######## design 1 ########
===== src/rtl/timer_counter.sv =====
// timer_counter: memory-mapped programmable down-counter with one-shot/auto-reload modes and maskable irq
module timer_counter (
  input  logic        clk,
  input  logic        reset,
  input  logic [1:0]  addr,
  input  logic        we,
  input  logic [31:0] din,
  output logic [31:0] dout,
  output logic        irq
);
  localparam logic [1:0] IDLE = 2'd0;
  localparam logic [1:0] LOAD = 2'd1;
  localparam logic [1:0] CNT  = 2'd2;
  localparam logic [1:0] INT  = 2'd3;
  logic [1:0]  state;
  logic [3:0]  ctrl;
  logic [31:0] preset;
  logic [31:0] count;
  logic        irq_flag;
  logic        wr_ctrl;
  logic        wr_preset;
  assign wr_ctrl   = we && addr == 2'd0;
  assign wr_preset = we && addr == 2'd1;
  assign irq       = irq_flag & ctrl[3];
  assign dout      = addr == 2'd0 ? {28'd0, ctrl} : addr == 2'd1 ? preset : addr == 2'd2 ? count : 32'd0;
  // CPU writes come after the FSM so they win over the hardware EN clear and flag set
  always_ff @(posedge clk) begin
    if (reset) begin
      state    <= IDLE;
      ctrl     <= '0;
      preset   <= '0;
      count    <= '0;
      irq_flag <= 1'b0;
    end else begin
      case (state)
        IDLE: if (ctrl[0]) state <= LOAD;
        LOAD: begin
          state <= ctrl[0] ? CNT : IDLE;
          if (ctrl[0]) count <= preset;
        end
        CNT: begin
          if (!ctrl[0]) state <= IDLE;
          else if (count > 32'd1) count <= count - 32'd1;
          else begin
            count    <= '0;
            irq_flag <= 1'b1;
            state    <= INT;
          end
        end
        INT: begin
          state <= IDLE;
          if (ctrl[2:1] == 2'b01) irq_flag <= 1'b0;
          else ctrl[0] <= 1'b0;
        end
      endcase
      if (wr_ctrl) ctrl <= din[3:0];
      if (wr_preset) preset <= din;
      if (wr_ctrl || wr_preset) irq_flag <= 1'b0;
    end
  end
endmodule


===== config.mk =====
export PLATFORM = sky130hd
export DESIGN_NAME = timer_counter
export DESIGN_NICKNAME = d
export VERILOG_FILES = /design/src/rtl/timer_counter.sv
export SDC_FILE = /design/constraint.sdc
export NUM_CORES = 1
export LEC_CHECK = 0
export ABC_AREA = 1
export CAP_MARGIN = 20
export CORE_ASPECT_RATIO = 2
export CORE_UTILIZATION = 50
export DETAILED_ROUTE_END_ITERATION = 10
export GPL_ROUTABILITY_DRIVEN = 1
export PLACE_DENSITY = 0.76
export SYNTH_ARGS = -nofsm -noshare
export SYNTH_HDL_FRONTEND = slang
export SYNTH_SLANG_ARGS = --single-unit

===== constraint.sdc =====
create_clock -name clk -period 2 [get_ports clk]
set_input_delay 0.3 -clock clk [delete_from_list [all_inputs] [get_ports clk]]
set_output_delay 0.3 -clock clk [all_outputs]
set_load 0.005 [all_outputs]

######## design 2 ########
[config.mk]
export PLATFORM = sky130hd
export DESIGN_NAME = vga_timing_gen
export DESIGN_NICKNAME = d
export VERILOG_FILES = /design/src/rtl/vga_timing_gen.sv
export SDC_FILE = /design/constraint.sdc
export NUM_CORES = 1
export LEC_CHECK = 0
export ABC_AREA = 1
export CORE_UTILIZATION = 25
export DETAILED_ROUTE_END_ITERATION = 6
export PLACE_DENSITY = 0.54
export SYNTH_ARGS = -nofsm -noshare
export SYNTH_HDL_FRONTEND = slang
export SYNTH_SLANG_ARGS = --single-unit
export TNS_END_PERCENT = 1
[constraint.sdc]
create_clock -name vgaclk -period 1.5 [get_ports vgaclk]
set_input_delay 0.225 -clock vgaclk [delete_from_list [all_inputs] [get_ports vgaclk]]
set_output_delay 0.225 -clock vgaclk [all_outputs]
set_load 0.01 [all_outputs]
[src/rtl/vga_timing_gen.sv]
// rtl/vga_timing_gen.sv - parametrised VGA raster timing generator
//
// Ports:
//   vgaclk      block clock
//   reset_n     asynchronous active-low reset
//   en          pixel enable; all state advances only on cycles with en=1
//   x, y        current pixel column / line
//   hsync       horizontal sync at HSYNC_POL when asserted, delayed PIPE_DLY
//   vsync       vertical sync at VSYNC_POL when asserted, delayed PIPE_DLY
//   sync_b      composite sync to DAC, tied low
//   blank_b     1 during active video, delayed PIPE_DLY
//   line_start  en and x==0 (undelayed)
//   frame_start en and x==0 and y==0 (undelayed)
//   frame_cnt   completed frames, wraps at 2^FCW
module vga_timing_gen #(
  parameter int HACTIVE   = 640,
  parameter int HFP       = 16,
  parameter int HSYN      = 96,
  parameter int HBP       = 48,
  parameter int VACTIVE   = 480,
  parameter int VFP       = 10,
  parameter int VSYN      = 2,
  parameter int VBP       = 33,
  parameter bit HSYNC_POL = 1'b0,
  parameter bit VSYNC_POL = 1'b0,
  parameter int PIPE_DLY  = 0,
  parameter int CW        = 10,
  parameter int FCW       = 8
) (
  input  logic           vgaclk,
  input  logic           reset_n,
  input  logic           en,
  output logic [CW-1:0]  x,
  output logic [CW-1:0]  y,
  output logic           hsync,
  output logic           vsync,
  output logic           sync_b,
  output logic           blank_b,
  output logic           line_start,
  output logic           frame_start,
  output logic [FCW-1:0] frame_cnt
);

  localparam int HTOTAL = HACTIVE + HFP + HSYN + HBP;
  localparam int VTOTAL = VACTIVE + VFP + VSYN + VBP;

  localparam logic [CW-1:0] X_LAST = CW'(HTOTAL - 1);
  localparam logic [CW-1:0] Y_LAST = CW'(VTOTAL - 1);

  // Sync windows as 32-bit bounds so an end bound equal to the total
  // (zero back porch) cannot wrap in a CW-bit compare.
  localparam logic [31:0] HS_START = 32'(HACTIVE + HFP);
  localparam logic [31:0] HS_END   = 32'(HACTIVE + HFP + HSYN);
  localparam logic [31:0] VS_START = 32'(VACTIVE + VFP);
  localparam logic [31:0] VS_END   = 32'(VACTIVE + VFP + VSYN);
  localparam logic [31:0] H_ACT    = 32'(HACTIVE);
  localparam logic [31:0] V_ACT    = 32'(VACTIVE);

  if ((HTOTAL - 1) >= (2 ** CW) || (VTOTAL - 1) >= (2 ** CW)) begin : g_cw_too_small
    $error("vga_timing_gen: CW=%0d cannot hold HTOTAL-1=%0d / VTOTAL-1=%0d",
           CW, HTOTAL - 1, VTOTAL - 1);
  end

  if (PIPE_DLY < 0 || PIPE_DLY > 7) begin : g_bad_dly
    $error("vga_timing_gen: PIPE_DLY=%0d outside 0..7", PIPE_DLY);
  end

  // Raster counters
  always_ff @(posedge vgaclk or negedge reset_n) begin
    if (!reset_n) begin
      x         <= '0;
      y         <= '0;
      frame_cnt <= '0;
    end else if (en) begin
      if (x == X_LAST) begin
        x <= '0;
        if (y == Y_LAST) begin
          y         <= '0;
          frame_cnt <= frame_cnt + FCW'(1);
        end else begin
          y <= y + CW'(1);
        end
      end else begin
        x <= x + CW'(1);
      end
    end
  end

  // Raw (undelayed) timing, active-high internally
  logic [31:0] xw;
  logic [31:0] yw;
  logic        hs_raw;
  logic        vs_raw;
  logic        bl_raw;

  assign xw     = 32'(x);
  assign yw     = 32'(y);
  assign hs_raw = (xw >= HS_START) && (xw < HS_END);
  assign vs_raw = (yw >= VS_START) && (yw < VS_END);
  assign bl_raw = (xw < H_ACT) && (yw < V_ACT);

  logic hs_q;
  logic vs_q;
  logic bl_q;

  if (PIPE_DLY == 0) begin : g_nodly
    assign hs_q = hs_raw;
    assign vs_q = vs_raw;
    assign bl_q = bl_raw;
  end else begin : g_dly
    // Each stage holds {hs, vs, bl} in active-high form; reset to all-zero
    // means syncs deasserted and blanked until real timing shifts through.
    logic [2:0] stage [PIPE_DLY];

    always_ff @(posedge vgaclk or negedge reset_n) begin
      if (!reset_n) begin
        for (int i = 0; i < PIPE_DLY; i++) begin
          stage[i] <= 3'b000;
        end
      end else if (en) begin
        stage[0] <= {hs_raw, vs_raw, bl_raw};
        for (int i = 1; i < PIPE_DLY; i++) begin
          stage[i] <= stage[i-1];
        end
      end
    end

    assign {hs_q, vs_q, bl_q} = stage[PIPE_DLY-1];
  end

  assign hsync       = hs_q ? HSYNC_POL : ~HSYNC_POL;
  assign vsync       = vs_q ? VSYNC_POL : ~VSYNC_POL;
  assign blank_b     = bl_q;
  assign sync_b      = 1'b0;

  // Strobes track the counters directly, never the delayed path
  assign line_start  = en && (x == '0);
  assign frame_start = en && (x == '0) && (y == '0);

endmodule

######## design 3 ########
**config.mk**
```make
export PLATFORM = sky130hd
export DESIGN_NAME = mux_pipe_skid
export DESIGN_NICKNAME = d
export VERILOG_FILES = /design/src/rtl/mux_pipe_skid.sv
export SDC_FILE = /design/constraint.sdc
export NUM_CORES = 1
export LEC_CHECK = 0
export ABC_AREA = 1
export CAP_MARGIN = 20
export CORE_MARGIN = 8
export CORE_UTILIZATION = 43
export CTS_CLUSTER_DIAMETER = 30
export DETAILED_ROUTE_END_ITERATION = 7
export HOLD_SLACK_MARGIN = 0.08
export PLACE_DENSITY_LB_ADDON = 0.1
export REMOVE_ABC_BUFFERS = 1
export SLEW_MARGIN = 20
export SYNTH_ARGS = -nofsm -noshare
export SYNTH_HDL_FRONTEND = slang
export SYNTH_SLANG_ARGS = --single-unit
```
**constraint.sdc**
```tcl
create_clock -name clk -period 3.7 [get_ports clk]
set_clock_uncertainty 0.1 [all_clocks]
set_input_delay 0.37 -clock clk [delete_from_list [all_inputs] [get_ports clk]]
set_output_delay 0.37 -clock clk [all_outputs]
set_load 0.02 [all_outputs]
```
**src/rtl/mux_pipe_skid.sv**
```systemverilog
// mux_pipe_skid: NUM_IN:1 registered select stage with a one-entry skid
// buffer so in_ready comes straight from a flop. Flush squashes both entries;
// an out-of-range select yields all-zero data.
module mux_pipe_skid #(
  parameter  int WIDTH  = 64,
  parameter  int NUM_IN = 4,
  localparam int SEL_W  = $clog2(NUM_IN)
) (
  input  logic                    clk,
  input  logic                    reset_n,
  input  logic [NUM_IN*WIDTH-1:0] data_in,
  input  logic [SEL_W-1:0]        sel,
  input  logic                    in_valid,
  output logic                    in_ready,
  input  logic                    flush,
  output logic [WIDTH-1:0]        data_out,
  output logic                    out_valid,
  input  logic                    out_ready
);

  typedef enum logic [1:0] {
    EMPTY = 2'd0,
    ONE   = 2'd1,
    FULL  = 2'd2
  } state_e;

  state_e             state_q, state_d;
  logic [WIDTH-1:0]   main_q, main_d;
  logic [WIDTH-1:0]   skid_q, skid_d;
  logic               in_ready_q, in_ready_d;
  logic [WIDTH-1:0]   mux_val;
  logic               accept, consume;

  // Input select; unmatched (out-of-range) selects leave the zero default.
  always_comb begin
    mux_val = '0;
    for (int k = 0; k < NUM_IN; k++) begin
      if (sel == SEL_W'(k)) mux_val = data_in[k*WIDTH +: WIDTH];
    end
  end

  assign accept    = in_valid & in_ready_q;
  assign consume   = out_valid & out_ready;
  assign out_valid = (state_q != EMPTY);
  assign data_out  = main_q;
  assign in_ready  = in_ready_q;

  // Next state and data moves; flush overrides any accept/consume this cycle.
  always_comb begin
    state_d = state_q;
    main_d  = main_q;
    skid_d  = skid_q;
    unique case (state_q)
      EMPTY: begin
        if (accept) begin
          main_d  = mux_val;
          state_d = ONE;
        end
      end
      ONE: begin
        if (accept && consume) begin
          main_d = mux_val;
        end else if (accept) begin
          skid_d  = mux_val;
          state_d = FULL;
        end else if (consume) begin
          state_d = EMPTY;
        end
      end
      FULL: begin
        if (consume) begin
          main_d  = skid_q;
          state_d = ONE;
        end
      end
      default: state_d = EMPTY;
    endcase
    if (flush) begin
      state_d = EMPTY;
      main_d  = main_q;
      skid_d  = skid_q;
    end
    in_ready_d = (state_d != FULL);
  end

  // State, data and ready registers; reset clears everything asynchronously.
  always_ff @(posedge clk or negedge reset_n) begin
    if (!reset_n) begin
      state_q    <= EMPTY;
      main_q     <= '0;
      skid_q     <= '0;
      in_ready_q <= 1'b1;
    end else begin
      state_q    <= state_d;
      main_q     <= main_d;
      skid_q     <= skid_d;
      in_ready_q <= in_ready_d;
    end
  end

endmodule

```
######## design 4 ########
## config.mk

```make
export PLATFORM = sky130hd
export DESIGN_NAME = dm_store_buffer
export DESIGN_NICKNAME = d
export VERILOG_FILES = /design/src/rtl/dm_store_buffer_pkg.sv /design/src/rtl/dm_sb_match.sv /design/src/rtl/dm_store_buffer.sv
export SDC_FILE = /design/constraint.sdc
export NUM_CORES = 1
export LEC_CHECK = 0
export CAP_MARGIN = 20
export CORE_ASPECT_RATIO = 1.4
export CORE_UTILIZATION = 35
export DETAILED_ROUTE_END_ITERATION = 8
export GPL_TIMING_DRIVEN = 0
export SYNTH_ARGS = -nofsm -noshare
export SYNTH_HDL_FRONTEND = slang
export SYNTH_SLANG_ARGS = --single-unit
```

## constraint.sdc

```tcl
create_clock -name clk -period 13.6 [get_ports clk]
set_input_delay 1.36 -clock clk [delete_from_list [all_inputs] [get_ports clk]]
set_output_delay 1.36 -clock clk [all_outputs]
set_load 0.01 [all_outputs]
```

## src/rtl/dm_store_buffer_pkg.sv

```systemverilog
// Shared entry layout for the data-memory store buffer.
// Entry word is {pc, waddr, data}, with data in the low bits.
package dm_store_buffer_pkg;

  localparam int WADDR_W    = 30;
  localparam int SB_ENTRY_W = 94;
  localparam int DATA_LSB   = 0;
  localparam int WADDR_LSB  = 32;
  localparam int PC_LSB     = 62;

  function automatic logic [SB_ENTRY_W-1:0] pack_entry(
    input logic [31:0]        pc,
    input logic [WADDR_W-1:0] waddr,
    input logic [31:0]        data
  );
    return {pc, waddr, data};
  endfunction

endpackage

```

## src/rtl/dm_sb_match.sv

```systemverilog
// Youngest-match search over the store buffer for load forwarding.
// Valid entries are contiguous from head, so scanning from oldest to youngest and keeping the last hit gives the youngest match.
module dm_sb_match
  import dm_store_buffer_pkg::*;
#(
  parameter int DEPTH = 4,
  localparam int PTR_W = $clog2(DEPTH)
) (
  input  logic [DEPTH-1:0]              valid,
  input  logic [DEPTH-1:0][WADDR_W-1:0] waddr,
  input  logic [PTR_W-1:0]              head,
  input  logic [WADDR_W-1:0]            ld_waddr,
  output logic                          hit,
  output logic [PTR_W-1:0]              idx
);

  logic [PTR_W-1:0] pos;

  always_comb begin
    hit = 1'b0;
    idx = head;
    pos = head;
    for (int i = 0; i < DEPTH; i++) begin
      pos = head + PTR_W'(i);
      if (valid[pos] && (waddr[pos] == ld_waddr)) begin
        hit = 1'b1;
        idx = pos;
      end
    end
  end

endmodule

```

## src/rtl/dm_store_buffer.sv

```systemverilog
// Posted-write buffer between the CPU store path and data memory, with load forwarding.
// Optional store coalescing into the youngest entry: define DM_STORE_BUF_COALESCE_EN.
module dm_store_buffer
  import dm_store_buffer_pkg::*;
#(
  parameter int DEPTH = 4,
  parameter int CNT_W = $clog2(DEPTH + 1)
) (
  input  logic             clk,
  input  logic             reset,
  input  logic             st_valid,
  input  logic [31:0]      st_pc,
  input  logic [31:0]      st_addr,
  input  logic [31:0]      st_data,
  output logic             st_ready,
  input  logic             ld_valid,
  input  logic [31:0]      ld_addr,
  output logic [31:0]      ld_data,
  output logic             ld_hit,
  input  logic [31:0]      dm_rdata,
  output logic             dm_we,
  output logic [31:0]      dm_pc,
  output logic [31:0]      dm_addr,
  output logic [31:0]      dm_wdata,
  output logic [CNT_W-1:0] count,
  output logic             empty
);

  localparam int PTR_W = $clog2(DEPTH);

  logic [SB_ENTRY_W-1:0]         mem [DEPTH];
  logic [DEPTH-1:0]              valid;
  logic [PTR_W-1:0]              head;
  logic [PTR_W-1:0]              tail;
  logic [PTR_W-1:0]              youngest;
  logic [PTR_W-1:0]              hit_idx;
  logic [DEPTH-1:0][WADDR_W-1:0] waddr_arr;
  logic [SB_ENTRY_W-1:0]         head_e;
  logic                          full;
  logic                          push;
  logic                          pop;
  logic                          coal;
  logic                          hit;
  logic                          unused_addr_lsbs;

  assign unused_addr_lsbs = ^{st_addr[1:0], ld_addr[1:0]};

  assign empty    = (count == '0);
  assign full     = (count == CNT_W'(DEPTH));
  assign youngest = tail - PTR_W'(1);
  assign head_e   = mem[head];

  // Loads own the DM port; the head drains only on cycles without a load.
  assign dm_we    = !empty && !ld_valid && !reset;
  assign pop      = dm_we;
  assign dm_addr  = ld_valid ? ld_addr : {head_e[WADDR_LSB +: WADDR_W], 2'b00};
  assign dm_wdata = head_e[DATA_LSB +: 32];
  assign dm_pc    = head_e[PC_LSB +: 32];

`ifdef DM_STORE_BUF_COALESCE_EN
  // Merging is unsafe when the youngest entry is also the one leaving this cycle.
  assign coal = st_valid && !empty
              && (mem[youngest][WADDR_LSB +: WADDR_W] == st_addr[31:2])
              && !(pop && (count == CNT_W'(1)));
  assign st_ready = !full || coal;
`else
  assign coal     = 1'b0;
  assign st_ready = !full;
`endif

  assign push = st_valid && st_ready && !coal;

  always_comb begin
    waddr_arr = '0;
    for (int i = 0; i < DEPTH; i++) begin
      waddr_arr[i] = mem[i][WADDR_LSB +: WADDR_W];
    end
  end

  dm_sb_match #(.DEPTH(DEPTH)) u_match (
    .valid    (valid),
    .waddr    (waddr_arr),
    .head     (head),
    .ld_waddr (ld_addr[31:2]),
    .hit      (hit),
    .idx      (hit_idx)
  );

  assign ld_hit  = hit;
  assign ld_data = hit ? mem[hit_idx][DATA_LSB +: 32] : dm_rdata;

  always_ff @(posedge clk) begin
    if (push) begin
      mem[tail] <= pack_entry(st_pc, st_addr[31:2], st_data);
    end else if (coal) begin
      mem[youngest] <= pack_entry(st_pc, st_addr[31:2], st_data);
    end
  end

  always_ff @(posedge clk) begin
    if (reset) begin
      head  <= '0;
      tail  <= '0;
      count <= '0;
      valid <= '0;
    end else begin
      if (push) begin
        valid[tail] <= 1'b1;
        tail        <= tail + PTR_W'(1);
      end
      if (pop) begin
        valid[head] <= 1'b0;
        head        <= head + PTR_W'(1);
      end
      case ({push, pop})
        2'b10:   count <= count + CNT_W'(1);
        2'b01:   count <= count - CNT_W'(1);
        default: count <= count;
      endcase
    end
  end

endmodule

```

Figure 1. PDN straps and rails (design 3).
Scale bar: 50 um. Pins as bars on the die edge. Tap cells in gray.
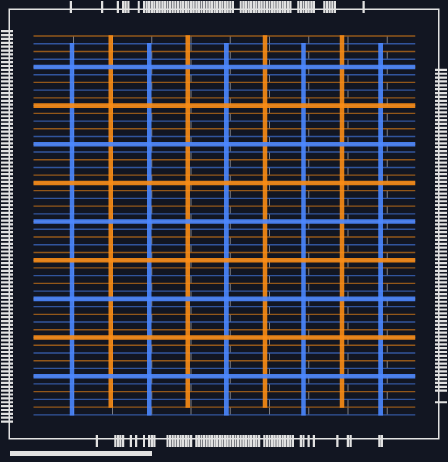
net	color
VSS	blue
VDD	orange
signal pins	329
tap cells	229
met4 straps	9
met1 rails	50
rows	49
CORE AREA: 17900 um^2
height of the chip: 150.6 um

==> reports/results.ini, design 3 <==
[status]
outcome=finished, final reports clean

[setup_path]
startpoint_kind_of_the_worst_setup_timing_path=primary input
cp_slowest_cell=sky130_fd_sc_hd__nor2_4
worst_case_reg_to_reg_path_depth=7
crit_path_start=sel[1]
max_stage_delay_ps=780

[synthesis]
largest_area_cell=sky130_fd_sc_hd__dfrtp_1
synthesis.yosys.warnings=0
mean_instance_size_in_the_synthesized_netlist_um2=6.834
synth_compound_gate_area_share_pct=8.543
synth_area_um2=7791
synth-adder-area-share_pct=0
synthTopLogicFamily=simple AND/OR/NAND/NOR gates

[final_timing]
max_slew_violations=0
max_slew.worst_pin.slew_ps=871.2
setup-violations-final=0
setup_slack_ps=1418

[layout]
area_growth_syn_to_layout_pct=49.27
comb-cell-share_pct=34.98
final-clk-cell-share_pct=4.744

[drt]
met2_wirelength_mm=13.13
drt-total-wl_mm=27.00
via_count=8395

[flow_run]
max-cap-violations=0

[place]
portBuffers=328

[pwr]
seq_power_w=0.00198
design_power_total_w=0.005130

[floorplanning]
nWellTaps=229
ios=329

[global_route]
grtUsageMet1_pct=27.68
grt-ovfl-total=0

[worst_hold_path]
hp-class=flip-flop to flip-flop
hold_path_end=data_out[23]

[clock_network]
htree_num_levels=4

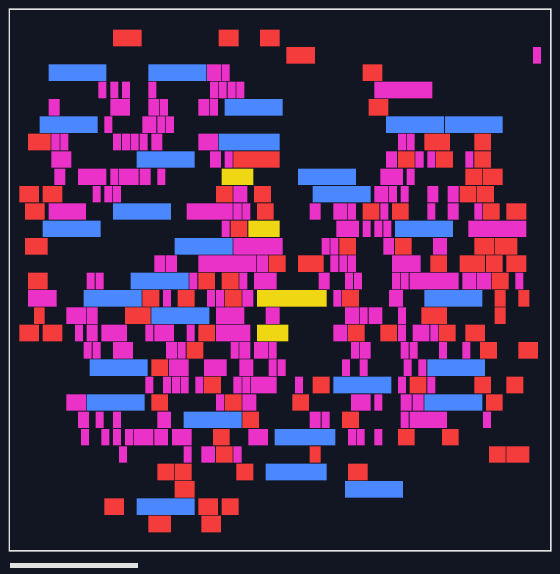
Figure 2: design 2, cells colored by class.
Scale bar: 20 um.
class	color	cells
other buffers and delay cells	red	92
all other logic	magenta	192
flip-flops	blue	28
clock drivers and dummy loads	yellow	4
post-layout utilization of the core: 42.23%
sequential share of cell area: 25.83%

==> reports/results.ini, design 2 <==
[status]
outcome=finished, violations left
failed_checks=negative setup slack

[clock_network]
clock_latency_ps=280
cts-root-to-sink-buffers=2
htree_num_levels=1

[place]
portBuffers=35

[final_timing]
setup-tns-final_ps=-1052
setup_slack_ps=-276.1
setup-violations-final=16
final_min_period_over_clock_period_pct=118.4

[layout]
comb-cell-share_pct=36.10
nonClockInverterCount=30
biggest_regs=x x10, y x10, frame_cnt x8
final_layout_top_logic_cells=62 x sky130_fd_sc_hd__nand2_1, 53 x sky130_fd_sc_hd__buf_4, 25 x sky130_fd_sc_hd__dfrtp_1
fillers=670
layout_top_cell_excl_fill_tap=sky130_fd_sc_hd__nand2_1
non_cts_buffers=92
clock_buffer_cells=3

[synthesis]
synth_compound_gate_area_share_pct=4.985
common_cells=63 x sky130_fd_sc_hd__nand2_1, 28 x sky130_fd_sc_hd__dfrtp_1, 27 x sky130_fd_sc_hd__inv_1, 26 x sky130_fd_sc_hd__nor2_1, 13 x sky130_fd_sc_hd__nand3_1
synth_area_um2=1707
largest_area_cell=sky130_fd_sc_hd__dfrtp_1
flop_cell=sky130_fd_sc_hd__dfrtp_1

[global_route]
met2_track_utilization_from_global_routing_pct=23.80
grtUsageMet1_pct=17.92

[setup_path]
cp.arrival_ps=1550
startpoint_kind_of_the_worst_setup_timing_path=flip-flop
timing.critical_path.cells=inv_2 > ha_4 > inv_2 > nor2_4 > nand3_2 > nor4_4 > buf_2
crit_buf_inv=3

[drt]
drtAntennaViolNets=0
drt-total-wl_mm=4.656
met2_wirelength_mm=2.243

[pwr]
internal_power_w=0.001893
power.sequential.fraction_pct=33.4

[flow_run]
log.warning_count=31

[floorplanning]
fp.dieArea_um2=7161

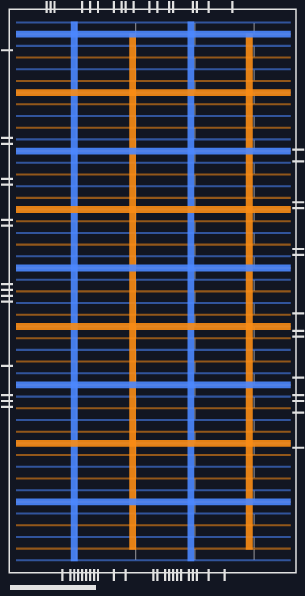
Figure 3: design 1, PDN straps and rails.
Scale bar: 20 um. Pins as bars on the die edge. Tap cells in gray.
net	color
VDD	orange
VSS	blue
rows	46
tap cells	96
signal pins	70
met5 straps	9
met1 rails	47
width of the chip: 66.38 um
Worst IR Drop VDD: 576.9 uV
height of the chip: 130.7 um
CORE AREA: 8000 um^2

==> reports/results.ini, design 1 <==
[status]
outcome=finished, final reports clean

[pwr]
switching_share_pct=25.26
switchingPower_w=0.0008659
power.sequential.fraction_pct=43.4
seq_power_w=0.00149
internal_power_w=0.002562

[synthesis]
synthDominantCellAreaShare_pct=34.30
synth.yosys.num_cells=599
post-synth-top-count-cell=sky130_fd_sc_hd__a21oi_1
synth_chip_area_um2=4144
synth.cellmix.xorXnorShare_pct=3.593
seq_area_frac_synth_pct=34.30

[global_route]
via_count_of_the_first_global_routing_pass=4190
globalRouteTotalUtil_pct=28.73

[drt]
dr.pass1.iters=5
dr_wl_met3_um=472
drt-total-wl_mm=11.72
highest_layer=met4
post_drt_via_cell_ratio=5.599
via_count=4311

[layout]
fillers=725
nets=708
layout_top_cell_excl_fill_tap=sky130_fd_sc_hd__a21oi_1
final-nonclk-buf-share_pct=16.48

[setup_path]
crit_fanout=23
cp_num_cells=7
cp_slowest_cell=sky130_fd_sc_hd__clkdlybuf4s50_1
timing.reg2reg.setup_slack_ps=230
timing.critical_path.max_delay_family=buffers and inverters
worstSetupEndpointType=primary output

[final_timing]
largest_clock_skew_in_the_final_design_ps=2.441
setup_slack_ps=48.70
hold-worst-slack_ps=462.3
final_min_period_over_clock_period_pct=97.56
setup-tns-final_ps=0

[place]
placed_cell_area_um2=5030
portBuffers=69

[floorplanning]
ios=70

[clock_network]
cts-root-to-sink-buffers=2

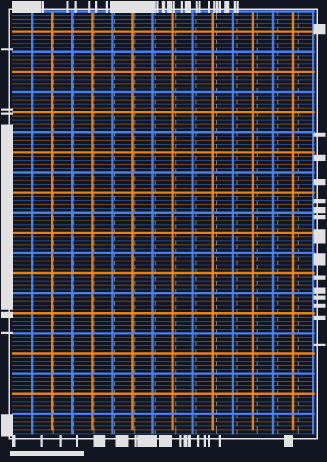
Figure 4: design 4, PDN straps and rails.
Scale bar: 50 um. Pins as bars on the die edge. Tap cells in gray.
net	color
VDD	orange
VSS	blue
signal pins	299
met5 straps	21

==> reports/results.ini, design 4 <==
[status]
outcome=finished, final reports clean

[setup_path]
crit_path_class=flip-flop to primary output
cp.arrival_ps=7850
worstSetupEndpointType=primary output
crit_fanout=11
cp_slowest_cell=sky130_fd_sc_hd__xnor2_1
cp_data_required_time_ps=12240
max_stage_delay_ps=760

[final_timing]
timing.max_slew.rel_slack_pct=23.60
grt_setup_unrepaired=no
final.min_clock_period_ps=9212
fmax_mhz=108.6
setup-violations-final=0
largest_clock_skew_in_the_final_design_ps=25.11

[place]
place.detailed.instances=2301
setup_slack_at_placement_ps=4909
place.gp.congestion=0.9879

[pwr]
switchingPower_w=0.001298
power.sequential.fraction_pct=34.7
powerClk_w=0.00120

[worst_hold_path]
holdCritStartpoint=valid[0]
hold_path_end=valid[0]

[clock_network]
postCtsResizedCells=0
cts-buffers-inserted=41
tritoncts=done

[layout]
nonClockInverterCount=16
registers.top_by_ff_count=mem
fin_util_pct=44.53
final-nonclk-buf-share_pct=13.88
final_cell_count_no_fill=2377
largest_cell_class_by_area=flip-flops and latches
final-clk-cell-share_pct=5.580

[synthesis]
muxShareOfSynthArea_pct=27.41
seq_area_frac_synth_pct=55.95
synth-edff-count=376
ys.flops=389
synthesis.yosys.warnings=0

[floorplanning]
core-area_um2=58460
ios=299
fp_util_pct=35.31

[drt]
drc_viols=0

[global_route]
grtUsageMet1_pct=24.07
globalRouteTotalUtil_pct=22.35


######## design 5 ########
Figure 5. PDN straps and rails (design 5).
Scale bar: 20 um. Pins as bars on the die edge. Tap cells in gray.
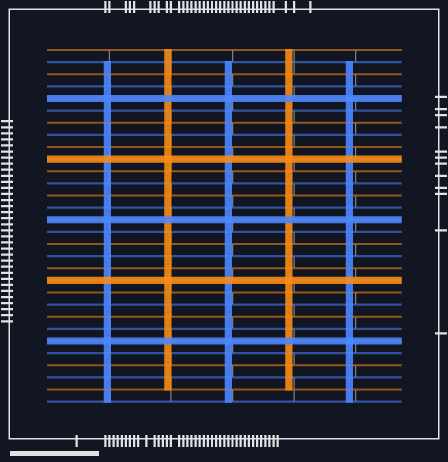

--- src/rtl/xadc_drp_arbiter.sv ---
// xadc_drp_arbiter: round-robin sharing of the XADC DRP between NREQ masters.
// Each grant issues one DEN strobe and waits for DRDY or a bounded timeout.
module xadc_drp_arbiter #(
  parameter int NREQ    = 2,
  parameter int TIMEOUT = 63
) (
  input  logic                 dclk,
  input  logic                 reset,
  input  logic [NREQ-1:0]      req_valid,
  input  logic [NREQ-1:0]      req_we,
  input  logic [7*NREQ-1:0]    req_addr,
  input  logic [16*NREQ-1:0]   req_di,
  output logic [NREQ-1:0]      req_ready,
  output logic [NREQ-1:0]      rsp_valid,
  output logic [15:0]          rsp_data,
  output logic                 rsp_err,
  output logic                 drp_den,
  output logic                 drp_dwe,
  output logic [6:0]           drp_daddr,
  output logic [15:0]          drp_di,
  input  logic [15:0]          drp_do,
  input  logic                 drp_drdy,
  output logic                 busy,
  output logic [7:0]           timeout_count
);

  localparam int PW = (NREQ > 1) ? $clog2(NREQ) : 1;
  localparam logic [NREQ-1:0] ONE = NREQ'(1);

  typedef enum logic {IDLE, WAIT} state_t;

  state_t         state;
  logic [PW-1:0]  ptr;    // last granted requester, also owner of the open transaction
  logic [PW-1:0]  win;
  logic           found;
  logic [7:0]     timer;

  // Round-robin search starting just above the last grant, wrapping.
  always_comb begin
    win   = ptr;
    found = 1'b0;
    for (int k = 1; k <= NREQ; k++) begin
      if (!found && req_valid[(int'(ptr) + k) % NREQ]) begin
        found = 1'b1;
        win   = PW'((int'(ptr) + k) % NREQ);
      end
    end
  end

  assign busy = (state == WAIT);

  // Arbitration / DRP transaction FSM; all handshake outputs are registered pulses.
  always_ff @(posedge dclk or posedge reset) begin
    if (reset) begin
      state         <= IDLE;
      ptr           <= PW'(NREQ - 1);
      timer         <= 8'd0;
      req_ready     <= '0;
      rsp_valid     <= '0;
      rsp_data      <= 16'd0;
      rsp_err       <= 1'b0;
      drp_den       <= 1'b0;
      drp_dwe       <= 1'b0;
      drp_daddr     <= 7'd0;
      drp_di        <= 16'd0;
      timeout_count <= 8'd0;
    end else begin
      req_ready <= '0;
      rsp_valid <= '0;
      rsp_err   <= 1'b0;
      drp_den   <= 1'b0;
      case (state)
        IDLE: begin
          // DRDY seen here is stale (e.g. after a timeout) and is ignored.
          if (found) begin
            drp_dwe   <= req_we[win];
            drp_daddr <= req_addr[7*int'(win) +: 7];
            drp_di    <= req_di[16*int'(win) +: 16];
            drp_den   <= 1'b1;
            req_ready <= ONE << win;
            ptr       <= win;
            timer     <= 8'd0;
            state     <= WAIT;
          end
        end
        WAIT: begin
          if (drp_drdy) begin
            rsp_valid <= ONE << ptr;
            rsp_data  <= drp_do;
            drp_dwe   <= 1'b0;
            state     <= IDLE;
          end else if (timer == 8'(TIMEOUT)) begin
            rsp_valid <= ONE << ptr;
            rsp_data  <= 16'd0;
            rsp_err   <= 1'b1;
            drp_dwe   <= 1'b0;
            if (timeout_count != 8'hFF) timeout_count <= timeout_count + 8'd1;
            state     <= IDLE;
          end else begin
            timer <= timer + 8'd1;
          end
        end
        default: state <= IDLE;
      endcase
    end
  end

endmodule

--- config.mk ---
export PLATFORM = sky130hd
export DESIGN_NAME = xadc_drp_arbiter
export DESIGN_NICKNAME = d
export VERILOG_FILES = /design/src/rtl/xadc_drp_arbiter.sv
export SDC_FILE = /design/constraint.sdc
export NUM_CORES = 1
export LEC_CHECK = 0
export CORE_MARGIN = 8
export CORE_UTILIZATION = 44
export CTS_CLUSTER_SIZE = 28
export DETAILED_ROUTE_END_ITERATION = 8
export DONT_BUFFER_PORTS = 1
export PLACE_DENSITY = 0.64
export REMOVE_ABC_BUFFERS = 1
export SLEW_MARGIN = 5
export SYNTH_ARGS = -nofsm -noshare
export SYNTH_HDL_FRONTEND = slang
export SYNTH_SLANG_ARGS = --single-unit
--- constraint.sdc ---
create_clock -name dclk -period 2 [get_ports dclk]
set_clock_uncertainty 0.2 [all_clocks]
set_input_delay 0.2 -clock dclk [delete_from_list [all_inputs] [get_ports dclk]]
set_output_delay 0.2 -clock dclk [all_outputs]
set_load 0.03 [all_outputs]
######## design 6 ########
`config.mk`:
```
export PLATFORM = sky130hd
export DESIGN_NAME = mem_access_ctrl_flat
export DESIGN_NICKNAME = d
export VERILOG_FILES = /design/src/rtl/mem_access_ctrl_pkg.sv /design/src/rtl/mem_access_ctrl_if.sv /design/src/rtl/mem_access_ctrl_addr_decode.sv /design/src/rtl/mem_access_ctrl.sv /design/src/flat_wrapper.sv
export SDC_FILE = /design/constraint.sdc
export NUM_CORES = 1
export LEC_CHECK = 0
export CORE_MARGIN = 2
export CORE_UTILIZATION = 39
export CTS_BUF_LIST = sky130_fd_sc_hd__clkbuf_4 sky130_fd_sc_hd__clkbuf_8 sky130_fd_sc_hd__clkbuf_16
export CTS_CLUSTER_SIZE = 12
export DETAILED_ROUTE_END_ITERATION = 16
export PLACE_DENSITY_LB_ADDON = 0.25
export SLEW_MARGIN = 0
export SYNTH_ARGS = -nofsm -noshare
export SYNTH_HDL_FRONTEND = slang
export SYNTH_SLANG_ARGS = --single-unit
```
`constraint.sdc`:
```
create_clock -name clk -period 5.5 [get_ports clk]
set_input_delay 1.65 -clock clk [delete_from_list [all_inputs] [get_ports clk]]
set_output_delay 1.65 -clock clk [all_outputs]
set_load 0.01 [all_outputs]
```
`src/rtl/mem_access_ctrl_pkg.sv`:
```
// mem_access_ctrl_pkg: shared FSM states and memory map constants
package mem_access_ctrl_pkg;
  typedef enum logic [1:0] {IDLE, BUSY, DONE, ERR} state_e;
  localparam int BASE_ADDR = 1024;
  localparam int IDX_BITS = 6;
  localparam int MEM_WORDS = 64;
endpackage

```
`src/rtl/mem_access_ctrl_if.sv`:
```
// mem_access_ctrl_if: request bus from EX/MEM plus data memory port
interface mem_access_ctrl_if #(
  parameter int WORD_WIDTH = 32,
  parameter int IDX_BITS = mem_access_ctrl_pkg::IDX_BITS
);
  logic req_rd;
  logic req_wr;
  logic [31:0] req_addr;
  logic [WORD_WIDTH-1:0] req_wdata;
  logic freeze;
  logic ready;
  logic [WORD_WIDTH-1:0] rdata;
  logic addr_err;
  logic [IDX_BITS-1:0] mem_addr;
  logic mem_wr_en;
  logic [WORD_WIDTH-1:0] mem_wr_data;
  logic [WORD_WIDTH-1:0] mem_rd_data;
  modport slave (
    input req_rd, req_wr, req_addr, req_wdata, mem_rd_data,
    output freeze, ready, rdata, addr_err, mem_addr, mem_wr_en, mem_wr_data
  );
  modport master (
    output req_rd, req_wr, req_addr, req_wdata, mem_rd_data,
    input freeze, ready, rdata, addr_err, mem_addr, mem_wr_en, mem_wr_data
  );
endinterface

```
`src/rtl/mem_access_ctrl_addr_decode.sv`:
```
// mem_addr_decode: byte address to word index with range/alignment check
module mem_addr_decode #(
  parameter int BASE_ADDR = mem_access_ctrl_pkg::BASE_ADDR,
  parameter int IDX_BITS = mem_access_ctrl_pkg::IDX_BITS
) (
  input  logic [31:0] addr,
  output logic [IDX_BITS-1:0] idx,
  output logic legal
);
  localparam logic [31:0] BASE = 32'(BASE_ADDR);
  localparam logic [31:0] SPAN = 32'(4 * (2 ** IDX_BITS));
  logic [31:0] off;
  always_comb begin
    off = addr - BASE;
    idx = off[IDX_BITS+1:2];
    legal = (addr >= BASE) && (off < SPAN) && (addr[1:0] == 2'b00);
  end
endmodule

```
`src/rtl/mem_access_ctrl.sv`:
```
// mem_access_ctrl: sequences MEM-stage loads/stores over fixed wait cycles
module mem_access_ctrl #(
  parameter int WORD_WIDTH = 32,
  parameter int BASE_ADDR = mem_access_ctrl_pkg::BASE_ADDR,
  parameter int WAIT_CYCLES = 3,
  parameter int IDX_BITS = mem_access_ctrl_pkg::IDX_BITS
) (
  input logic clk,
  input logic rst,
  mem_access_ctrl_if.slave bus
);
  import mem_access_ctrl_pkg::*;
  state_e state_q, state_d;
  logic [3:0] cnt_q, cnt_d;
  logic [IDX_BITS-1:0] idx_q, idx_d, dec_idx;
  logic [WORD_WIDTH-1:0] wdata_q, wdata_d, rdata_q, rdata_d;
  logic wr_q, wr_d, legal, req;
  mem_addr_decode #(.BASE_ADDR(BASE_ADDR), .IDX_BITS(IDX_BITS)) u_dec (
    .addr(bus.req_addr),
    .idx(dec_idx),
    .legal(legal)
  );
  assign req = bus.req_rd | bus.req_wr;
  always_comb begin
    state_d = state_q;
    cnt_d = cnt_q;
    idx_d = idx_q;
    wdata_d = wdata_q;
    wr_d = wr_q;
    rdata_d = rdata_q;
    case (state_q)
      IDLE: if (req) begin
        state_d = legal ? BUSY : ERR;
        if (legal) begin
          idx_d = dec_idx;
          wdata_d = bus.req_wdata;
          wr_d = bus.req_wr;
          cnt_d = 4'(WAIT_CYCLES - 1);
        end
      end
      BUSY: begin
        cnt_d = (cnt_q != 4'd0) ? cnt_q - 4'd1 : cnt_q;
        state_d = (cnt_q == 4'd0) ? DONE : BUSY;
        rdata_d = (cnt_q == 4'd0 && !wr_q) ? bus.mem_rd_data : rdata_q;
      end
      default: state_d = IDLE;
    endcase
  end
  always_ff @(posedge clk) begin
    if (rst) begin
      state_q <= IDLE;
      cnt_q <= '0;
      idx_q <= '0;
      wdata_q <= '0;
      wr_q <= 1'b0;
      rdata_q <= '0;
    end else begin
      state_q <= state_d;
      cnt_q <= cnt_d;
      idx_q <= idx_d;
      wdata_q <= wdata_d;
      wr_q <= wr_d;
      rdata_q <= rdata_d;
    end
  end
  assign bus.freeze = (state_q == BUSY) || (state_q == IDLE && req);
  assign bus.ready = (state_q == DONE) || (state_q == ERR);
  assign bus.addr_err = (state_q == ERR);
  assign bus.rdata = rdata_q;
  assign bus.mem_addr = idx_q;
  assign bus.mem_wr_data = wdata_q;
  assign bus.mem_wr_en = (state_q == BUSY) && (cnt_q == 4'd0) && wr_q;
endmodule

```
`src/flat_wrapper.sv`:
```
// flat-port wrapper written by rule: the top's interface ports become plain ports
module mem_access_ctrl_flat import mem_access_ctrl_pkg::*;
#(
  parameter int WORD_WIDTH = 32,
  parameter int BASE_ADDR = mem_access_ctrl_pkg::BASE_ADDR,
  parameter int WAIT_CYCLES = 3,
  parameter int IDX_BITS = mem_access_ctrl_pkg::IDX_BITS
)
  (clk, rst, bus_req_rd, bus_req_wr, bus_req_addr, bus_req_wdata, bus_mem_rd_data, bus_freeze, bus_ready, bus_rdata, bus_addr_err, bus_mem_addr, bus_mem_wr_en, bus_mem_wr_data);
  mem_access_ctrl_if #(.WORD_WIDTH(WORD_WIDTH), .IDX_BITS(IDX_BITS)) bus_i ();
  input logic clk;
  input logic rst;
  input wire logic [$bits(bus_i.req_rd)-1:0] bus_req_rd;
  input wire logic [$bits(bus_i.req_wr)-1:0] bus_req_wr;
  input wire logic [$bits(bus_i.req_addr)-1:0] bus_req_addr;
  input wire logic [$bits(bus_i.req_wdata)-1:0] bus_req_wdata;
  input wire logic [$bits(bus_i.mem_rd_data)-1:0] bus_mem_rd_data;
  output wire logic [$bits(bus_i.freeze)-1:0] bus_freeze;
  output wire logic [$bits(bus_i.ready)-1:0] bus_ready;
  output wire logic [$bits(bus_i.rdata)-1:0] bus_rdata;
  output wire logic [$bits(bus_i.addr_err)-1:0] bus_addr_err;
  output wire logic [$bits(bus_i.mem_addr)-1:0] bus_mem_addr;
  output wire logic [$bits(bus_i.mem_wr_en)-1:0] bus_mem_wr_en;
  output wire logic [$bits(bus_i.mem_wr_data)-1:0] bus_mem_wr_data;
  assign bus_i.req_rd = bus_req_rd;
  assign bus_i.req_wr = bus_req_wr;
  assign bus_i.req_addr = bus_req_addr;
  assign bus_i.req_wdata = bus_req_wdata;
  assign bus_i.mem_rd_data = bus_mem_rd_data;
  assign bus_freeze = bus_i.freeze;
  assign bus_ready = bus_i.ready;
  assign bus_rdata = bus_i.rdata;
  assign bus_addr_err = bus_i.addr_err;
  assign bus_mem_addr = bus_i.mem_addr;
  assign bus_mem_wr_en = bus_i.mem_wr_en;
  assign bus_mem_wr_data = bus_i.mem_wr_data;
  mem_access_ctrl #(.WORD_WIDTH(WORD_WIDTH), .BASE_ADDR(BASE_ADDR), .WAIT_CYCLES(WAIT_CYCLES), .IDX_BITS(IDX_BITS)) u_core (.clk(clk), .rst(rst), .bus(bus_i));
endmodule
```
######## design 7 ########
File: config.mk
export PLATFORM = sky130hd
export DESIGN_NAME = qspi_arbiter
export DESIGN_NICKNAME = d
export VERILOG_FILES = /design/src/rtl/qspi_arb_pkg.sv /design/src/rtl/qspi_arb_rr.sv /design/src/rtl/qspi_arbiter.sv
export SDC_FILE = /design/constraint.sdc
export NUM_CORES = 1
export LEC_CHECK = 0
export ABC_CLOCK_PERIOD_IN_PS = 3000
export CAP_MARGIN = 20
export CORE_MARGIN = 5
export CORE_UTILIZATION = 35
export DETAILED_ROUTE_END_ITERATION = 16
export DONT_BUFFER_PORTS = 1
export GPL_TIMING_DRIVEN = 0
export PLACE_DENSITY_LB_ADDON = 0.08
export SLEW_MARGIN = 10
export SYNTH_ARGS = -nofsm -noshare
export SYNTH_HDL_FRONTEND = slang
export SYNTH_SLANG_ARGS = --single-unit
File: constraint.sdc
create_clock -name clk -period 3 [get_ports clk]
set_input_delay 0.9 -clock clk [delete_from_list [all_inputs] [get_ports clk]]
set_output_delay 0.9 -clock clk [all_outputs]
set_load 0.05 [all_outputs]
File: src/rtl/qspi_arb_pkg.sv
// Shared types for the QSPI port arbiter.
// Optional timeout is enabled with QSPI_ARB_TIMEOUT_EN.
package qspi_arb_pkg;

  typedef enum logic [1:0] {
    IDLE  = 2'd0,
    ISSUE = 2'd1,
    BUSY  = 2'd2,
    DONE  = 2'd3
  } state_t;

  typedef enum logic {
    PORT_A = 1'b0,
    PORT_B = 1'b1
  } port_t;

  typedef enum logic {
    OP_RD = 1'b0,
    OP_WR = 1'b1
  } op_t;

  localparam logic [31:0] TIMEOUT_DATA = 32'hDEAD_BEEF;

endpackage

File: src/rtl/qspi_arb_rr.sv
// Two-way round-robin picker for the QSPI arbiter.
// Purely combinational; the caller owns last_grant.
module qspi_arb_rr
  import qspi_arb_pkg::*;
(
  input  logic req_a,
  input  logic req_b,
  input  logic last_grant,
  output logic grant_valid,
  output logic grant_id
);

  always_comb begin
    grant_valid = req_a | req_b;
    grant_id    = PORT_A;
    unique case (1'b1)
      (req_a && req_b):
        grant_id = (last_grant == PORT_A) ? PORT_B : PORT_A;
      (req_b && !req_a):
        grant_id = PORT_B;
      default:
        grant_id = PORT_A;
    endcase
  end

endmodule

File: src/rtl/qspi_arbiter.sv
// Shares one qspi_if between fetch port A and data port B.
// Define QSPI_ARB_TIMEOUT_EN to enable the BUSY-state timeout.
module qspi_arbiter
  import qspi_arb_pkg::*;
#(
  parameter int TIMEOUT_CYC = 4096,
  parameter int TO_W        = 13
) (
  input  logic        clk,
  input  logic        rst_n,
  input  logic        a_req,
  input  logic [31:0] a_adr,
  output logic        a_ack,
  output logic [31:0] a_rdata,
  input  logic        b_rd_req,
  input  logic        b_wr_req,
  input  logic        b_w,
  input  logic        b_hw,
  input  logic [31:0] b_adr,
  input  logic [31:0] b_wdata,
  output logic        b_ack,
  output logic [31:0] b_rdata,
  output logic        err,
  output logic        q_read_req,
  output logic        q_write_req,
  output logic        q_w,
  output logic        q_hw,
  output logic [31:0] q_adr,
  output logic [31:0] q_wdata,
  input  logic [31:0] q_read_data,
  input  logic        q_read_valid,
  input  logic        q_write_finish
);

  if (2 ** TO_W <= TIMEOUT_CYC) begin : g_bad_to_w
    $error("TO_W too narrow for TIMEOUT_CYC");
  end

  state_t      r_state;
  state_t      w_next;
  logic        r_port;
  logic        r_op;
  logic        r_w;
  logic        r_hw;
  logic        r_last;
  logic        r_qrd;
  logic        r_qwr;
  logic [31:0] r_adr;
  logic [31:0] r_wdata;
  logic [31:0] r_a_rdata;
  logic [31:0] r_b_rdata;
  logic        w_b_req;
  logic        w_gv;
  logic        w_gid;
  logic        w_grant;
  logic        w_fin;
  logic        w_cmpl;
  logic        w_to;
  logic [31:0] w_cap;
  logic        w_unused;

  assign w_unused = ^{a_adr[31:24], b_adr[31:24]};
  assign w_b_req  = b_rd_req | b_wr_req;
  assign w_cmpl   = (r_op == OP_RD) ? q_read_valid : q_write_finish;
  assign w_cap    = w_to ? TIMEOUT_DATA : q_read_data;

  qspi_arb_rr u_rr (
    .req_a       (a_req),
    .req_b       (w_b_req),
    .last_grant  (r_last),
    .grant_valid (w_gv),
    .grant_id    (w_gid)
  );

`ifdef QSPI_ARB_TIMEOUT_EN
  logic [TO_W-1:0] r_to_cnt;
  logic            r_err;

  always_ff @(posedge clk or negedge rst_n) begin
    if (!rst_n) begin
      r_to_cnt <= '0;
    end else if (r_state == ISSUE) begin
      r_to_cnt <= '0;
    end else if (r_state == BUSY) begin
      r_to_cnt <= r_to_cnt + TO_W'(1);
    end
  end

  // A real completion in the final cycle wins over the timeout.
  assign w_to = (r_state == BUSY) && !w_cmpl &&
                (r_to_cnt == TO_W'(TIMEOUT_CYC - 1));

  always_ff @(posedge clk or negedge rst_n) begin
    if (!rst_n) begin
      r_err <= 1'b0;
    end else if (w_fin) begin
      r_err <= w_to;
    end
  end

  assign err = (r_state == DONE) && r_err;
`else
  assign w_to = 1'b0;
  assign err  = 1'b0;
`endif

  always_ff @(posedge clk or negedge rst_n) begin
    if (!rst_n) begin
      r_state <= IDLE;
    end else begin
      r_state <= w_next;
    end
  end

  always_comb begin
    w_next  = r_state;
    w_grant = 1'b0;
    w_fin   = 1'b0;
    unique case (r_state)
      IDLE: begin
        if (w_gv) begin
          w_next  = ISSUE;
          w_grant = 1'b1;
        end
      end
      ISSUE: w_next = BUSY;
      BUSY: begin
        if (w_cmpl || w_to) begin
          w_next = DONE;
          w_fin  = 1'b1;
        end
      end
      DONE: w_next = IDLE;
      default: w_next = IDLE;
    endcase
  end

  always_ff @(posedge clk or negedge rst_n) begin
    if (!rst_n) begin
      r_port    <= PORT_A;
      r_op      <= OP_RD;
      r_w       <= 1'b0;
      r_hw      <= 1'b0;
      r_adr     <= '0;
      r_wdata   <= '0;
      r_last    <= PORT_B;
      r_qrd     <= 1'b0;
      r_qwr     <= 1'b0;
      r_a_rdata <= '0;
      r_b_rdata <= '0;
    end else begin
      r_qrd <= (r_state == ISSUE) && (r_op == OP_RD);
      r_qwr <= (r_state == ISSUE) && (r_op == OP_WR);
      if (w_grant) begin
        r_port <= w_gid;
        if (w_gid == PORT_A) begin
          r_op    <= OP_RD;
          r_w     <= 1'b1;
          r_hw    <= 1'b0;
          r_adr   <= {8'h00, a_adr[23:0]};
          r_wdata <= '0;
        end else begin
          r_op    <= b_rd_req ? OP_RD : OP_WR;
          r_w     <= b_w;
          r_hw    <= b_hw;
          r_adr   <= {8'h00, b_adr[23:0]};
          r_wdata <= b_wdata;
        end
      end
      if (w_fin && (r_op == OP_RD || w_to)) begin
        if (r_port == PORT_A) begin
          r_a_rdata <= w_cap;
        end else begin
          r_b_rdata <= w_cap;
        end
      end
      if (r_state == DONE) begin
        r_last <= r_port;
      end
    end
  end

  assign a_ack       = (r_state == DONE) && (r_port == PORT_A);
  assign b_ack       = (r_state == DONE) && (r_port == PORT_B);
  assign a_rdata     = r_a_rdata;
  assign b_rdata     = r_b_rdata;
  assign q_read_req  = r_qrd;
  assign q_write_req = r_qwr;
  assign q_w         = r_w;
  assign q_hw        = r_hw;
  assign q_adr       = r_adr;
  assign q_wdata     = r_wdata;

endmodule
Figure 6. Cells colored by class (design 5).
Scale bar: 20 um.
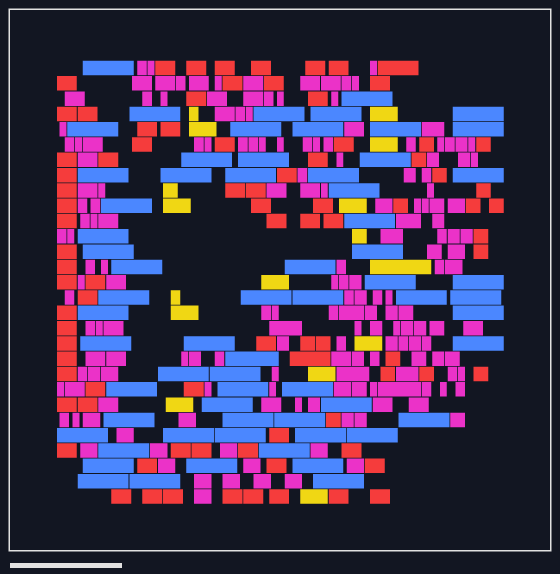
class	color	cells
other buffers and delay cells	red	85
flip-flops	blue	64
all other logic	magenta	173
clock drivers and dummy loads	yellow	16

About Figure 5:
net	color
VSS	blue
VDD	orange
rows	29
signal pins	124
met5 straps	5
tap cells	77

==> reports/results.ini, design 5 <==
[status]
outcome=finished, final reports clean

[layout]
final-nonclk-buf-share_pct=21.27
fin_area_um2=3895
final_cell_count_no_fill=418
largest_cell_class_by_area=flip-flops and latches
area_growth_syn_to_layout_pct=38.29
fin_util_pct=62.05
final_layout_top_logic_cells=66 x sky130_fd_sc_hd__dlygate4sd3_1, 63 x sky130_fd_sc_hd__dfrtp_1, 30 x sky130_fd_sc_hd__nand2_1
nets=404

[setup_path]
cp.arrival_ps=1940
crit_fanout=19
worst_r2r_endpoint=rsp_data[0]
worst_setup_path_endpoint=rsp_data[0]
timing.critical_path.cells=ha_1 > nand3_1 > nor3_2 > o21ai_4 > a22o_1
startpoint_kind_of_the_worst_setup_timing_path=flip-flop
cp_num_cells=5
crit_path_class=flip-flop to flip-flop
cp_data_required_time_ps=2060

[final_timing]
hold-worst-slack_ps=42.93
max_slew.worst_pin.slew_ps=584.9

[global_route]
globalRouteTotalUtil_pct=16.85
grtUsageMet1_pct=17.42
grt-ovfl-total=0

[clock_network]
htree_num_levels=3
tritoncts=done
cts-buffers-inserted=9
clock_latency_ps=330

[synthesis]
async_flop_share_pct=100.0
cell_count_after_synthesis=251
synthesis.yosys.warnings=0
synthDominantCellAreaShare_pct=55.98

[drt]
post_drt_via_cell_ratio=5.421
wl_met1_mm=2.843

[place]
place.detailed.instances=331
portBuffers=0
placed_cell_area_um2=2998

[worst_hold_path]
hp-class=primary input to flip-flop

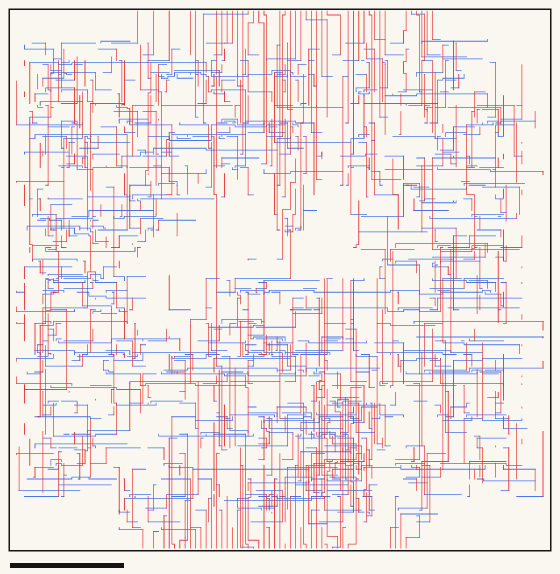
Figure 7: design 6, wiring by layer.
Scale bar: 20 um. Only two layers are drawn.
layer	color	wire length
met1	blue	3380 um
met2	red	4110 um

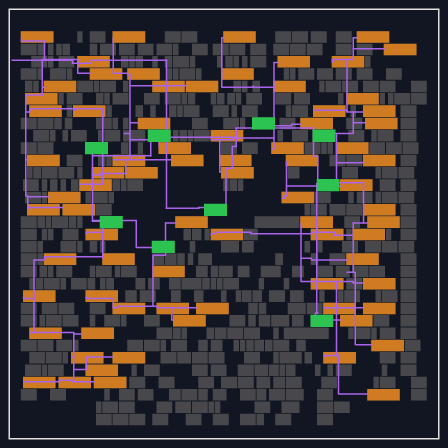
Figure 8: design 6, clock distribution.
[clock wires] purple | length: 922 um
[flip-flops] orange | count: 77
[cells driving clock nets] green | count: 9
routed clock nets	10
largest clock skew in the final design: 11.18 ps
clock latency of the later-clocked register in the worst-skew pair: 340 ps

==> reports/results.ini, design 6 <==
[status]
outcome=finished, final reports clean

[final_timing]
timing.max_slew.rel_slack_pct=29.91
timing.final.hold_violations=0
max_slew_violations=0

[drt]
via_count=3043

[setup_path]
worst_setup_path_endpoint=u_core.bus.mem_wr_data[26]
worstSetupEndpointType=flip-flop
timing.reg2reg.setup_slack_ps=3100
timing.critical_path.cells=clkdlybuf4s50_1 > or4_4 > or4b_4 > o41ai_4 > or3b_4 > a2111o_2 > buf_4 > mux2i_1 > nor2_1

[clock_network]
cts-root-to-sink-buffers=2

[layout]
layout_top_cell_excl_fill_tap=sky130_fd_sc_hd__clkdlybuf4s50_1
fin_area_um2=5085
drive_above_1_share_pct=5.588

[synthesis]
synth.yosys.num_cells=350

[place]
setup_slack_at_placement_ps=383.0

[global_route]
grt-ovfl-total=0

[floorplanning]
fp_util_pct=40.80

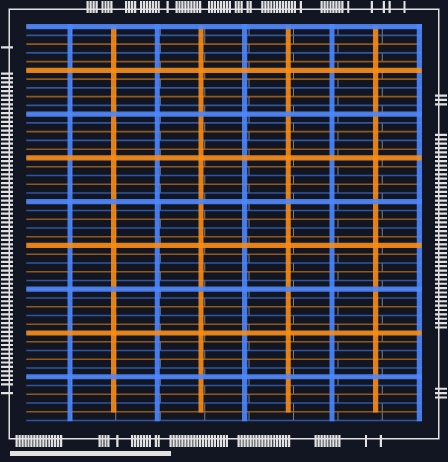
Figure 9: design 7, PDN straps and rails.
Scale bar: 50 um. Pins as bars on the die edge. Tap cells in gray.
net	color
VSS	blue
VDD	orange
met4 straps	9
rows	45
met1 rails	46
met5 straps	9
signal pins	272

==> reports/results.ini, design 7 <==
[synthesis]
mean_instance_size_in_the_synthesized_netlist_um2=14.79
largest_area_cell=sky130_fd_sc_hd__dfrtp_1
synth-adder-area-share_pct=0.9452
post-synth-top-count-cell=sky130_fd_sc_hd__dfrtp_1

[layout]
comb-cell-share_pct=29.40
final_cell_count_no_fill=586
fin_area_um2=6221
ff_count=129
final_layout_top_logic_cells=128 x sky130_fd_sc_hd__dfrtp_1, 36 x sky130_fd_sc_hd__mux2_2, 33 x sky130_fd_sc_hd__a22o_1
fillers=1408

[status]
outcome=finished, final reports clean

[setup_path]
crit_path_class=flip-flop to primary output
max_stage_delay_ps=470
timing.critical_path.cells=ha_1 > and2_1
worst_case_reg_to_reg_path_depth=6
crit_buf_inv=0

[final_timing]
timing.final.hold_violations=0
fmax_mhz=419.4
setup-violations-final=0
hold-worst-slack_ps=184.7
final_min_period_over_clock_period_pct=79.47

[drt]
drt-total-wl_mm=12.60
post_drt_via_cell_ratio=5.073
first_iter_violations=97
drtAntennaViolNets=0

[place]
place.gp.congestion=0.7137
place_hpwl_mm=9.270

[clock_network]
clock_latency_ps=410
cts_hold_buf=0
postCtsResizedCells=0
tritoncts=done

[global_route]
grt_antenna_before_repair=0
grt_most_used_layer=met2

[floorplanning]
ios=272


######## design 8 ########
Figure 10. Clock distribution (design 8).
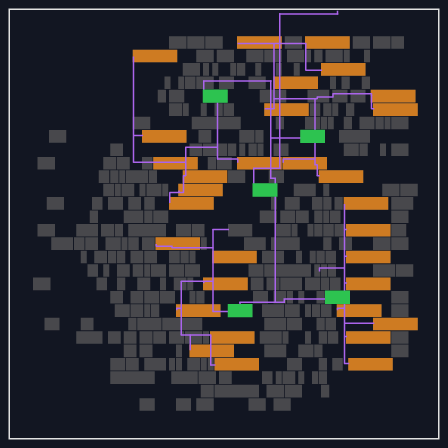

===== config.mk =====
export PLATFORM = sky130hd
export DESIGN_NAME = fs_gen
export DESIGN_NICKNAME = d
export VERILOG_FILES = /design/src/rtl/fs_pkg.sv /design/src/rtl/fs_div.sv /design/src/rtl/fs_gen.sv
export SDC_FILE = /design/constraint.sdc
export NUM_CORES = 1
export LEC_CHECK = 0
export ABC_CLOCK_PERIOD_IN_PS = 2200
export CAP_MARGIN = 30
export CORE_MARGIN = 4
export CORE_UTILIZATION = 35
export DETAILED_ROUTE_END_ITERATION = 16
export GPL_ROUTABILITY_DRIVEN = 0
export PLACE_DENSITY = 0.65
export SYNTH_ARGS = -nofsm -noshare
export SYNTH_HDL_FRONTEND = slang
export SYNTH_SLANG_ARGS = --single-unit

===== constraint.sdc =====
create_clock -name clk -period 2.2 [get_ports clk]
set_clock_uncertainty 0.1 [all_clocks]
set_input_delay 0.66 -clock clk [delete_from_list [all_inputs] [get_ports clk]]
set_output_delay 0.66 -clock clk [all_outputs]
set_load 0.02 [all_outputs]

===== src/rtl/fs_pkg.sv =====
// Shared definitions for the frequency selector / waveform generator:
// waveform mode encodings and the default widths used by fs_gen.
package fs_pkg;

  // Default divider width; the divide ratio is 2^FS_DIV_W - sw.
  localparam int FS_DIV_W   = 13;

  // Default output sample width; the phase accumulator is one bit wider.
  localparam int FS_WAVE_W  = 8;

  // Default phase step width.
  localparam int FS_PHASE_W = 8;

  // Waveform shaper selection, as driven on the mode input.
  typedef enum logic [1:0] {
    MODE_SAW = 2'b00,
    MODE_TRI = 2'b01,
    MODE_SQR = 2'b10,
    MODE_DC  = 2'b11
  } fs_mode_t;

endpackage : fs_pkg


===== src/rtl/fs_div.sv =====
// Reloadable up-counter clock divider. Counts from sw up to all-ones and
// emits a one-cycle registered carry each time it wraps back to sw, giving
// a period of 2^DIV_W - sw cycles. sw is only looked at while disabled or
// at the reload point, so a mid-period change never shortens a period.
module fs_div
  import fs_pkg::*;
#(
  parameter int DIV_W = FS_DIV_W
) (
  input  logic             clk,
  input  logic             rst,
  input  logic             en,
  input  logic [DIV_W-1:0] sw,
  output logic             co
);

  logic [DIV_W-1:0] cnt;
  logic             at_top;

  // The counter has reached its terminal value and reloads on this edge.
  assign at_top = (cnt == {DIV_W{1'b1}});

  // Counter with reload at terminal count; carry registered alongside it.
  always_ff @(posedge clk or negedge rst) begin
    if (!rst) begin
      cnt <= '0;
      co  <= 1'b0;
    end else if (!en) begin
      cnt <= sw;
      co  <= 1'b0;
    end else if (at_top) begin
      cnt <= sw;
      co  <= 1'b1;
    end else begin
      cnt <= cnt + DIV_W'(1);
      co  <= 1'b0;
    end
  end

endmodule : fs_div


===== src/rtl/fs_gen.sv =====
// Frequency selector / waveform generator. The divider carry steps a
// WAVE_W+1 bit phase accumulator by phase_cnt; a registered shaper turns
// the accumulator into a sawtooth, triangle, square or DC sample.
// PHASE_W must not exceed WAVE_W+1 (the step is zero-extended).
module fs_gen
  import fs_pkg::*;
#(
  parameter int DIV_W   = FS_DIV_W,
  parameter int WAVE_W  = FS_WAVE_W,
  parameter int PHASE_W = FS_PHASE_W
) (
  input  logic               clk,
  input  logic               rst,
  input  logic               en,
  input  logic [DIV_W-1:0]   sw,
  input  logic [PHASE_W-1:0] phase_cnt,
  input  logic               phase_clr,
  input  logic [1:0]         mode,
  input  logic [WAVE_W-1:0]  duty,
  output logic               co,
  output logic [WAVE_W-1:0]  wave
);

  localparam int ACC_W = WAVE_W + 1;

  logic [ACC_W-1:0]  acc;
  logic [ACC_W-1:0]  phase_ext;
  logic [WAVE_W-1:0] acc_low;
  logic [WAVE_W-1:0] shaped;

  assign phase_ext = ACC_W'(phase_cnt);
  assign acc_low   = acc[WAVE_W-1:0];

  fs_div #(
    .DIV_W (DIV_W)
  ) u_div (
    .clk (clk),
    .rst (rst),
    .en  (en),
    .sw  (sw),
    .co  (co)
  );

  // Phase accumulator: a clear wins over the carry-driven step, wraps mod 2^ACC_W.
  always_ff @(posedge clk or negedge rst) begin
    if (!rst) begin
      acc <= '0;
    end else if (phase_clr) begin
      acc <= '0;
    end else if (co) begin
      acc <= acc + phase_ext;
    end
  end

  // Waveform shaping from the current phase, mode and duty setting.
  always_comb begin
    shaped = '0;
    case (mode)
      MODE_SAW: shaped = acc_low;
      MODE_TRI: shaped = acc[WAVE_W] ? ~acc_low : acc_low;
      MODE_SQR: shaped = (acc_low < duty) ? {WAVE_W{1'b1}} : {WAVE_W{1'b0}};
      MODE_DC:  shaped = duty;
      default:  shaped = '0;
    endcase
  end

  // Output sample register, one cycle behind the accumulator/controls.
  always_ff @(posedge clk or negedge rst) begin
    if (!rst) begin
      wave <= '0;
    end else begin
      wave <= shaped;
    end
  end

endmodule : fs_gen


######## design 9 ########
## config.mk

```make
export PLATFORM = sky130hd
export DESIGN_NAME = vec_in_loader
export DESIGN_NICKNAME = d
export VERILOG_FILES = /design/src/rtl/vec_in_pkg.sv /design/src/rtl/vec_bank.sv /design/src/rtl/vec_in_loader.sv
export SDC_FILE = /design/constraint.sdc
export NUM_CORES = 1
export LEC_CHECK = 0
export CORE_AREA = 2 2 95 97
export CTS_CLUSTER_DIAMETER = 40
export DETAILED_ROUTE_END_ITERATION = 6
export DIE_AREA = 0 0 97 99
export PLACE_DENSITY = 0.83
export SYNTH_ARGS = -nofsm -noshare
export SYNTH_HDL_FRONTEND = slang
export SYNTH_SLANG_ARGS = --single-unit
```

## constraint.sdc

```tcl
create_clock -name clk_100mhz -period 5.7 [get_ports clk_100mhz]
set_input_delay 0.57 -clock clk_100mhz [delete_from_list [all_inputs] [get_ports clk_100mhz]]
set_output_delay 0.57 -clock clk_100mhz [all_outputs]
set_load 0.05 [all_outputs]
```

## src/rtl/vec_in_pkg.sv

```systemverilog
`default_nettype none
// +----------------------------------------------------------------------------+
// | vec_in_pkg                                                                 |
// | Shared types and default sizing for the vec_in_loader input staging block. |
// | Revision: 1.0                                                              |
// +----------------------------------------------------------------------------+
package vec_in_pkg;

  localparam int VEC_INVECWIDTH = 8;
  localparam int VEC_WIDTH      = 8;
  localparam int VEC_CHUNK      = 2;

  function automatic int calc_nbeats(input int invecwidth, input int chunk);
    return invecwidth / chunk;
  endfunction

  localparam int NBEATS = calc_nbeats(VEC_INVECWIDTH, VEC_CHUNK);

  typedef enum logic [1:0] {
    EMPTY   = 2'd0,
    FILLING = 2'd1,
    FULL    = 2'd2
  } bank_state_e;

  typedef enum logic {
    IDLE   = 1'b0,
    STREAM = 1'b1
  } rd_state_e;

  typedef logic signed [VEC_WIDTH-1:0] elem_t;

endpackage
`default_nettype wire

```

## src/rtl/vec_bank.sv

```systemverilog
`default_nettype none
// +----------------------------------------------------------------------------+
// | vec_bank                                                                   |
// | One vector register bank: element write port, synchronous clear and a     |
// | chunk read mux. Instantiated once, or twice with VEC_IN_DOUBLE_BUFFER_EN.  |
// | Revision: 1.0                                                              |
// +----------------------------------------------------------------------------+
module vec_bank
  import vec_in_pkg::*;
#(
  parameter int INVECWIDTH = VEC_INVECWIDTH,
  parameter int WIDTH      = VEC_WIDTH,
  parameter int CHUNK      = VEC_CHUNK,
  parameter int AW         = 3,
  parameter int BW         = 2
) (
  input  logic                   clk,
  input  logic                   rst,
  input  logic                   i_we,
  input  logic [AW-1:0]          i_waddr,
  input  logic [WIDTH-1:0]       i_wdata,
  input  logic                   i_clr,
  input  logic [BW-1:0]          i_ridx,
  output logic [CHUNK*WIDTH-1:0] o_chunk
);

  logic [WIDTH-1:0] r_mem   [INVECWIDTH];
  logic [WIDTH-1:0] w_mem_n [INVECWIDTH];

  always_comb begin
    w_mem_n = r_mem;
    if (i_clr) begin
      for (int i = 0; i < INVECWIDTH; i++) w_mem_n[i] = '0;
    end else if (i_we) begin
      w_mem_n[i_waddr] = i_wdata;
    end
  end

  always_ff @(posedge clk or posedge rst) begin
    if (rst) begin
      for (int i = 0; i < INVECWIDTH; i++) r_mem[i] <= '0;
    end else begin
      r_mem <= w_mem_n;
    end
  end

  // Read from the next-state image so a beat launched on the commit cycle
  // already carries an element written in that same cycle.
  always_comb begin
    o_chunk = '0;
    for (int k = 0; k < CHUNK; k++) begin
      if (int'(i_ridx) * CHUNK + k < INVECWIDTH)
        o_chunk[k*WIDTH +: WIDTH] = w_mem_n[AW'(int'(i_ridx) * CHUNK + k)];
    end
  end

endmodule
`default_nettype wire

```

## src/rtl/vec_in_loader.sv

```systemverilog
`default_nettype none
// +----------------------------------------------------------------------------+
// | vec_in_loader                                                              |
// | Assembles input vectors one element per cycle and streams them as chunks  |
// | over valid/ready. VEC_IN_DOUBLE_BUFFER_EN selects two banks (else one).    |
// | Revision: 1.0                                                              |
// +----------------------------------------------------------------------------+
module vec_in_loader
  import vec_in_pkg::*;
#(
  parameter int INVECWIDTH = VEC_INVECWIDTH,
  parameter int WIDTH      = VEC_WIDTH,
  parameter int CHUNK      = VEC_CHUNK
) (
  input  logic                   clk_100mhz,
  input  logic                   sys_rst,
  input  logic                   wr_in,
  input  logic [WIDTH-1:0]       in_data,
  input  logic                   in_data_ready,
  output logic [CHUNK*WIDTH-1:0] out_data,
  output logic                   out_valid,
  input  logic                   out_ready,
  output logic                   out_last,
  output logic                   in_full,
  output logic                   wr_overflow
);

  localparam int NB = calc_nbeats(INVECWIDTH, CHUNK);
  localparam int BW = (NB > 1) ? $clog2(NB) : 1;
  localparam int AW = (INVECWIDTH > 1) ? $clog2(INVECWIDTH) : 1;
  localparam int PW = $clog2(INVECWIDTH + 1);
`ifdef VEC_IN_DOUBLE_BUFFER_EN
  localparam int NBANKS = 2;
`else
  localparam int NBANKS = 1;
`endif

  logic [PW-1:0]          r_wp;
  logic                   r_wr_bank;
  logic                   r_wr_act;
  logic                   r_rd_ptr;
  bank_state_e            r_bstate   [2];
  bank_state_e            w_bstate_n [2];
  logic                   w_wr_bank_n;
  logic                   w_wr_act_n;
  rd_state_e              r_rd_state;
  rd_state_e              w_rd_state_n;
  logic [BW-1:0]          r_beat;
  logic [CHUNK*WIDTH-1:0] r_out_data;
  logic                   r_out_valid;
  logic                   r_out_last;
  logic                   r_ovf;

  logic                   w_other;
  logic                   w_wr_ok;
  logic [PW-1:0]          w_wp_eff;
  logic                   w_commit;
  logic                   w_drop;
  logic                   w_hs;
  logic                   w_last_beat;
  logic                   w_free;
  logic                   w_start;
  logic [BW-1:0]          w_ridx;
  logic [CHUNK*WIDTH-1:0] w_chunk [2];

  assign w_other     = (NBANKS == 2) ? ~r_wr_bank : r_wr_bank;
  assign w_wr_ok     = wr_in && r_wr_act && (r_wp < PW'(INVECWIDTH));
  assign w_wp_eff    = r_wp + PW'(w_wr_ok);
  assign w_commit    = in_data_ready && r_wr_act && (w_wp_eff != '0);
  assign w_drop      = (wr_in && !w_wr_ok) || (in_data_ready && !r_wr_act);
  assign w_hs        = r_out_valid && out_ready;
  assign w_last_beat = (r_beat == BW'(NB - 1));
  assign w_free      = (r_rd_state == STREAM) && w_hs && w_last_beat;
  assign w_ridx      = w_start ? '0 : r_beat + 1'b1;

  // Bank ownership: a commit hands the writer the other bank if it is free,
  // otherwise the writer waits and the next freed bank goes straight to it.
  always_comb begin
    w_bstate_n  = r_bstate;
    w_wr_bank_n = r_wr_bank;
    w_wr_act_n  = r_wr_act;
    if (w_commit) begin
      w_bstate_n[r_wr_bank] = FULL;
      if (r_bstate[w_other] == EMPTY) begin
        w_wr_bank_n         = w_other;
        w_bstate_n[w_other] = FILLING;
      end else begin
        w_wr_act_n = 1'b0;
      end
    end
    if (w_free) begin
      w_bstate_n[r_rd_ptr] = EMPTY;
      if (!w_wr_act_n) begin
        w_wr_act_n           = 1'b1;
        w_wr_bank_n          = r_rd_ptr;
        w_bstate_n[r_rd_ptr] = FILLING;
      end
    end
  end

  always_ff @(posedge clk_100mhz or posedge sys_rst) begin
    if (sys_rst) begin
      r_wp        <= '0;
      r_wr_bank   <= 1'b0;
      r_wr_act    <= 1'b1;
      r_bstate[0] <= FILLING;
      r_bstate[1] <= EMPTY;
      r_ovf       <= 1'b0;
    end else begin
      r_wp      <= w_commit ? '0 : w_wp_eff;
      r_wr_bank <= w_wr_bank_n;
      r_wr_act  <= w_wr_act_n;
      r_bstate  <= w_bstate_n;
      if (w_drop) r_ovf <= 1'b1;
    end
  end

  always_ff @(posedge clk_100mhz or posedge sys_rst) begin
    if (sys_rst) r_rd_state <= IDLE;
    else         r_rd_state <= w_rd_state_n;
  end

  always_comb begin
    w_rd_state_n = r_rd_state;
    w_start      = 1'b0;
    case (r_rd_state)
      IDLE: begin
        if (r_bstate[r_rd_ptr] == FULL || (w_commit && r_wr_bank == r_rd_ptr)) begin
          w_start      = 1'b1;
          w_rd_state_n = STREAM;
        end
      end
      STREAM: begin
        if (w_free) w_rd_state_n = IDLE;
      end
      default: w_rd_state_n = IDLE;
    endcase
  end

  always_ff @(posedge clk_100mhz or posedge sys_rst) begin
    if (sys_rst) begin
      r_beat      <= '0;
      r_rd_ptr    <= 1'b0;
      r_out_data  <= '0;
      r_out_valid <= 1'b0;
      r_out_last  <= 1'b0;
    end else if (w_start) begin
      r_beat      <= '0;
      r_out_valid <= 1'b1;
      r_out_data  <= w_chunk[r_rd_ptr];
      r_out_last  <= (NB == 1);
    end else if (w_free) begin
      r_beat      <= '0;
      r_out_valid <= 1'b0;
      r_out_last  <= 1'b0;
      r_rd_ptr    <= (NBANKS == 2) ? ~r_rd_ptr : 1'b0;
    end else if (w_hs) begin
      r_beat      <= w_ridx;
      r_out_data  <= w_chunk[r_rd_ptr];
      r_out_last  <= (w_ridx == BW'(NB - 1));
    end
  end

  for (genvar gi = 0; gi < 2; gi++) begin : g_bank
    if (gi < NBANKS) begin : g_inst
      vec_bank #(
        .INVECWIDTH (INVECWIDTH),
        .WIDTH      (WIDTH),
        .CHUNK      (CHUNK),
        .AW         (AW),
        .BW         (BW)
      ) u_bank (
        .clk     (clk_100mhz),
        .rst     (sys_rst),
        .i_we    (w_wr_ok && (r_wr_bank == 1'(gi))),
        .i_waddr (r_wp[AW-1:0]),
        .i_wdata (in_data),
        .i_clr   (w_free && (r_rd_ptr == 1'(gi))),
        .i_ridx  (w_ridx),
        .o_chunk (w_chunk[gi])
      );
    end else begin : g_none
      assign w_chunk[gi] = '0;
    end
  end

  assign out_data    = r_out_data;
  assign out_valid   = r_out_valid;
  assign out_last    = r_out_last;
  assign in_full     = ~r_wr_act;
  assign wr_overflow = r_ovf;

endmodule
`default_nettype wire

```

######## design 10 ########
==> src/rtl/mem_io_bridge_pkg.sv <==
// Shared encodings for the load/store bridge: access sizes, FSM states, IO window default.
// Also holds the alignment rule so decode and any future checker agree on it.
package mem_io_bridge_pkg;

    localparam int ISA_WIDTH = 32;
    localparam int OFF_W     = 2;

    localparam logic [31:0] IO_BASE_DFLT = 32'hFFFF_FC00;

    localparam logic [1:0] SZ_BYTE = 2'b00;
    localparam logic [1:0] SZ_HALF = 2'b01;
    localparam logic [1:0] SZ_WORD = 2'b10;
    localparam logic [1:0] SZ_ILL  = 2'b11;

    localparam logic [1:0] ST_IDLE    = 2'b00;
    localparam logic [1:0] ST_MEM_RD  = 2'b01;
    localparam logic [1:0] ST_IO_WAIT = 2'b10;
    localparam logic [1:0] ST_IO_DONE = 2'b11;

    typedef struct packed {
        logic             store;
        logic             sext;
        logic [1:0]       size;
        logic [OFF_W-1:0] off;
    } req_t;

    function automatic logic misaligned(input logic [1:0] sz, input logic [OFF_W-1:0] off);
        case (sz)
            SZ_HALF: return off[0];
            SZ_WORD: return off != '0;
            default: return 1'b0;
        endcase
    endfunction

endpackage

==> src/rtl/mem_io_bridge_lane_align.sv <==
// Byte-lane steering: store byte enables and replication, load lane extract with sign/zero extend.
// Latency: purely combinational, zero cycles.
// Backpressure: none; the parent decides when the outputs are meaningful.
module mem_io_bridge_lane_align
    import mem_io_bridge_pkg::*;
#(
    parameter int DW = ISA_WIDTH
) (
    input  logic [1:0]       st_size,
    input  logic [OFF_W-1:0] st_off,
    input  logic [DW-1:0]    st_wdata,
    output logic [DW/8-1:0]  be,
    output logic [DW-1:0]    wdata_rep,
    input  logic [1:0]       ld_size,
    input  logic [OFF_W-1:0] ld_off,
    input  logic             ld_sext,
    input  logic [DW-1:0]    ld_word,
    output logic [DW-1:0]    ld_data
);

    localparam int NB = DW / 8;

    logic [7:0]  ld_b;
    logic [15:0] ld_h;

    always_comb begin
        be        = '0;
        wdata_rep = '0;
        case (st_size)
            SZ_BYTE: begin
                be        = {{(NB-1){1'b0}}, 1'b1} << st_off;
                wdata_rep = {NB{st_wdata[7:0]}};
            end
            SZ_HALF: begin
                be        = {{(NB-2){1'b0}}, 2'b11} << st_off;
                wdata_rep = {(NB/2){st_wdata[15:0]}};
            end
            SZ_WORD: begin
                be        = '1;
                wdata_rep = st_wdata;
            end
            default: begin
                be        = '0;
                wdata_rep = '0;
            end
        endcase
    end

    // Half loads are always halfword aligned, so only the upper offset bit picks the lane.
    assign ld_b = ld_word[{ld_off, 3'b000} +: 8];
    assign ld_h = ld_word[{ld_off[1], 4'b0000} +: 16];

    always_comb begin
        ld_data = ld_word;
        case (ld_size)
            SZ_BYTE: ld_data = {{(DW-8){ld_sext & ld_b[7]}}, ld_b};
            SZ_HALF: ld_data = {{(DW-16){ld_sext & ld_h[15]}}, ld_h};
            default: ld_data = ld_word;
        endcase
    end

endmodule

==> src/rtl/mem_io_bridge.sv <==
// CPU load/store bridge to synchronous data memory and N_IO memory-mapped IO channels.
// Latency: mem store 0 cycles, mem load 1 cycle, IO 2..IO_TMO+2 cycles (ready or timeout).
// Backpressure: cpu_stall holds the pipeline while a load or IO access is outstanding.
module mem_io_bridge
    import mem_io_bridge_pkg::*;
#(
    parameter int              DW       = ISA_WIDTH,
    parameter int              IO_W     = 16,
    parameter int              N_IO     = 4,
    parameter logic [DW-1:0]   IO_BASE  = IO_BASE_DFLT,
    parameter int              CH_SHIFT = 4,
    parameter int              IO_TMO   = 15
) (
    input  logic                 clk,
    input  logic                 rst,
    input  logic                 cpu_rd,
    input  logic                 cpu_wr,
    input  logic [DW-1:0]        cpu_addr,
    input  logic [DW-1:0]        cpu_wdata,
    input  logic [1:0]           cpu_size,
    input  logic                 cpu_sext,
    output logic [DW-1:0]        cpu_rdata,
    output logic                 cpu_stall,
    output logic                 mem_en,
    output logic [DW/8-1:0]      mem_be,
    output logic [DW-1:0]        mem_addr,
    output logic [DW-1:0]        mem_wdata,
    input  logic [DW-1:0]        mem_rdata,
    output logic [N_IO-1:0]      io_sel,
    output logic                 io_we,
    output logic [IO_W-1:0]      io_wdata,
    input  logic [N_IO*IO_W-1:0] io_rdata,
    input  logic [N_IO-1:0]      io_ready,
    output logic                 bus_err
);

    localparam int CHW = (N_IO > 1) ? $clog2(N_IO) : 1;
    localparam int TW  = (IO_TMO > 1) ? $clog2(IO_TMO + 1) : 1;
    localparam logic [TW-1:0] TMO_LAST = TW'(IO_TMO);

    logic [1:0]      state;
    req_t            req_q;
    logic [CHW-1:0]  ch_q;
    logic [TW-1:0]   cnt;
    logic [IO_W-1:0] io_cap;

    logic            in_idle;
    logic            req;
    logic            is_io;
    logic [DW-1:0]   ch_full;
    logic [CHW-1:0]  ch;
    logic            ch_bad;
    logic            err;
    logic            go;
    logic            set_err;
    logic [N_IO-1:0] sel_dec;
    logic            io_hit;
    logic            io_fin;

    logic [DW/8-1:0] be_gen;
    logic [DW-1:0]   wdata_rep;
    logic [DW-1:0]   ld_word;
    logic [DW-1:0]   ld_data;

    // Requests are only looked at in IDLE; reset masks them so outputs stay quiet while held.
    assign in_idle = (state == ST_IDLE) && !rst;
    assign req     = cpu_rd | cpu_wr;
    assign is_io   = cpu_addr >= IO_BASE;
    assign ch_full = (cpu_addr - IO_BASE) >> CH_SHIFT;
    assign ch      = ch_full[CHW-1:0];
    assign ch_bad  = is_io && (ch_full >= DW'(N_IO));
    assign err     = misaligned(cpu_size, cpu_addr[OFF_W-1:0]) || (cpu_size == SZ_ILL) || ch_bad;
    assign go      = in_idle && req && !err;
    assign set_err = in_idle && req && (err || (cpu_rd && cpu_wr));

    always_comb begin
        sel_dec     = '0;
        sel_dec[ch] = 1'b1;
    end

    assign io_hit = io_ready[ch_q];
    assign io_fin = io_hit || (cnt == TMO_LAST);

    mem_io_bridge_lane_align #(.DW(DW)) u_lane (
        .st_size   (cpu_size),
        .st_off    (cpu_addr[OFF_W-1:0]),
        .st_wdata  (cpu_wdata),
        .be        (be_gen),
        .wdata_rep (wdata_rep),
        .ld_size   (req_q.size),
        .ld_off    (req_q.off),
        .ld_sext   (req_q.sext),
        .ld_word   (ld_word),
        .ld_data   (ld_data)
    );

    // IO data is zero-extended first, then goes through the same lane extract as memory.
    assign ld_word = (state == ST_MEM_RD) ? mem_rdata : {{(DW-IO_W){1'b0}}, io_cap};

    assign mem_en    = go && !is_io;
    assign mem_be    = (mem_en && cpu_wr) ? be_gen : '0;
    assign mem_addr  = mem_en ? {cpu_addr[DW-1:OFF_W], {OFF_W{1'b0}}} : '0;
    assign mem_wdata = (mem_en && cpu_wr) ? wdata_rep : '0;
    assign cpu_stall = (go && (is_io || !cpu_wr)) || (state == ST_IO_WAIT);
    assign cpu_rdata = ((state == ST_MEM_RD) || (state == ST_IO_DONE)) ? ld_data : '0;

    always_ff @(posedge clk or posedge rst) begin
        if (rst) begin
            state    <= ST_IDLE;
            req_q    <= '0;
            ch_q     <= '0;
            cnt      <= '0;
            io_sel   <= '0;
            io_we    <= 1'b0;
            io_wdata <= '0;
            io_cap   <= '0;
            bus_err  <= 1'b0;
        end else begin
            if (set_err) begin
                bus_err <= 1'b1;
            end
            case (state)
                ST_IDLE: begin
                    if (go) begin
                        req_q.store <= cpu_wr;
                        req_q.sext  <= cpu_sext;
                        req_q.size  <= cpu_size;
                        req_q.off   <= cpu_addr[OFF_W-1:0];
                        cnt         <= '0;
                        if (is_io) begin
                            state    <= ST_IO_WAIT;
                            ch_q     <= ch;
                            io_sel   <= sel_dec;
                            io_we    <= cpu_wr;
                            io_wdata <= cpu_wdata[IO_W-1:0];
                        end else if (!cpu_wr) begin
                            state <= ST_MEM_RD;
                        end
                    end
                end
                ST_MEM_RD: begin
                    state <= ST_IDLE;
                end
                ST_IO_WAIT: begin
                    if (io_fin) begin
                        state    <= ST_IO_DONE;
                        io_sel   <= '0;
                        io_we    <= 1'b0;
                        io_wdata <= '0;
                        io_cap   <= (io_hit && !req_q.store) ? io_rdata[ch_q*IO_W +: IO_W] : '0;
                        if (!io_hit) begin
                            bus_err <= 1'b1;
                        end
                    end else begin
                        cnt <= cnt + 1'b1;
                    end
                end
                ST_IO_DONE: begin
                    state <= ST_IDLE;
                end
                default: begin
                    state <= ST_IDLE;
                end
            endcase
        end
    end

endmodule

==> config.mk <==
export PLATFORM = sky130hd
export DESIGN_NAME = mem_io_bridge
export DESIGN_NICKNAME = d
export VERILOG_FILES = /design/src/rtl/mem_io_bridge_pkg.sv /design/src/rtl/mem_io_bridge_lane_align.sv /design/src/rtl/mem_io_bridge.sv
export SDC_FILE = /design/constraint.sdc
export NUM_CORES = 1
export LEC_CHECK = 0
export ABC_AREA = 1
export CAP_MARGIN = 10
export CORE_AREA = 2 2 114 116
export DETAILED_ROUTE_END_ITERATION = 6
export DIE_AREA = 0 0 116 118
export DONT_BUFFER_PORTS = 1
export HOLD_SLACK_MARGIN = 0.03
export PLACE_DENSITY = 0.54
export SLEW_MARGIN = 20
export SYNTH_ARGS = -nofsm -noshare
export SYNTH_HDL_FRONTEND = slang
export SYNTH_SLANG_ARGS = --single-unit
==> constraint.sdc <==
create_clock -name clk -period 5.4 [get_ports clk]
set_input_delay 0.81 -clock clk [delete_from_list [all_inputs] [get_ports clk]]
set_output_delay 0.81 -clock clk [all_outputs]
set_load 0.01 [all_outputs]
Figure 11. Clock distribution (design 10).
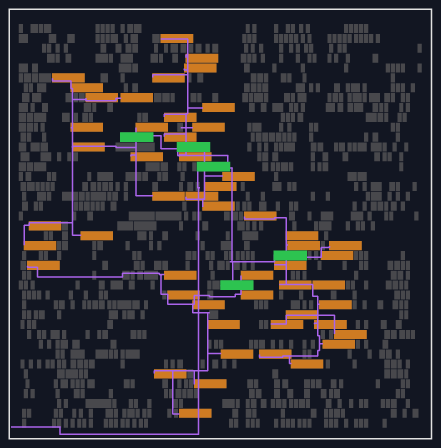
[cells driving clock nets] green | count: 5
[flip-flops] orange | count: 52
[clock wires] purple | length: 723 um
routed clock nets	6

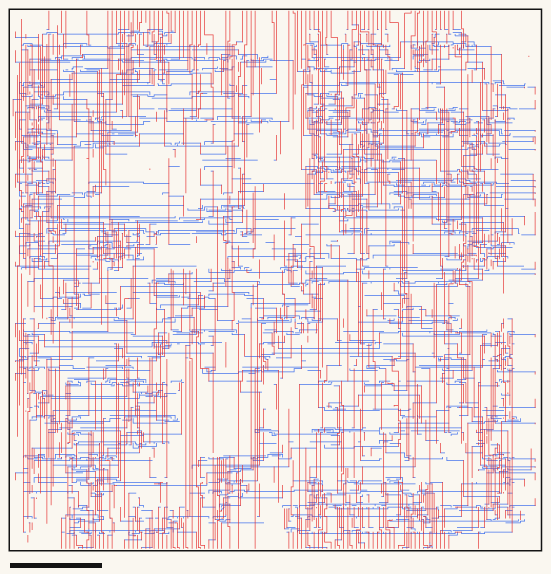
Figure 12: design 10, wiring by layer.
Scale bar: 20 um. Only two layers are drawn.
layer	color	wire length
met2	red	8710 um
met1	blue	6860 um
vias after detailed routing: 5545
overall fraction of global-route tracks in use: 23.90%
routed wire length: 16.96 mm
per-cell routed wire length: 16.30 um

==> reports/results.ini, design 10 <==
[status]
outcome=finished, final reports clean

[layout]
clock_buffer_cells=5
nets=1043
final-nonclk-buf-share_pct=0.1388
comb-cell-share_pct=61.45

[place]
place.detailed.instances=1032
portBuffers=0

[final_timing]
final.min_clock_period_ps=4145
grt_setup_unrepaired=no
max_slew.worst_pin.slew_ps=921.4

[pwr]
power.density_cell_area_nw_per_um2=349.6
internal_power_w=0.0009560

[clock_network]
htree_num_levels=2
path_clk_slew_ps=70
tritoncts=done
cts_num_sinks=52
cts_setup_buffers=0

[synthesis]
synth.yosys.num_cells=905
cell_count_after_synthesis=905
synth_compound_gate_area_share_pct=16.96
area_leaders=sky130_fd_sc_hd__dfrtp_1 24%, sky130_fd_sc_hd__nand2_1 20%, sky130_fd_sc_hd__nor2_1 11%
synth-adder-area-share_pct=1.176

[setup_path]
worst_setup_path_endpoint=cpu_rdata[26]
crit_buf_inv=2
timing.critical_path.max_delay_family=simple AND/OR/NAND/NOR gates
critical-path-top-cell-by-count=sky130_fd_sc_hd__nand2_1

[floorplanning]
rows=41

[global_route]
grt_most_used_layer=met2
grtUsageMet1_pct=29.28

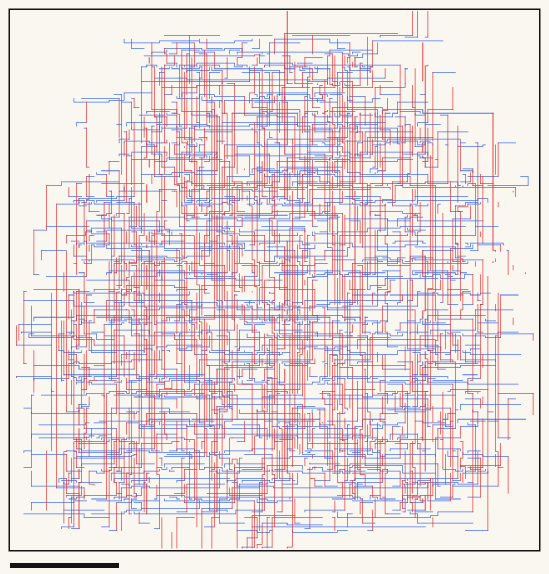
Figure 13: design 9, wiring by layer.
Scale bar: 20 um. Only two layers are drawn.
layer	color	wire length
met2	red	6570 um
met1	blue	6350 um

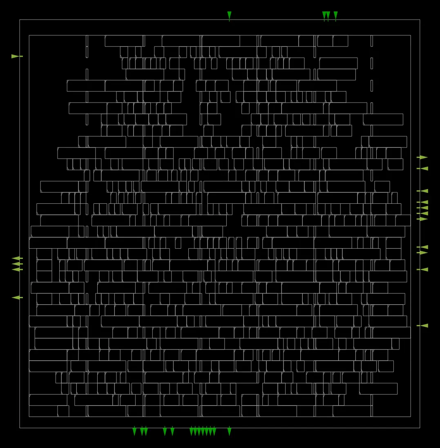
Figure 14: design 9, cell outlines without signal wires.
number of flip-flops and latches: 93
total number of tap cells: 108

==> reports/results.ini, design 9 <==
[final_timing]
timing.final.hold_violations=0
final_min_period_over_clock_period_pct=74.21
largest_clock_skew_in_the_final_design_ps=20.01
final.min_clock_period_ps=4230

[pwr]
leakage_nw=2.535
power.density_cell_area_nw_per_um2=199.3
design_power_total_w=0.001139
irDropWorstVdd_uv=125.5

[setup_path]
max_stage_delay_ps=1010
crit_buf_inv=2
timing.reg2reg.setup_slack_ps=1670
crit_path_start=wr_in
critical-path-top-cell-by-count=sky130_fd_sc_hd__ha_1

[clock_network]
cts_setup_buffers=0
cts_num_sinks=93

[layout]
nets=598
mi_logic_area_um2=2698
largest_cell_class_by_area=multi-input combinational cells
fin_area_um2=5715
clock_buffer_cells=9
seq_share_pct=40.76
final_cell_count_no_fill=695
comb-cell-share_pct=47.20

[status]
outcome=finished, final reports clean

[global_route]
grt_most_used_layer=met2
grt_antenna_before_repair=0
grt_max_degree=68
groute.layer.met3.usage_pct=5.745

[drt]
dr.pass1.iters=6

[synthesis]
synth_area_um2=5310
mappedNetlistNets=601
ys_sh_simple_pct=22.64
ys.flops=93
cell_count_after_synthesis=585
synth-adder-area-share_pct=0.7069

[floorplanning]
die_height_um=99
fp.dieW_um=97

[worst_hold_path]
hold_path_end=wr_overflow

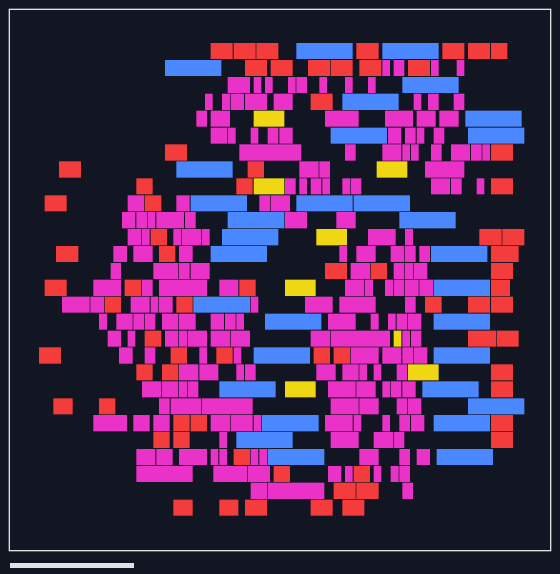
Figure 15: design 8, cells colored by class.
Scale bar: 20 um.
class	color	cells
clock drivers and dummy loads	yellow	8
other buffers and delay cells	red	71
all other logic	magenta	203
flip-flops	blue	31

Notes on Figure 10 above:
[flip-flops] orange | count: 31
[cells driving clock nets] green | count: 5
[clock wires] purple | length: 430 um
routed clock nets	6
clock latency of the later-clocked register in the worst-skew pair: 280 ps
clock group total power: 0.000489 W

==> reports/results.ini, design 8 <==
[status]
outcome=finished, final reports clean

[floorplanning]
fp_util_pct=36.32

[final_timing]
final_min_period_over_clock_period_pct=96.78
setup-violations-final=0
max_slew_violations=0

[layout]
drive_above_1_share_pct=17.89

[flow_run]
max-cap-violations=0

[synthesis]
common_cells=31 x sky130_fd_sc_hd__dfrtp_1, 27 x sky130_fd_sc_hd__nand2_1, 21 x sky130_fd_sc_hd__o21ai_0, 17 x sky130_fd_sc_hd__inv_1, 17 x sky130_fd_sc_hd__xnor2_1
synthesis.yosys.warnings=0
muxShareOfSynthArea_pct=1.610

[setup_path]
r2r_start=acc[0]
cp_num_cells=6
worst_case_reg_to_reg_path_depth=7
timing.reg2reg.setup_slack_ps=290

[clock_network]
cts_hold_buf=0


######## design 11 ########
Figure 16. Clock distribution (design 11).
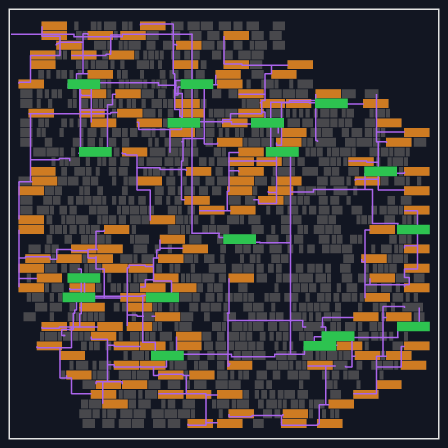

<file path="src/rtl/blink_pkg.sv">
`default_nettype none
// ============================================================================
// Module   : blink_pkg
// Brief    : Command op codes, controller states and default LED patterns.
// Revision : 1.0
// ============================================================================
package blink_pkg;

    localparam logic [1:0] OP_SET_PERIOD  = 2'd0;
    localparam logic [1:0] OP_SET_PATTERN = 2'd1;
    localparam logic [1:0] OP_RUN         = 2'd2;
    localparam logic [1:0] OP_STOP        = 2'd3;

    typedef logic [0:0] state_t;
    localparam state_t ST_IDLE = 1'b0;
    localparam state_t ST_RUN  = 1'b1;

    localparam logic [7:0] c_DEF_PAT_A = 8'hFF;
    localparam logic [7:0] c_DEF_PAT_B = 8'h00;

endpackage
`default_nettype wire

</file>
<file path="src/rtl/blink_sequencer_if.sv">
`default_nettype none
// ============================================================================
// Module   : blink_sequencer_if
// Brief    : Valid/ready command channel from the remote command decoder.
// Revision : 1.0
// ============================================================================
interface blink_sequencer_if;

    logic        cmd_valid;
    logic        cmd_ready;
    logic [1:0]  cmd_op;
    logic [31:0] cmd_data;

    modport master (output cmd_valid, output cmd_op, output cmd_data, input cmd_ready);
    modport slave  (input cmd_valid, input cmd_op, input cmd_data, output cmd_ready);

endinterface
`default_nettype wire

</file>
<file path="src/rtl/blink_phase_timer.sv">
`default_nettype none
// ============================================================================
// Module   : blink_phase_timer
// Brief    : Phase counter 0..period-1 with clear; pulses tick on terminal count.
// Revision : 1.0
// ============================================================================
module blink_phase_timer #(
    parameter int CNT_W = 32
) (
    input  wire logic             clk,
    input  wire logic             rst,
    input  wire logic             i_en,
    input  wire logic             i_clr,
    input  wire logic [CNT_W-1:0] i_period,
    output logic                  o_tick
);

    logic [CNT_W-1:0] r_count;
    logic             w_tick;

    assign w_tick = i_en && (r_count == (i_period - CNT_W'(1)));
    assign o_tick = w_tick;

    always_ff @(posedge clk) begin
        if (rst) begin
            r_count <= '0;
        end else if (i_clr) begin
            r_count <= '0;
        end else if (i_en) begin
            r_count <= w_tick ? '0 : r_count + CNT_W'(1);
        end
    end

endmodule
`default_nettype wire

</file>
<file path="src/rtl/blink_sequencer.sv">
`default_nettype none
// ============================================================================
// Module   : blink_sequencer
// Brief    : Command-driven LED sequencer alternating pattern A/B per phase.
// Revision : 1.0
// ============================================================================
module blink_sequencer
    import blink_pkg::*;
#(
    parameter int CLK_FREQ    = 25_000_000,
    parameter int DEFAULT_DIV = 4,
    parameter int CNT_W       = 32
) (
    input  wire logic       clk,
    input  wire logic       rst,
    blink_sequencer_if.slave cmd,
    output logic [7:0]      leds,
    output logic            busy,
    output logic            done,
    output logic            err
);

    localparam logic [CNT_W-1:0] c_DEFAULT_PERIOD = CNT_W'(CLK_FREQ / DEFAULT_DIV);

    state_t           r_state;
    state_t           w_state_nxt;
    logic [CNT_W-1:0] r_pend_period;
    logic [CNT_W-1:0] r_act_period;
    logic [7:0]       r_pat_a;
    logic [7:0]       r_pat_b;
    logic [15:0]      r_remaining;
    logic             r_phase;
    logic [7:0]       r_leds;
    logic             r_done;
    logic             r_err;

    logic [7:0]       w_leds_nxt;
    logic             w_done_nxt;
    logic             w_err_nxt;
    logic             w_run_cmd;
    logic             w_stop_cmd;
    logic             w_setp_cmd;
    logic             w_setpat_cmd;
    logic             w_period_zero;
    logic             w_in_run;
    logic             w_tick;
    logic             w_boundary;
    logic             w_last;

    assign w_run_cmd     = cmd.cmd_valid && (cmd.cmd_op == OP_RUN);
    assign w_stop_cmd    = cmd.cmd_valid && (cmd.cmd_op == OP_STOP);
    assign w_setp_cmd    = cmd.cmd_valid && (cmd.cmd_op == OP_SET_PERIOD);
    assign w_setpat_cmd  = cmd.cmd_valid && (cmd.cmd_op == OP_SET_PATTERN);
    assign w_period_zero = (cmd.cmd_data[CNT_W-1:0] == '0);
    assign w_in_run      = (r_state == ST_RUN);

    // RUN/STOP commands take precedence over a coincident phase boundary
    assign w_boundary = w_in_run && w_tick && !w_run_cmd && !w_stop_cmd;
    assign w_last     = w_boundary && (r_remaining == 16'd1);

    blink_phase_timer #(
        .CNT_W (CNT_W)
    ) u_timer (
        .clk      (clk),
        .rst      (rst),
        .i_en     (w_in_run),
        .i_clr    (w_run_cmd || w_stop_cmd || !w_in_run),
        .i_period (r_act_period),
        .o_tick   (w_tick)
    );

    always_ff @(posedge clk) begin
        if (rst) begin
            r_state <= ST_IDLE;
        end else begin
            r_state <= w_state_nxt;
        end
    end

    always_comb begin
        w_state_nxt = r_state;
        case (r_state)
            ST_IDLE: begin
                if (w_run_cmd) w_state_nxt = ST_RUN;
            end
            ST_RUN: begin
                if (w_run_cmd)                 w_state_nxt = ST_RUN;
                else if (w_stop_cmd || w_last) w_state_nxt = ST_IDLE;
            end
            default: w_state_nxt = ST_IDLE;
        endcase
    end

    always_comb begin
        w_leds_nxt = r_leds;
        w_done_nxt = w_last;
        w_err_nxt  = w_setp_cmd && w_period_zero;
        if (w_run_cmd) begin
            w_leds_nxt = r_pat_a;
        end else if (w_stop_cmd || w_last || !w_in_run) begin
            w_leds_nxt = '0;
        end else if (w_boundary) begin
            // r_phase is the phase ending now; show the other pattern next
            w_leds_nxt = r_phase ? r_pat_a : r_pat_b;
        end
    end

    always_ff @(posedge clk) begin
        if (rst) begin
            r_pend_period <= c_DEFAULT_PERIOD;
            r_act_period  <= c_DEFAULT_PERIOD;
            r_pat_a       <= c_DEF_PAT_A;
            r_pat_b       <= c_DEF_PAT_B;
            r_remaining   <= '0;
            r_phase       <= 1'b0;
            r_leds        <= '0;
            r_done        <= 1'b0;
            r_err         <= 1'b0;
        end else begin
            r_leds <= w_leds_nxt;
            r_done <= w_done_nxt;
            r_err  <= w_err_nxt;

            if (w_setp_cmd && !w_period_zero) begin
                r_pend_period <= cmd.cmd_data[CNT_W-1:0];
            end
            if (w_setpat_cmd) begin
                r_pat_a <= cmd.cmd_data[7:0];
                r_pat_b <= cmd.cmd_data[15:8];
            end

            // Active period picks up the pre-write pending value
            if (w_run_cmd) begin
                r_act_period <= r_pend_period;
                r_remaining  <= cmd.cmd_data[15:0];
                r_phase      <= 1'b0;
            end else if (w_boundary) begin
                r_act_period <= r_pend_period;
                r_phase      <= ~r_phase;
                if (r_remaining != 16'd0) begin
                    r_remaining <= r_remaining - 16'd1;
                end
            end
        end
    end

    assign cmd.cmd_ready = 1'b1;
    assign leds          = r_leds;
    assign busy          = w_in_run;
    assign done          = r_done;
    assign err           = r_err;

endmodule
`default_nettype wire

</file>
<file path="src/flat_wrapper.sv">
// flat-port wrapper written by rule: the top's interface ports become plain ports
module blink_sequencer_flat import blink_pkg::*;
#(
    parameter int CLK_FREQ    = 25_000_000,
    parameter int DEFAULT_DIV = 4,
    parameter int CNT_W       = 32
)
  (clk, rst, leds, busy, done, err, cmd_cmd_valid, cmd_cmd_op, cmd_cmd_data, cmd_cmd_ready);
  blink_sequencer_if cmd_i ();
  input  wire logic clk;
  input  wire logic rst;
  output logic [7:0] leds;
  output logic busy;
  output logic done;
  output logic err;
  input wire logic [$bits(cmd_i.cmd_valid)-1:0] cmd_cmd_valid;
  input wire logic [$bits(cmd_i.cmd_op)-1:0] cmd_cmd_op;
  input wire logic [$bits(cmd_i.cmd_data)-1:0] cmd_cmd_data;
  output wire logic [$bits(cmd_i.cmd_ready)-1:0] cmd_cmd_ready;
  assign cmd_i.cmd_valid = cmd_cmd_valid;
  assign cmd_i.cmd_op = cmd_cmd_op;
  assign cmd_i.cmd_data = cmd_cmd_data;
  assign cmd_cmd_ready = cmd_i.cmd_ready;
  blink_sequencer #(.CLK_FREQ(CLK_FREQ), .DEFAULT_DIV(DEFAULT_DIV), .CNT_W(CNT_W)) u_core (.clk(clk), .rst(rst), .cmd(cmd_i), .leds(leds), .busy(busy), .done(done), .err(err));
endmodule
</file>
<file path="config.mk">
export PLATFORM = sky130hd
export DESIGN_NAME = blink_sequencer_flat
export DESIGN_NICKNAME = d
export VERILOG_FILES = /design/src/rtl/blink_pkg.sv /design/src/rtl/blink_sequencer_if.sv /design/src/rtl/blink_phase_timer.sv /design/src/rtl/blink_sequencer.sv /design/src/flat_wrapper.sv
export SDC_FILE = /design/constraint.sdc
export NUM_CORES = 1
export LEC_CHECK = 0
export CORE_MARGIN = 2
export CORE_UTILIZATION = 55
export DETAILED_ROUTE_END_ITERATION = 8
export GPL_TIMING_DRIVEN = 0
export PLACE_DENSITY = 0.79
export SLEW_MARGIN = 25
export SYNTH_ARGS = -nofsm -noshare
export SYNTH_HDL_FRONTEND = slang
export SYNTH_SLANG_ARGS = --single-unit
</file>
<file path="constraint.sdc">
create_clock -name clk -period 4.7 [get_ports clk]
set_input_delay 0.705 -clock clk [delete_from_list [all_inputs] [get_ports clk]]
set_output_delay 0.705 -clock clk [all_outputs]
set_load 0.05 [all_outputs]
</file>
######## design 12 ########
### src/rtl/game_pkg.sv
// game_pkg
// Shared encodings for the player movement logic:
//   dir_t   - move direction as seen on move_dir (STOP/DOWN/UP/LEFT/RIGHT)
//   state_t - movement FSM states (IDLE/MOVE)
//   pick_dir - fixed-priority button selection, up > down > left > right
package game_pkg;

    typedef enum logic [2:0] {
        DIR_STOP  = 3'd0,
        DIR_DOWN  = 3'd1,
        DIR_UP    = 3'd2,
        DIR_LEFT  = 3'd3,
        DIR_RIGHT = 3'd4
    } dir_t;

    typedef enum logic {
        ST_IDLE = 1'b0,
        ST_MOVE = 1'b1
    } state_t;

    function automatic dir_t pick_dir(input logic up, input logic down,
                                      input logic left, input logic right);
        dir_t d;
        if (up)         d = DIR_UP;
        else if (down)  d = DIR_DOWN;
        else if (left)  d = DIR_LEFT;
        else if (right) d = DIR_RIGHT;
        else            d = DIR_STOP;
        return d;
    endfunction

endpackage

### src/rtl/move_arbiter.sv
// move_arbiter
// Picks the winning direction among the requests (up > down > left > right)
// and reports whether one tile step in that direction keeps the sprite's
// top-left corner inside the inclusive bounds. A losing-priority button is
// never considered when the winner is out of bounds: the request is dropped.
// Ports:
//   btn_up/down/left/right : request levels
//   pos_r, pos_c           : current sprite position (10-bit)
//   dir                    : winning direction (DIR_STOP if none)
//   valid                  : a winner exists and its target is in bounds
module move_arbiter
    import game_pkg::*;
#(
    parameter int STEP_PIXELS = 32,
    parameter int ROW_MIN     = 0,
    parameter int ROW_MAX     = 448,
    parameter int COL_MIN     = 0,
    parameter int COL_MAX     = 608
) (
    input  logic       btn_up,
    input  logic       btn_down,
    input  logic       btn_left,
    input  logic       btn_right,
    input  logic [9:0] pos_r,
    input  logic [9:0] pos_c,
    output dir_t       dir,
    output logic       valid
);

    // Comparisons are done one bit wider so pos+STEP never wraps and
    // pos-STEP is never formed at all (compared as pos >= MIN+STEP).
    localparam logic [10:0] STEP_EXT = 11'(STEP_PIXELS);
    localparam logic [10:0] UP_MIN   = 11'(ROW_MIN + STEP_PIXELS);
    localparam logic [10:0] LEFT_MIN = 11'(COL_MIN + STEP_PIXELS);
    localparam logic [10:0] ROW_LIM  = 11'(ROW_MAX);
    localparam logic [10:0] COL_LIM  = 11'(COL_MAX);

    logic [10:0] r_ext;
    logic [10:0] c_ext;

    assign r_ext = {1'b0, pos_r};
    assign c_ext = {1'b0, pos_c};

    always_comb begin
        dir   = pick_dir(btn_up, btn_down, btn_left, btn_right);
        valid = 1'b0;
        case (dir)
            DIR_UP:    valid = (r_ext >= UP_MIN);
            DIR_DOWN:  valid = ((r_ext + STEP_EXT) <= ROW_LIM);
            DIR_LEFT:  valid = (c_ext >= LEFT_MIN);
            DIR_RIGHT: valid = ((c_ext + STEP_EXT) <= COL_LIM);
            default:   valid = 1'b0;
        endcase
    end

endmodule

### src/rtl/player_move_ctrl.sv
// player_move_ctrl
// Tile-based sprite movement controller. A button request in IDLE starts a
// one-tile move of STEP_PIXELS pixels, one pixel every 2^DELAY_LOG cycles.
// During a move one further request can be latched and is chained straight
// into the next move without an IDLE cycle.
// Ports:
//   clk_13                 : clock, rising edge
//   rst                    : asynchronous active-high reset
//   btn_up/down/left/right : debounced request levels
//   player_r, player_c     : sprite top-left row / column
//   move_dir               : current direction (STOP when idle)
//   frame_sel              : walk-animation frame select
//   busy                   : high while a tile move is in progress
// Build option: define WALK_ANIM_EN to drive frame_sel from the move
// counter (frame 1 during the second half of each move); otherwise 0.
module player_move_ctrl
    import game_pkg::*;
#(
    parameter int STEP_PIXELS = 32,
    parameter int DELAY_LOG   = 5,
    parameter int ROW_MIN     = 0,
    parameter int ROW_MAX     = 448,
    parameter int COL_MIN     = 0,
    parameter int COL_MAX     = 608,
    parameter int RST_ROW     = 300,
    parameter int RST_COL     = 300
) (
    input  logic       clk_13,
    input  logic       rst,
    input  logic       btn_up,
    input  logic       btn_down,
    input  logic       btn_left,
    input  logic       btn_right,
    output logic [9:0] player_r,
    output logic [9:0] player_c,
    output logic [2:0] move_dir,
    output logic       frame_sel,
    output logic       busy
);

    localparam int             CW       = $clog2(STEP_PIXELS) + DELAY_LOG;
    localparam logic [CW-1:0]  CNT_LOAD = CW'(STEP_PIXELS * (2 ** DELAY_LOG) - 1);
    localparam logic [CW-1:0]  CNT_ONE  = CW'(1);

    state_t        state_reg, state_next;
    logic [CW-1:0] cnt_reg, cnt_next;
    logic [9:0]    row_reg, row_next;
    logic [9:0]    col_reg, col_next;
    dir_t          dir_reg, dir_next;
    logic          pend_valid_reg, pend_valid_next;
    dir_t          pend_dir_reg, pend_dir_next;

    logic          step_tick;
    logic [9:0]    row_stepped;
    logic [9:0]    col_stepped;
    logic          is_idle;
    logic          arb_up, arb_down, arb_left, arb_right;
    dir_t          arb_dir;
    logic          arb_valid;
    dir_t          btn_dir;

    assign is_idle   = (state_reg == ST_IDLE);
    assign step_tick = (state_reg == ST_MOVE) && (cnt_reg[DELAY_LOG-1:0] == '0);
    assign btn_dir   = pick_dir(btn_up, btn_down, btn_left, btn_right);

    // Position after this edge's pixel step. The chained-move bounds check
    // at the end of a tile must see the position including the final step.
    always_comb begin
        row_stepped = row_reg;
        col_stepped = col_reg;
        if (step_tick) begin
            case (dir_reg)
                DIR_DOWN:  row_stepped = row_reg + 10'd1;
                DIR_UP:    row_stepped = row_reg - 10'd1;
                DIR_LEFT:  col_stepped = col_reg - 10'd1;
                DIR_RIGHT: col_stepped = col_reg + 10'd1;
                default:   ;
            endcase
        end
    end

    // One arbiter serves both uses: live buttons when idle, the latched
    // pending direction (as a one-hot request) while moving.
    assign arb_up    = is_idle ? btn_up    : (pend_valid_reg && pend_dir_reg == DIR_UP);
    assign arb_down  = is_idle ? btn_down  : (pend_valid_reg && pend_dir_reg == DIR_DOWN);
    assign arb_left  = is_idle ? btn_left  : (pend_valid_reg && pend_dir_reg == DIR_LEFT);
    assign arb_right = is_idle ? btn_right : (pend_valid_reg && pend_dir_reg == DIR_RIGHT);

    move_arbiter #(
        .STEP_PIXELS (STEP_PIXELS),
        .ROW_MIN     (ROW_MIN),
        .ROW_MAX     (ROW_MAX),
        .COL_MIN     (COL_MIN),
        .COL_MAX     (COL_MAX)
    ) u_arbiter (
        .btn_up    (arb_up),
        .btn_down  (arb_down),
        .btn_left  (arb_left),
        .btn_right (arb_right),
        .pos_r     (row_stepped),
        .pos_c     (col_stepped),
        .dir       (arb_dir),
        .valid     (arb_valid)
    );

    always_ff @(posedge clk_13 or posedge rst) begin
        if (rst) begin
            state_reg      <= ST_IDLE;
            cnt_reg        <= '0;
            row_reg        <= 10'(RST_ROW);
            col_reg        <= 10'(RST_COL);
            dir_reg        <= DIR_STOP;
            pend_valid_reg <= 1'b0;
            pend_dir_reg   <= DIR_STOP;
        end else begin
            state_reg      <= state_next;
            cnt_reg        <= cnt_next;
            row_reg        <= row_next;
            col_reg        <= col_next;
            dir_reg        <= dir_next;
            pend_valid_reg <= pend_valid_next;
            pend_dir_reg   <= pend_dir_next;
        end
    end

    always_comb begin
        state_next      = state_reg;
        cnt_next        = cnt_reg;
        dir_next        = dir_reg;
        pend_valid_next = pend_valid_reg;
        pend_dir_next   = pend_dir_reg;
        row_next        = row_stepped;
        col_next        = col_stepped;
        case (state_reg)
            ST_IDLE: begin
                pend_valid_next = 1'b0;
                if (arb_valid) begin
                    state_next = ST_MOVE;
                    cnt_next   = CNT_LOAD;
                    dir_next   = arb_dir;
                end
            end
            ST_MOVE: begin
                cnt_next = cnt_reg - CNT_ONE;
                if (cnt_reg == '0) begin
                    pend_valid_next = 1'b0;
                    pend_dir_next   = DIR_STOP;
                    if (arb_valid) begin
                        cnt_next = CNT_LOAD;
                        dir_next = arb_dir;
                    end else begin
                        state_next = ST_IDLE;
                        cnt_next   = '0;
                        dir_next   = DIR_STOP;
                    end
                end else if (!pend_valid_reg && btn_dir != DIR_STOP) begin
                    pend_valid_next = 1'b1;
                    pend_dir_next   = btn_dir;
                end
            end
            default: state_next = ST_IDLE;
        endcase
    end

    assign player_r = row_reg;
    assign player_c = col_reg;
    assign move_dir = dir_reg;
    assign busy     = (state_reg == ST_MOVE);

`ifdef WALK_ANIM_EN
    assign frame_sel = (state_reg == ST_MOVE) && !cnt_reg[CW-1];
`else
    assign frame_sel = 1'b0;
`endif

endmodule
### config.mk
export PLATFORM = sky130hd
export DESIGN_NAME = player_move_ctrl
export DESIGN_NICKNAME = d
export VERILOG_FILES = /design/src/rtl/game_pkg.sv /design/src/rtl/move_arbiter.sv /design/src/rtl/player_move_ctrl.sv
export SDC_FILE = /design/constraint.sdc
export NUM_CORES = 1
export LEC_CHECK = 0
export CORE_MARGIN = 5
export CORE_UTILIZATION = 51
export CTS_BUF_LIST = sky130_fd_sc_hd__clkbuf_8 sky130_fd_sc_hd__clkbuf_16
export DETAILED_ROUTE_END_ITERATION = 12
export PLACE_DENSITY = 0.83
export SLEW_MARGIN = 10
export SYNTH_ARGS = -nofsm -noshare
export SYNTH_HDL_FRONTEND = slang
export SYNTH_SLANG_ARGS = --single-unit
### constraint.sdc
create_clock -name clk_13 -period 6.35 [get_ports clk_13]
set_input_delay 1.27 -clock clk_13 [delete_from_list [all_inputs] [get_ports clk_13]]
set_output_delay 1.27 -clock clk_13 [all_outputs]
set_load 0.005 [all_outputs]
######## design 13 ########
**config.mk**
```make
export PLATFORM = sky130hd
export DESIGN_NAME = sipo_rx
export DESIGN_NICKNAME = d
export VERILOG_FILES = /design/src/rtl/sipo_rx_pkg.sv /design/src/rtl/sipo_rx.sv
export SDC_FILE = /design/constraint.sdc
export NUM_CORES = 1
export LEC_CHECK = 0
export CAP_MARGIN = 20
export CORE_MARGIN = 2
export CORE_UTILIZATION = 30
export CTS_CLUSTER_SIZE = 14
export DETAILED_ROUTE_END_ITERATION = 10
export PLACE_DENSITY = 0.54
export SYNTH_ARGS = -nofsm -noshare
export SYNTH_HDL_FRONTEND = slang
export SYNTH_SLANG_ARGS = --single-unit
```
**constraint.sdc**
```tcl
create_clock -name clk -period 1.4 [get_ports clk]
set_input_delay 0.21 -clock clk [delete_from_list [all_inputs] [get_ports clk]]
set_output_delay 0.21 -clock clk [all_outputs]
set_load 0.02 [all_outputs]
```
**src/rtl/sipo_rx_pkg.sv**
```systemverilog
// sipo_rx_pkg: shared state encodings, frame bit levels and counter-width helper
package sipo_rx_pkg;
  typedef enum logic [1:0] {IDLE = 2'd0, DATA = 2'd1, STOP = 2'd2} state_t;
  localparam logic START_BIT = 1'b0;
  localparam logic STOP_BIT = 1'b1;
  function automatic int clog2(input int v);
    int r;
    r = 0;
    while ((1 << r) < v) r++;
    return r;
  endfunction
endpackage

```
**src/rtl/sipo_rx.sv**
```systemverilog
// sipo_rx: framed serial receiver assembling w-bit LSB-first words with load and frame-error strobes
module sipo_rx
  import sipo_rx_pkg::*;
#(
  parameter int w = 8
) (
  input  logic         clk,
  input  logic         rst,
  input  logic         tick,
  input  logic         sin,
  output logic [w-1:0] d,
  output logic         ld,
  output logic         ferr,
  output logic         busy
);
  localparam int cw = clog2(w);
  state_t state, state_n;
  logic [cw-1:0] cnt;
  logic [w-1:0] shreg;
  logic stop_tick;
  // next-state decode; the unused encoding falls back to IDLE
  always_comb begin
    stop_tick = tick && state == STOP;
    state_n = state;
    case (state)
      IDLE: state_n = (tick && sin == START_BIT) ? DATA : IDLE;
      DATA: state_n = (tick && cnt == cw'(w - 1)) ? STOP : DATA;
      STOP: state_n = tick ? IDLE : STOP;
      default: state_n = IDLE;
    endcase
  end
  // state, datapath and registered outputs; strobes self-clear every edge
  always_ff @(posedge clk or posedge rst) begin
    if (rst) begin
      state <= IDLE;
      cnt <= '0;
      shreg <= '0;
      d <= '0;
      ld <= 1'b0;
      ferr <= 1'b0;
      busy <= 1'b0;
    end else begin
      state <= state_n;
      busy <= state_n != IDLE;
      ld <= stop_tick && sin == STOP_BIT;
      ferr <= stop_tick && sin != STOP_BIT;
      if (tick && state == IDLE) cnt <= '0;
      if (tick && state == DATA) begin
        shreg <= {sin, shreg[w-1:1]};
        cnt <= cnt + cw'(1);
      end
      if (stop_tick && sin == STOP_BIT) d <= shreg;
    end
  end
endmodule

```

==> notes/layouts.md <==
Pictures saved along the way, in no particular order.

Cell outlines without signal wires.
(a)
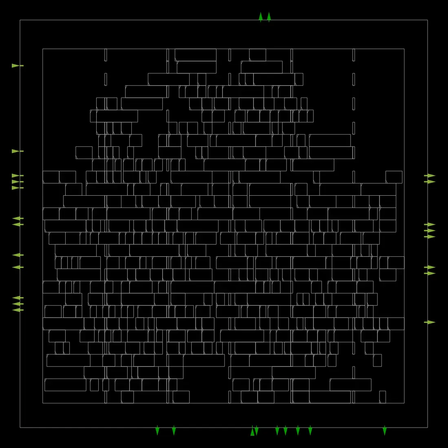
(b)
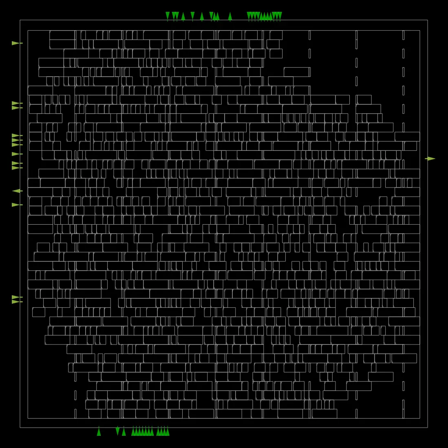
(c)
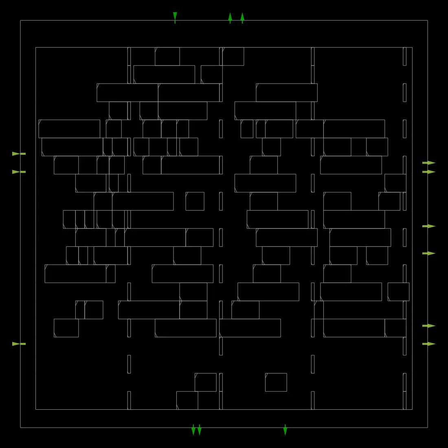
(b) -> design 11
(c) -> design 13
(a) -> design 12
Of these, most sequential cells: (b)

Figure 17. Wiring by layer (design 12).
Scale bar: 20 um. Only two layers are drawn.
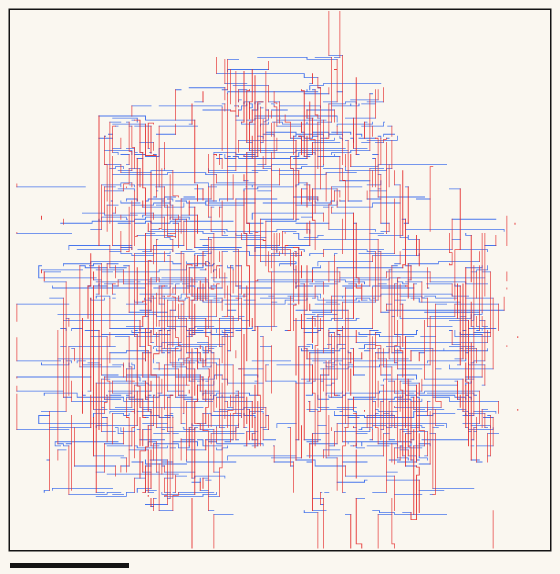
layer	color	wire length
met2	red	4010 um
met1	blue	3630 um

==> reports/results.ini, design 12 <==
[drt]
drc_viols=0
highest_layer=met4
dr.pass1.iters=5
drt-total-wl_mm=8.133
post_drt_via_cell_ratio=6.453

[clock_network]
clock_latency_ps=290
cts_hold_buf=0
cts_setup_buffers=0
cts-buffers-inserted=5

[global_route]
via_count_of_the_first_global_routing_pass=3067
grt_max_degree=41

[setup_path]
crit_buf_inv=1
max_stage_delay_ps=860
worstSetupEndpointType=flip-flop
crit_path_class=flip-flop to flip-flop

[synthesis]
synthesis.yosys.warnings=0
ys.flops=38
synth_area_um2=3326
largest_area_cell=sky130_fd_sc_hd__dfrtp_1
common_cells=34 x sky130_fd_sc_hd__nor2_1, 30 x sky130_fd_sc_hd__dfrtp_1, 27 x sky130_fd_sc_hd__nand2_1, 25 x sky130_fd_sc_hd__inv_1, 22 x sky130_fd_sc_hd__ha_1

[flow_run]
max-cap-violations=0

[status]
outcome=finished, final reports clean

[final_timing]
hold-worst-slack_ps=478.6
max_slew.worst_pin.slew_ps=1058
fmax_mhz=184.1
final.min_clock_period_ps=5432
setup-tns-final_ps=0

[pwr]
power.density_cell_area_nw_per_um2=123.8
leakage_nw=1.603
power.share.combinational_pct=3.4

[layout]
antennaDiodeCount=0

[floorplanning]
rows=29
fp_util_pct=52.37

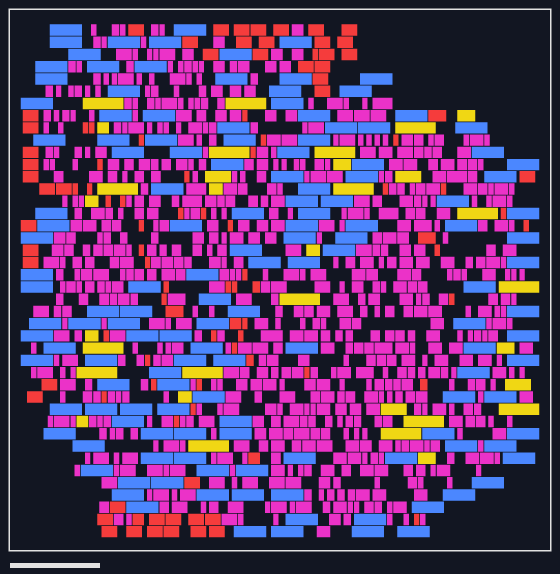
Figure 18: design 11, cells colored by class.
Scale bar: 20 um.
class	color	cells
flip-flops	blue	140
clock drivers and dummy loads	yellow	32
all other logic	magenta	713
other buffers and delay cells	red	99
post-layout utilization of the core: 65.82%
CORE AREA: 13190 um^2
Non-Filler Cell Area, Final: 8682 um^2

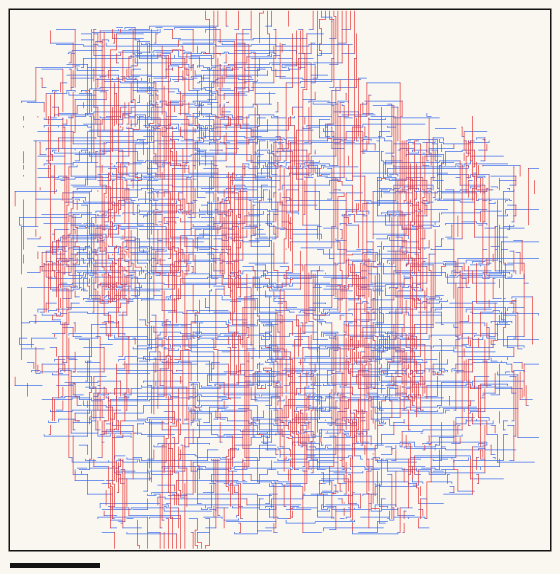
Figure 19: design 11, wiring by layer.
Scale bar: 20 um. Only two layers are drawn.
layer	color	wire length
met1	blue	9110 um
met2	red	9130 um

## Picture notes: Figure 16
[cells driving clock nets] green | count: 17
[clock wires] purple | length: 1760 um
[flip-flops] orange | count: 140
flops lie	widely spread
routed clock nets	18

==> reports/results.ini, design 11 <==
[final_timing]
hold-worst-slack_ps=458.9
final.min_clock_period_ps=4130
grt_setup_unrepaired=no

[synthesis]
post-synth-top-count-cell=sky130_fd_sc_hd__dfxtp_1
synthDominantCellAreaShare_pct=37.84
synth.cellmix.xorXnorShare_pct=7.804
mappedNetlistNets=947
synth_chip_area_um2=7407
ys.flops=140
synth-adder-area-share_pct=0.6757
common_cells=140 x sky130_fd_sc_hd__dfxtp_1, 122 x sky130_fd_sc_hd__nor2_1, 99 x sky130_fd_sc_hd__nand2_1, 61 x sky130_fd_sc_hd__mux2i_1, 42 x sky130_fd_sc_hd__clkbuf_1
synth.yosys.num_cells=906

[layout]
drive_above_1_share_pct=5.793
nonClockInverterCount=15
seq_share_pct=32.28
seq_area_um2=2803
ff_count=140
biggest_regs=u_core.r_act_period x32, u_core.r_pend_period x32, u_core.u_timer.r_count x32
largest_cell_class_by_area=multi-input combinational cells

[global_route]
grt_max_degree=18
globalRouteTotalUtil_pct=29.51
grt_antenna_before_repair=0

[worst_hold_path]
hp-class=flip-flop to flip-flop

[clock_network]
clock_latency_ps=440
cts-root-to-sink-buffers=2
cts_num_sinks=140

[setup_path]
worst_r2r_endpoint=u_core.r_remaining[14]
crit_path_class=flip-flop to flip-flop
crit_fanout=7
timing.critical_path.cells=clkbuf_1 > nor4_1 > and2_1 > nand2_1 > or4b_1 > a211o_1 > and2_1 > or4b_4 > or3_4 > a311o_1

[drt]
first_iter_violations=605
post_drt_wl_per_cell_um=17.77
wl_met1_mm=9.108

[pwr]
switching_share_pct=27.80
power.group.top=clock
power.density_cell_area_nw_per_um2=322.1

[status]
outcome=finished, final reports clean

[floorplanning]
fp.dieArea_um2=14410

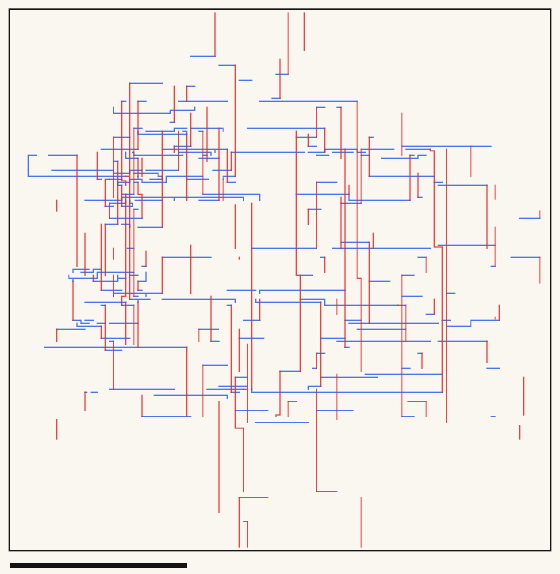
Figure 20: design 13, wiring by layer.
Scale bar: 20 um. Only two layers are drawn.
layer	color	wire length
met2	red	701 um
met1	blue	610 um
overall fraction of global-route tracks in use: 9.003%
vias after detailed routing: 567
routed wire length: 1.380 mm
per-cell routed wire length: 10.30 um

==> reports/results.ini, design 13 <==
[synthesis]
cell_count_after_synthesis=70
common_cells=24 x sky130_fd_sc_hd__dfrtp_1, 15 x sky130_fd_sc_hd__mux2_2, 7 x sky130_fd_sc_hd__nand2_1, 4 x sky130_fd_sc_hd__nand2b_1, 4 x sky130_fd_sc_hd__o21ai_0
ys.flops=24
synth.yosys.num_cells=70
synth.cellmix.xorXnorShare_pct=0

[setup_path]
cp_num_cells=1
cp_slowest_cell=sky130_fd_sc_hd__dfrtp_1
cp_data_required_time_ps=1190
timing.critical_path.cells=dlygate4sd2_1

[global_route]
grt_max_degree=25
grt_most_used_layer=met2
met2_track_utilization_from_global_routing_pct=15.05

[drt]
highest_layer=met3
wl_met1_um=610
post_drt_via_cell_ratio=4.231

[status]
outcome=finished, final reports clean

[final_timing]
fmax_mhz=810.3
grt_setup_unrepaired=no
setup-violations-final=0
setup_slack_ps=165.9

[layout]
largest_cell_class_by_area=flip-flops and latches
biggest_regs=d x8, shreg x8, cnt x3
non_cts_buffers=18
final-nonclk-buf-share_pct=12.93

[floorplanning]
fp_util_pct=31.87
die_height_um=61.18

[pwr]
power.share.combinational_pct=24.3
power.density_cell_area_nw_per_um2=1469
switching_share_pct=28.16
power.clock.fraction_pct=19.8
powerClk_w=0.000352

[place]
place_hpwl_mm=1.013

[clock_network]
clockRootBuffer=sky130_fd_sc_hd__clkbuf_4

[flow_run]
max-cap-violations=0



==> screenshots <==
Clock distribution.
panel A
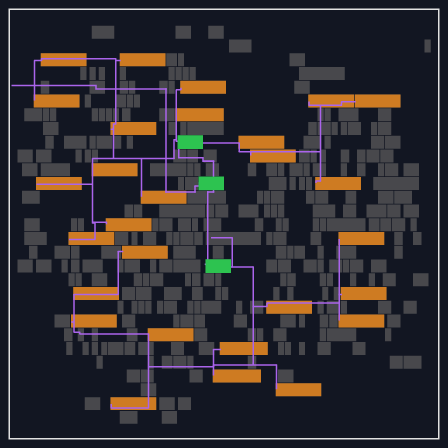
panel B
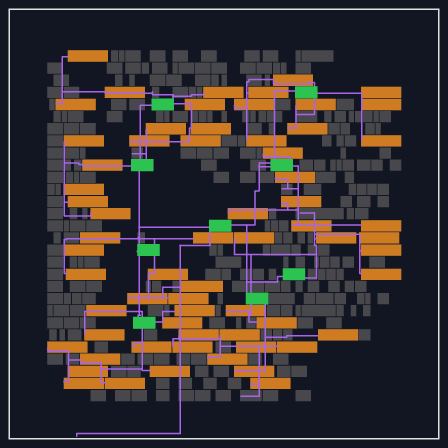
panel C
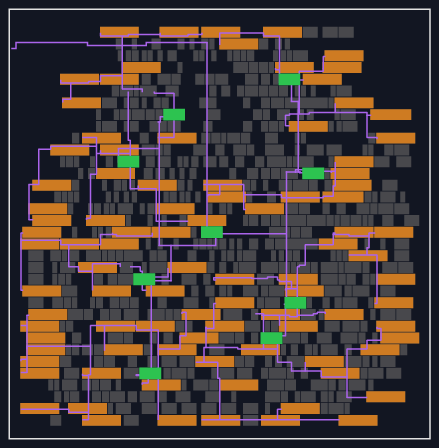
panel D
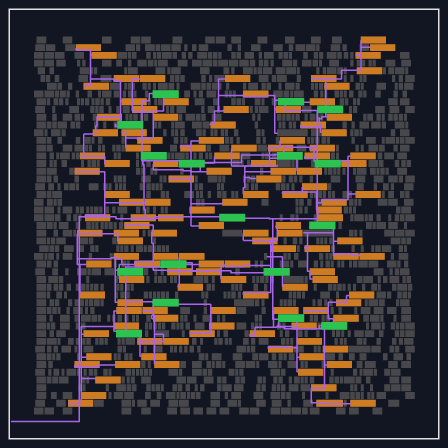
panel E
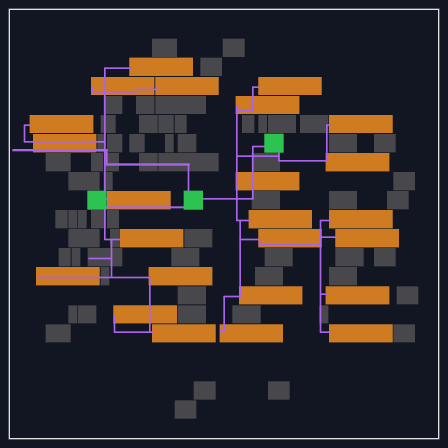
panel F
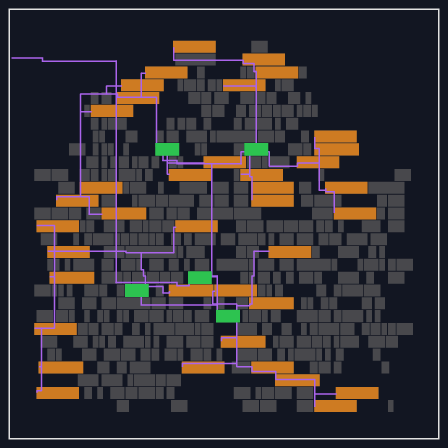
- most sequential cells: panel D
- panel D = design 3
- panel F = design 12
- panel A = design 2
- panel E = design 13
- panel B = design 5
- panel C = design 9

Key to panel D:
[flip-flops] orange | count: 131
[clock wires] purple | length: 1740 um
[cells driving clock nets] green | count: 17
routed clock nets	18


## Gallery

Wiring by layer.
picture 1
Scale bar: 20 um. Only two layers are drawn.
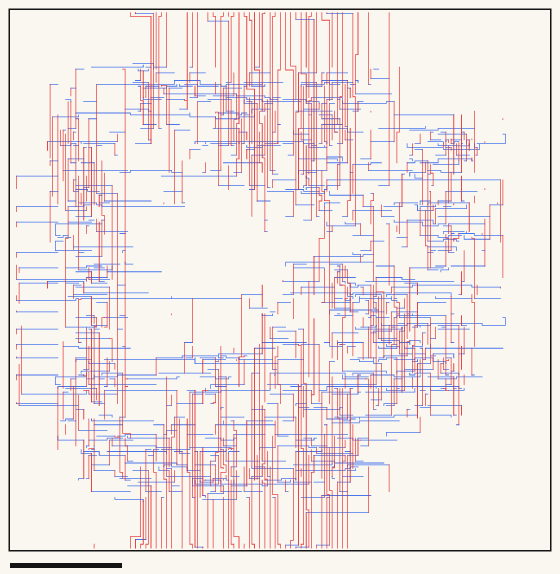
picture 2
Scale bar: 50 um. Only two layers are drawn.
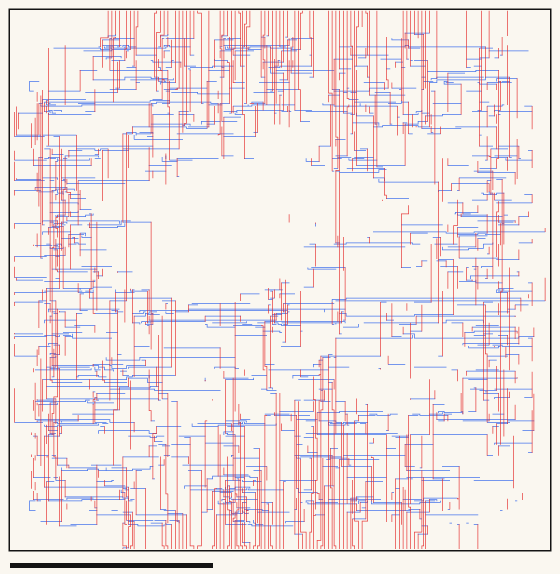
picture 3
Scale bar: 50 um. Only two layers are drawn.
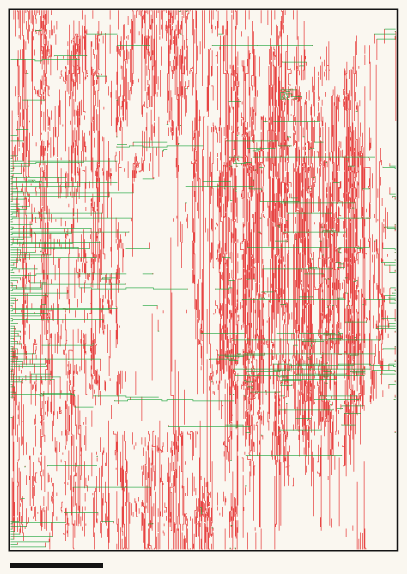
picture 4
Scale bar: 20 um. Only two layers are drawn.
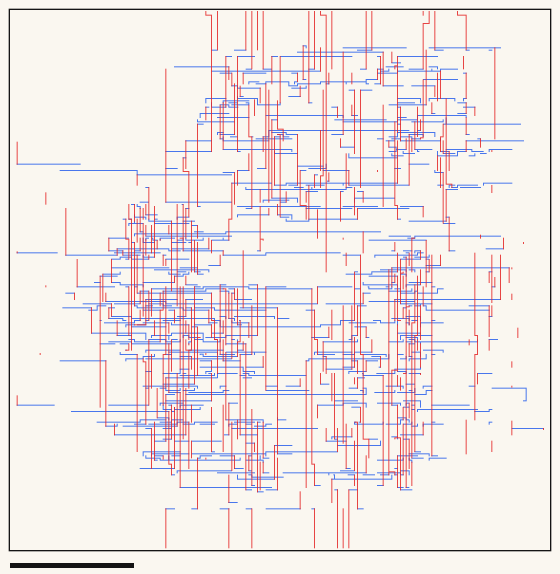
picture 5
Scale bar: 50 um. Only two layers are drawn.
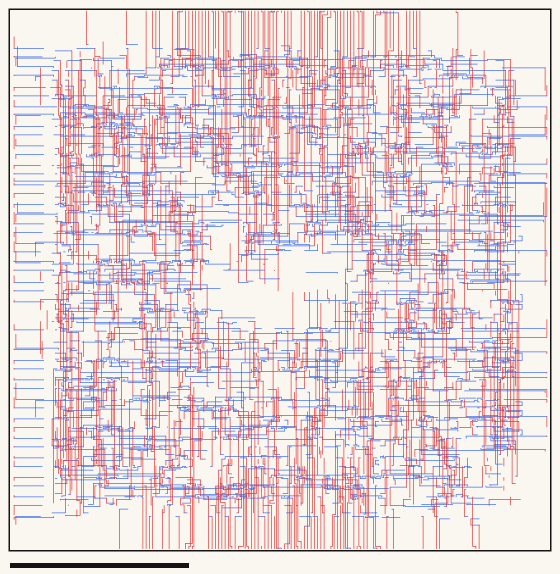
picture 6
Scale bar: 20 um. Only two layers are drawn.
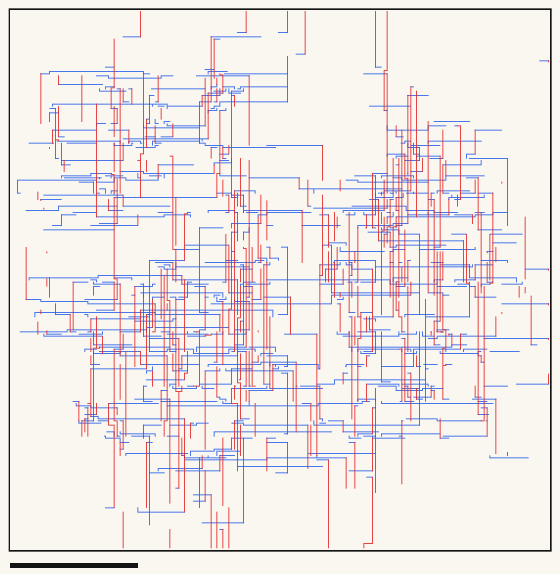
The one with the most wire is picture 3.
design 4 -> picture 3
design 8 -> picture 4
design 2 -> picture 6
design 3 -> picture 5
design 5 -> picture 1
design 7 -> picture 2

Power figures rest on the tool's default switching activity, not on a simulated workload.
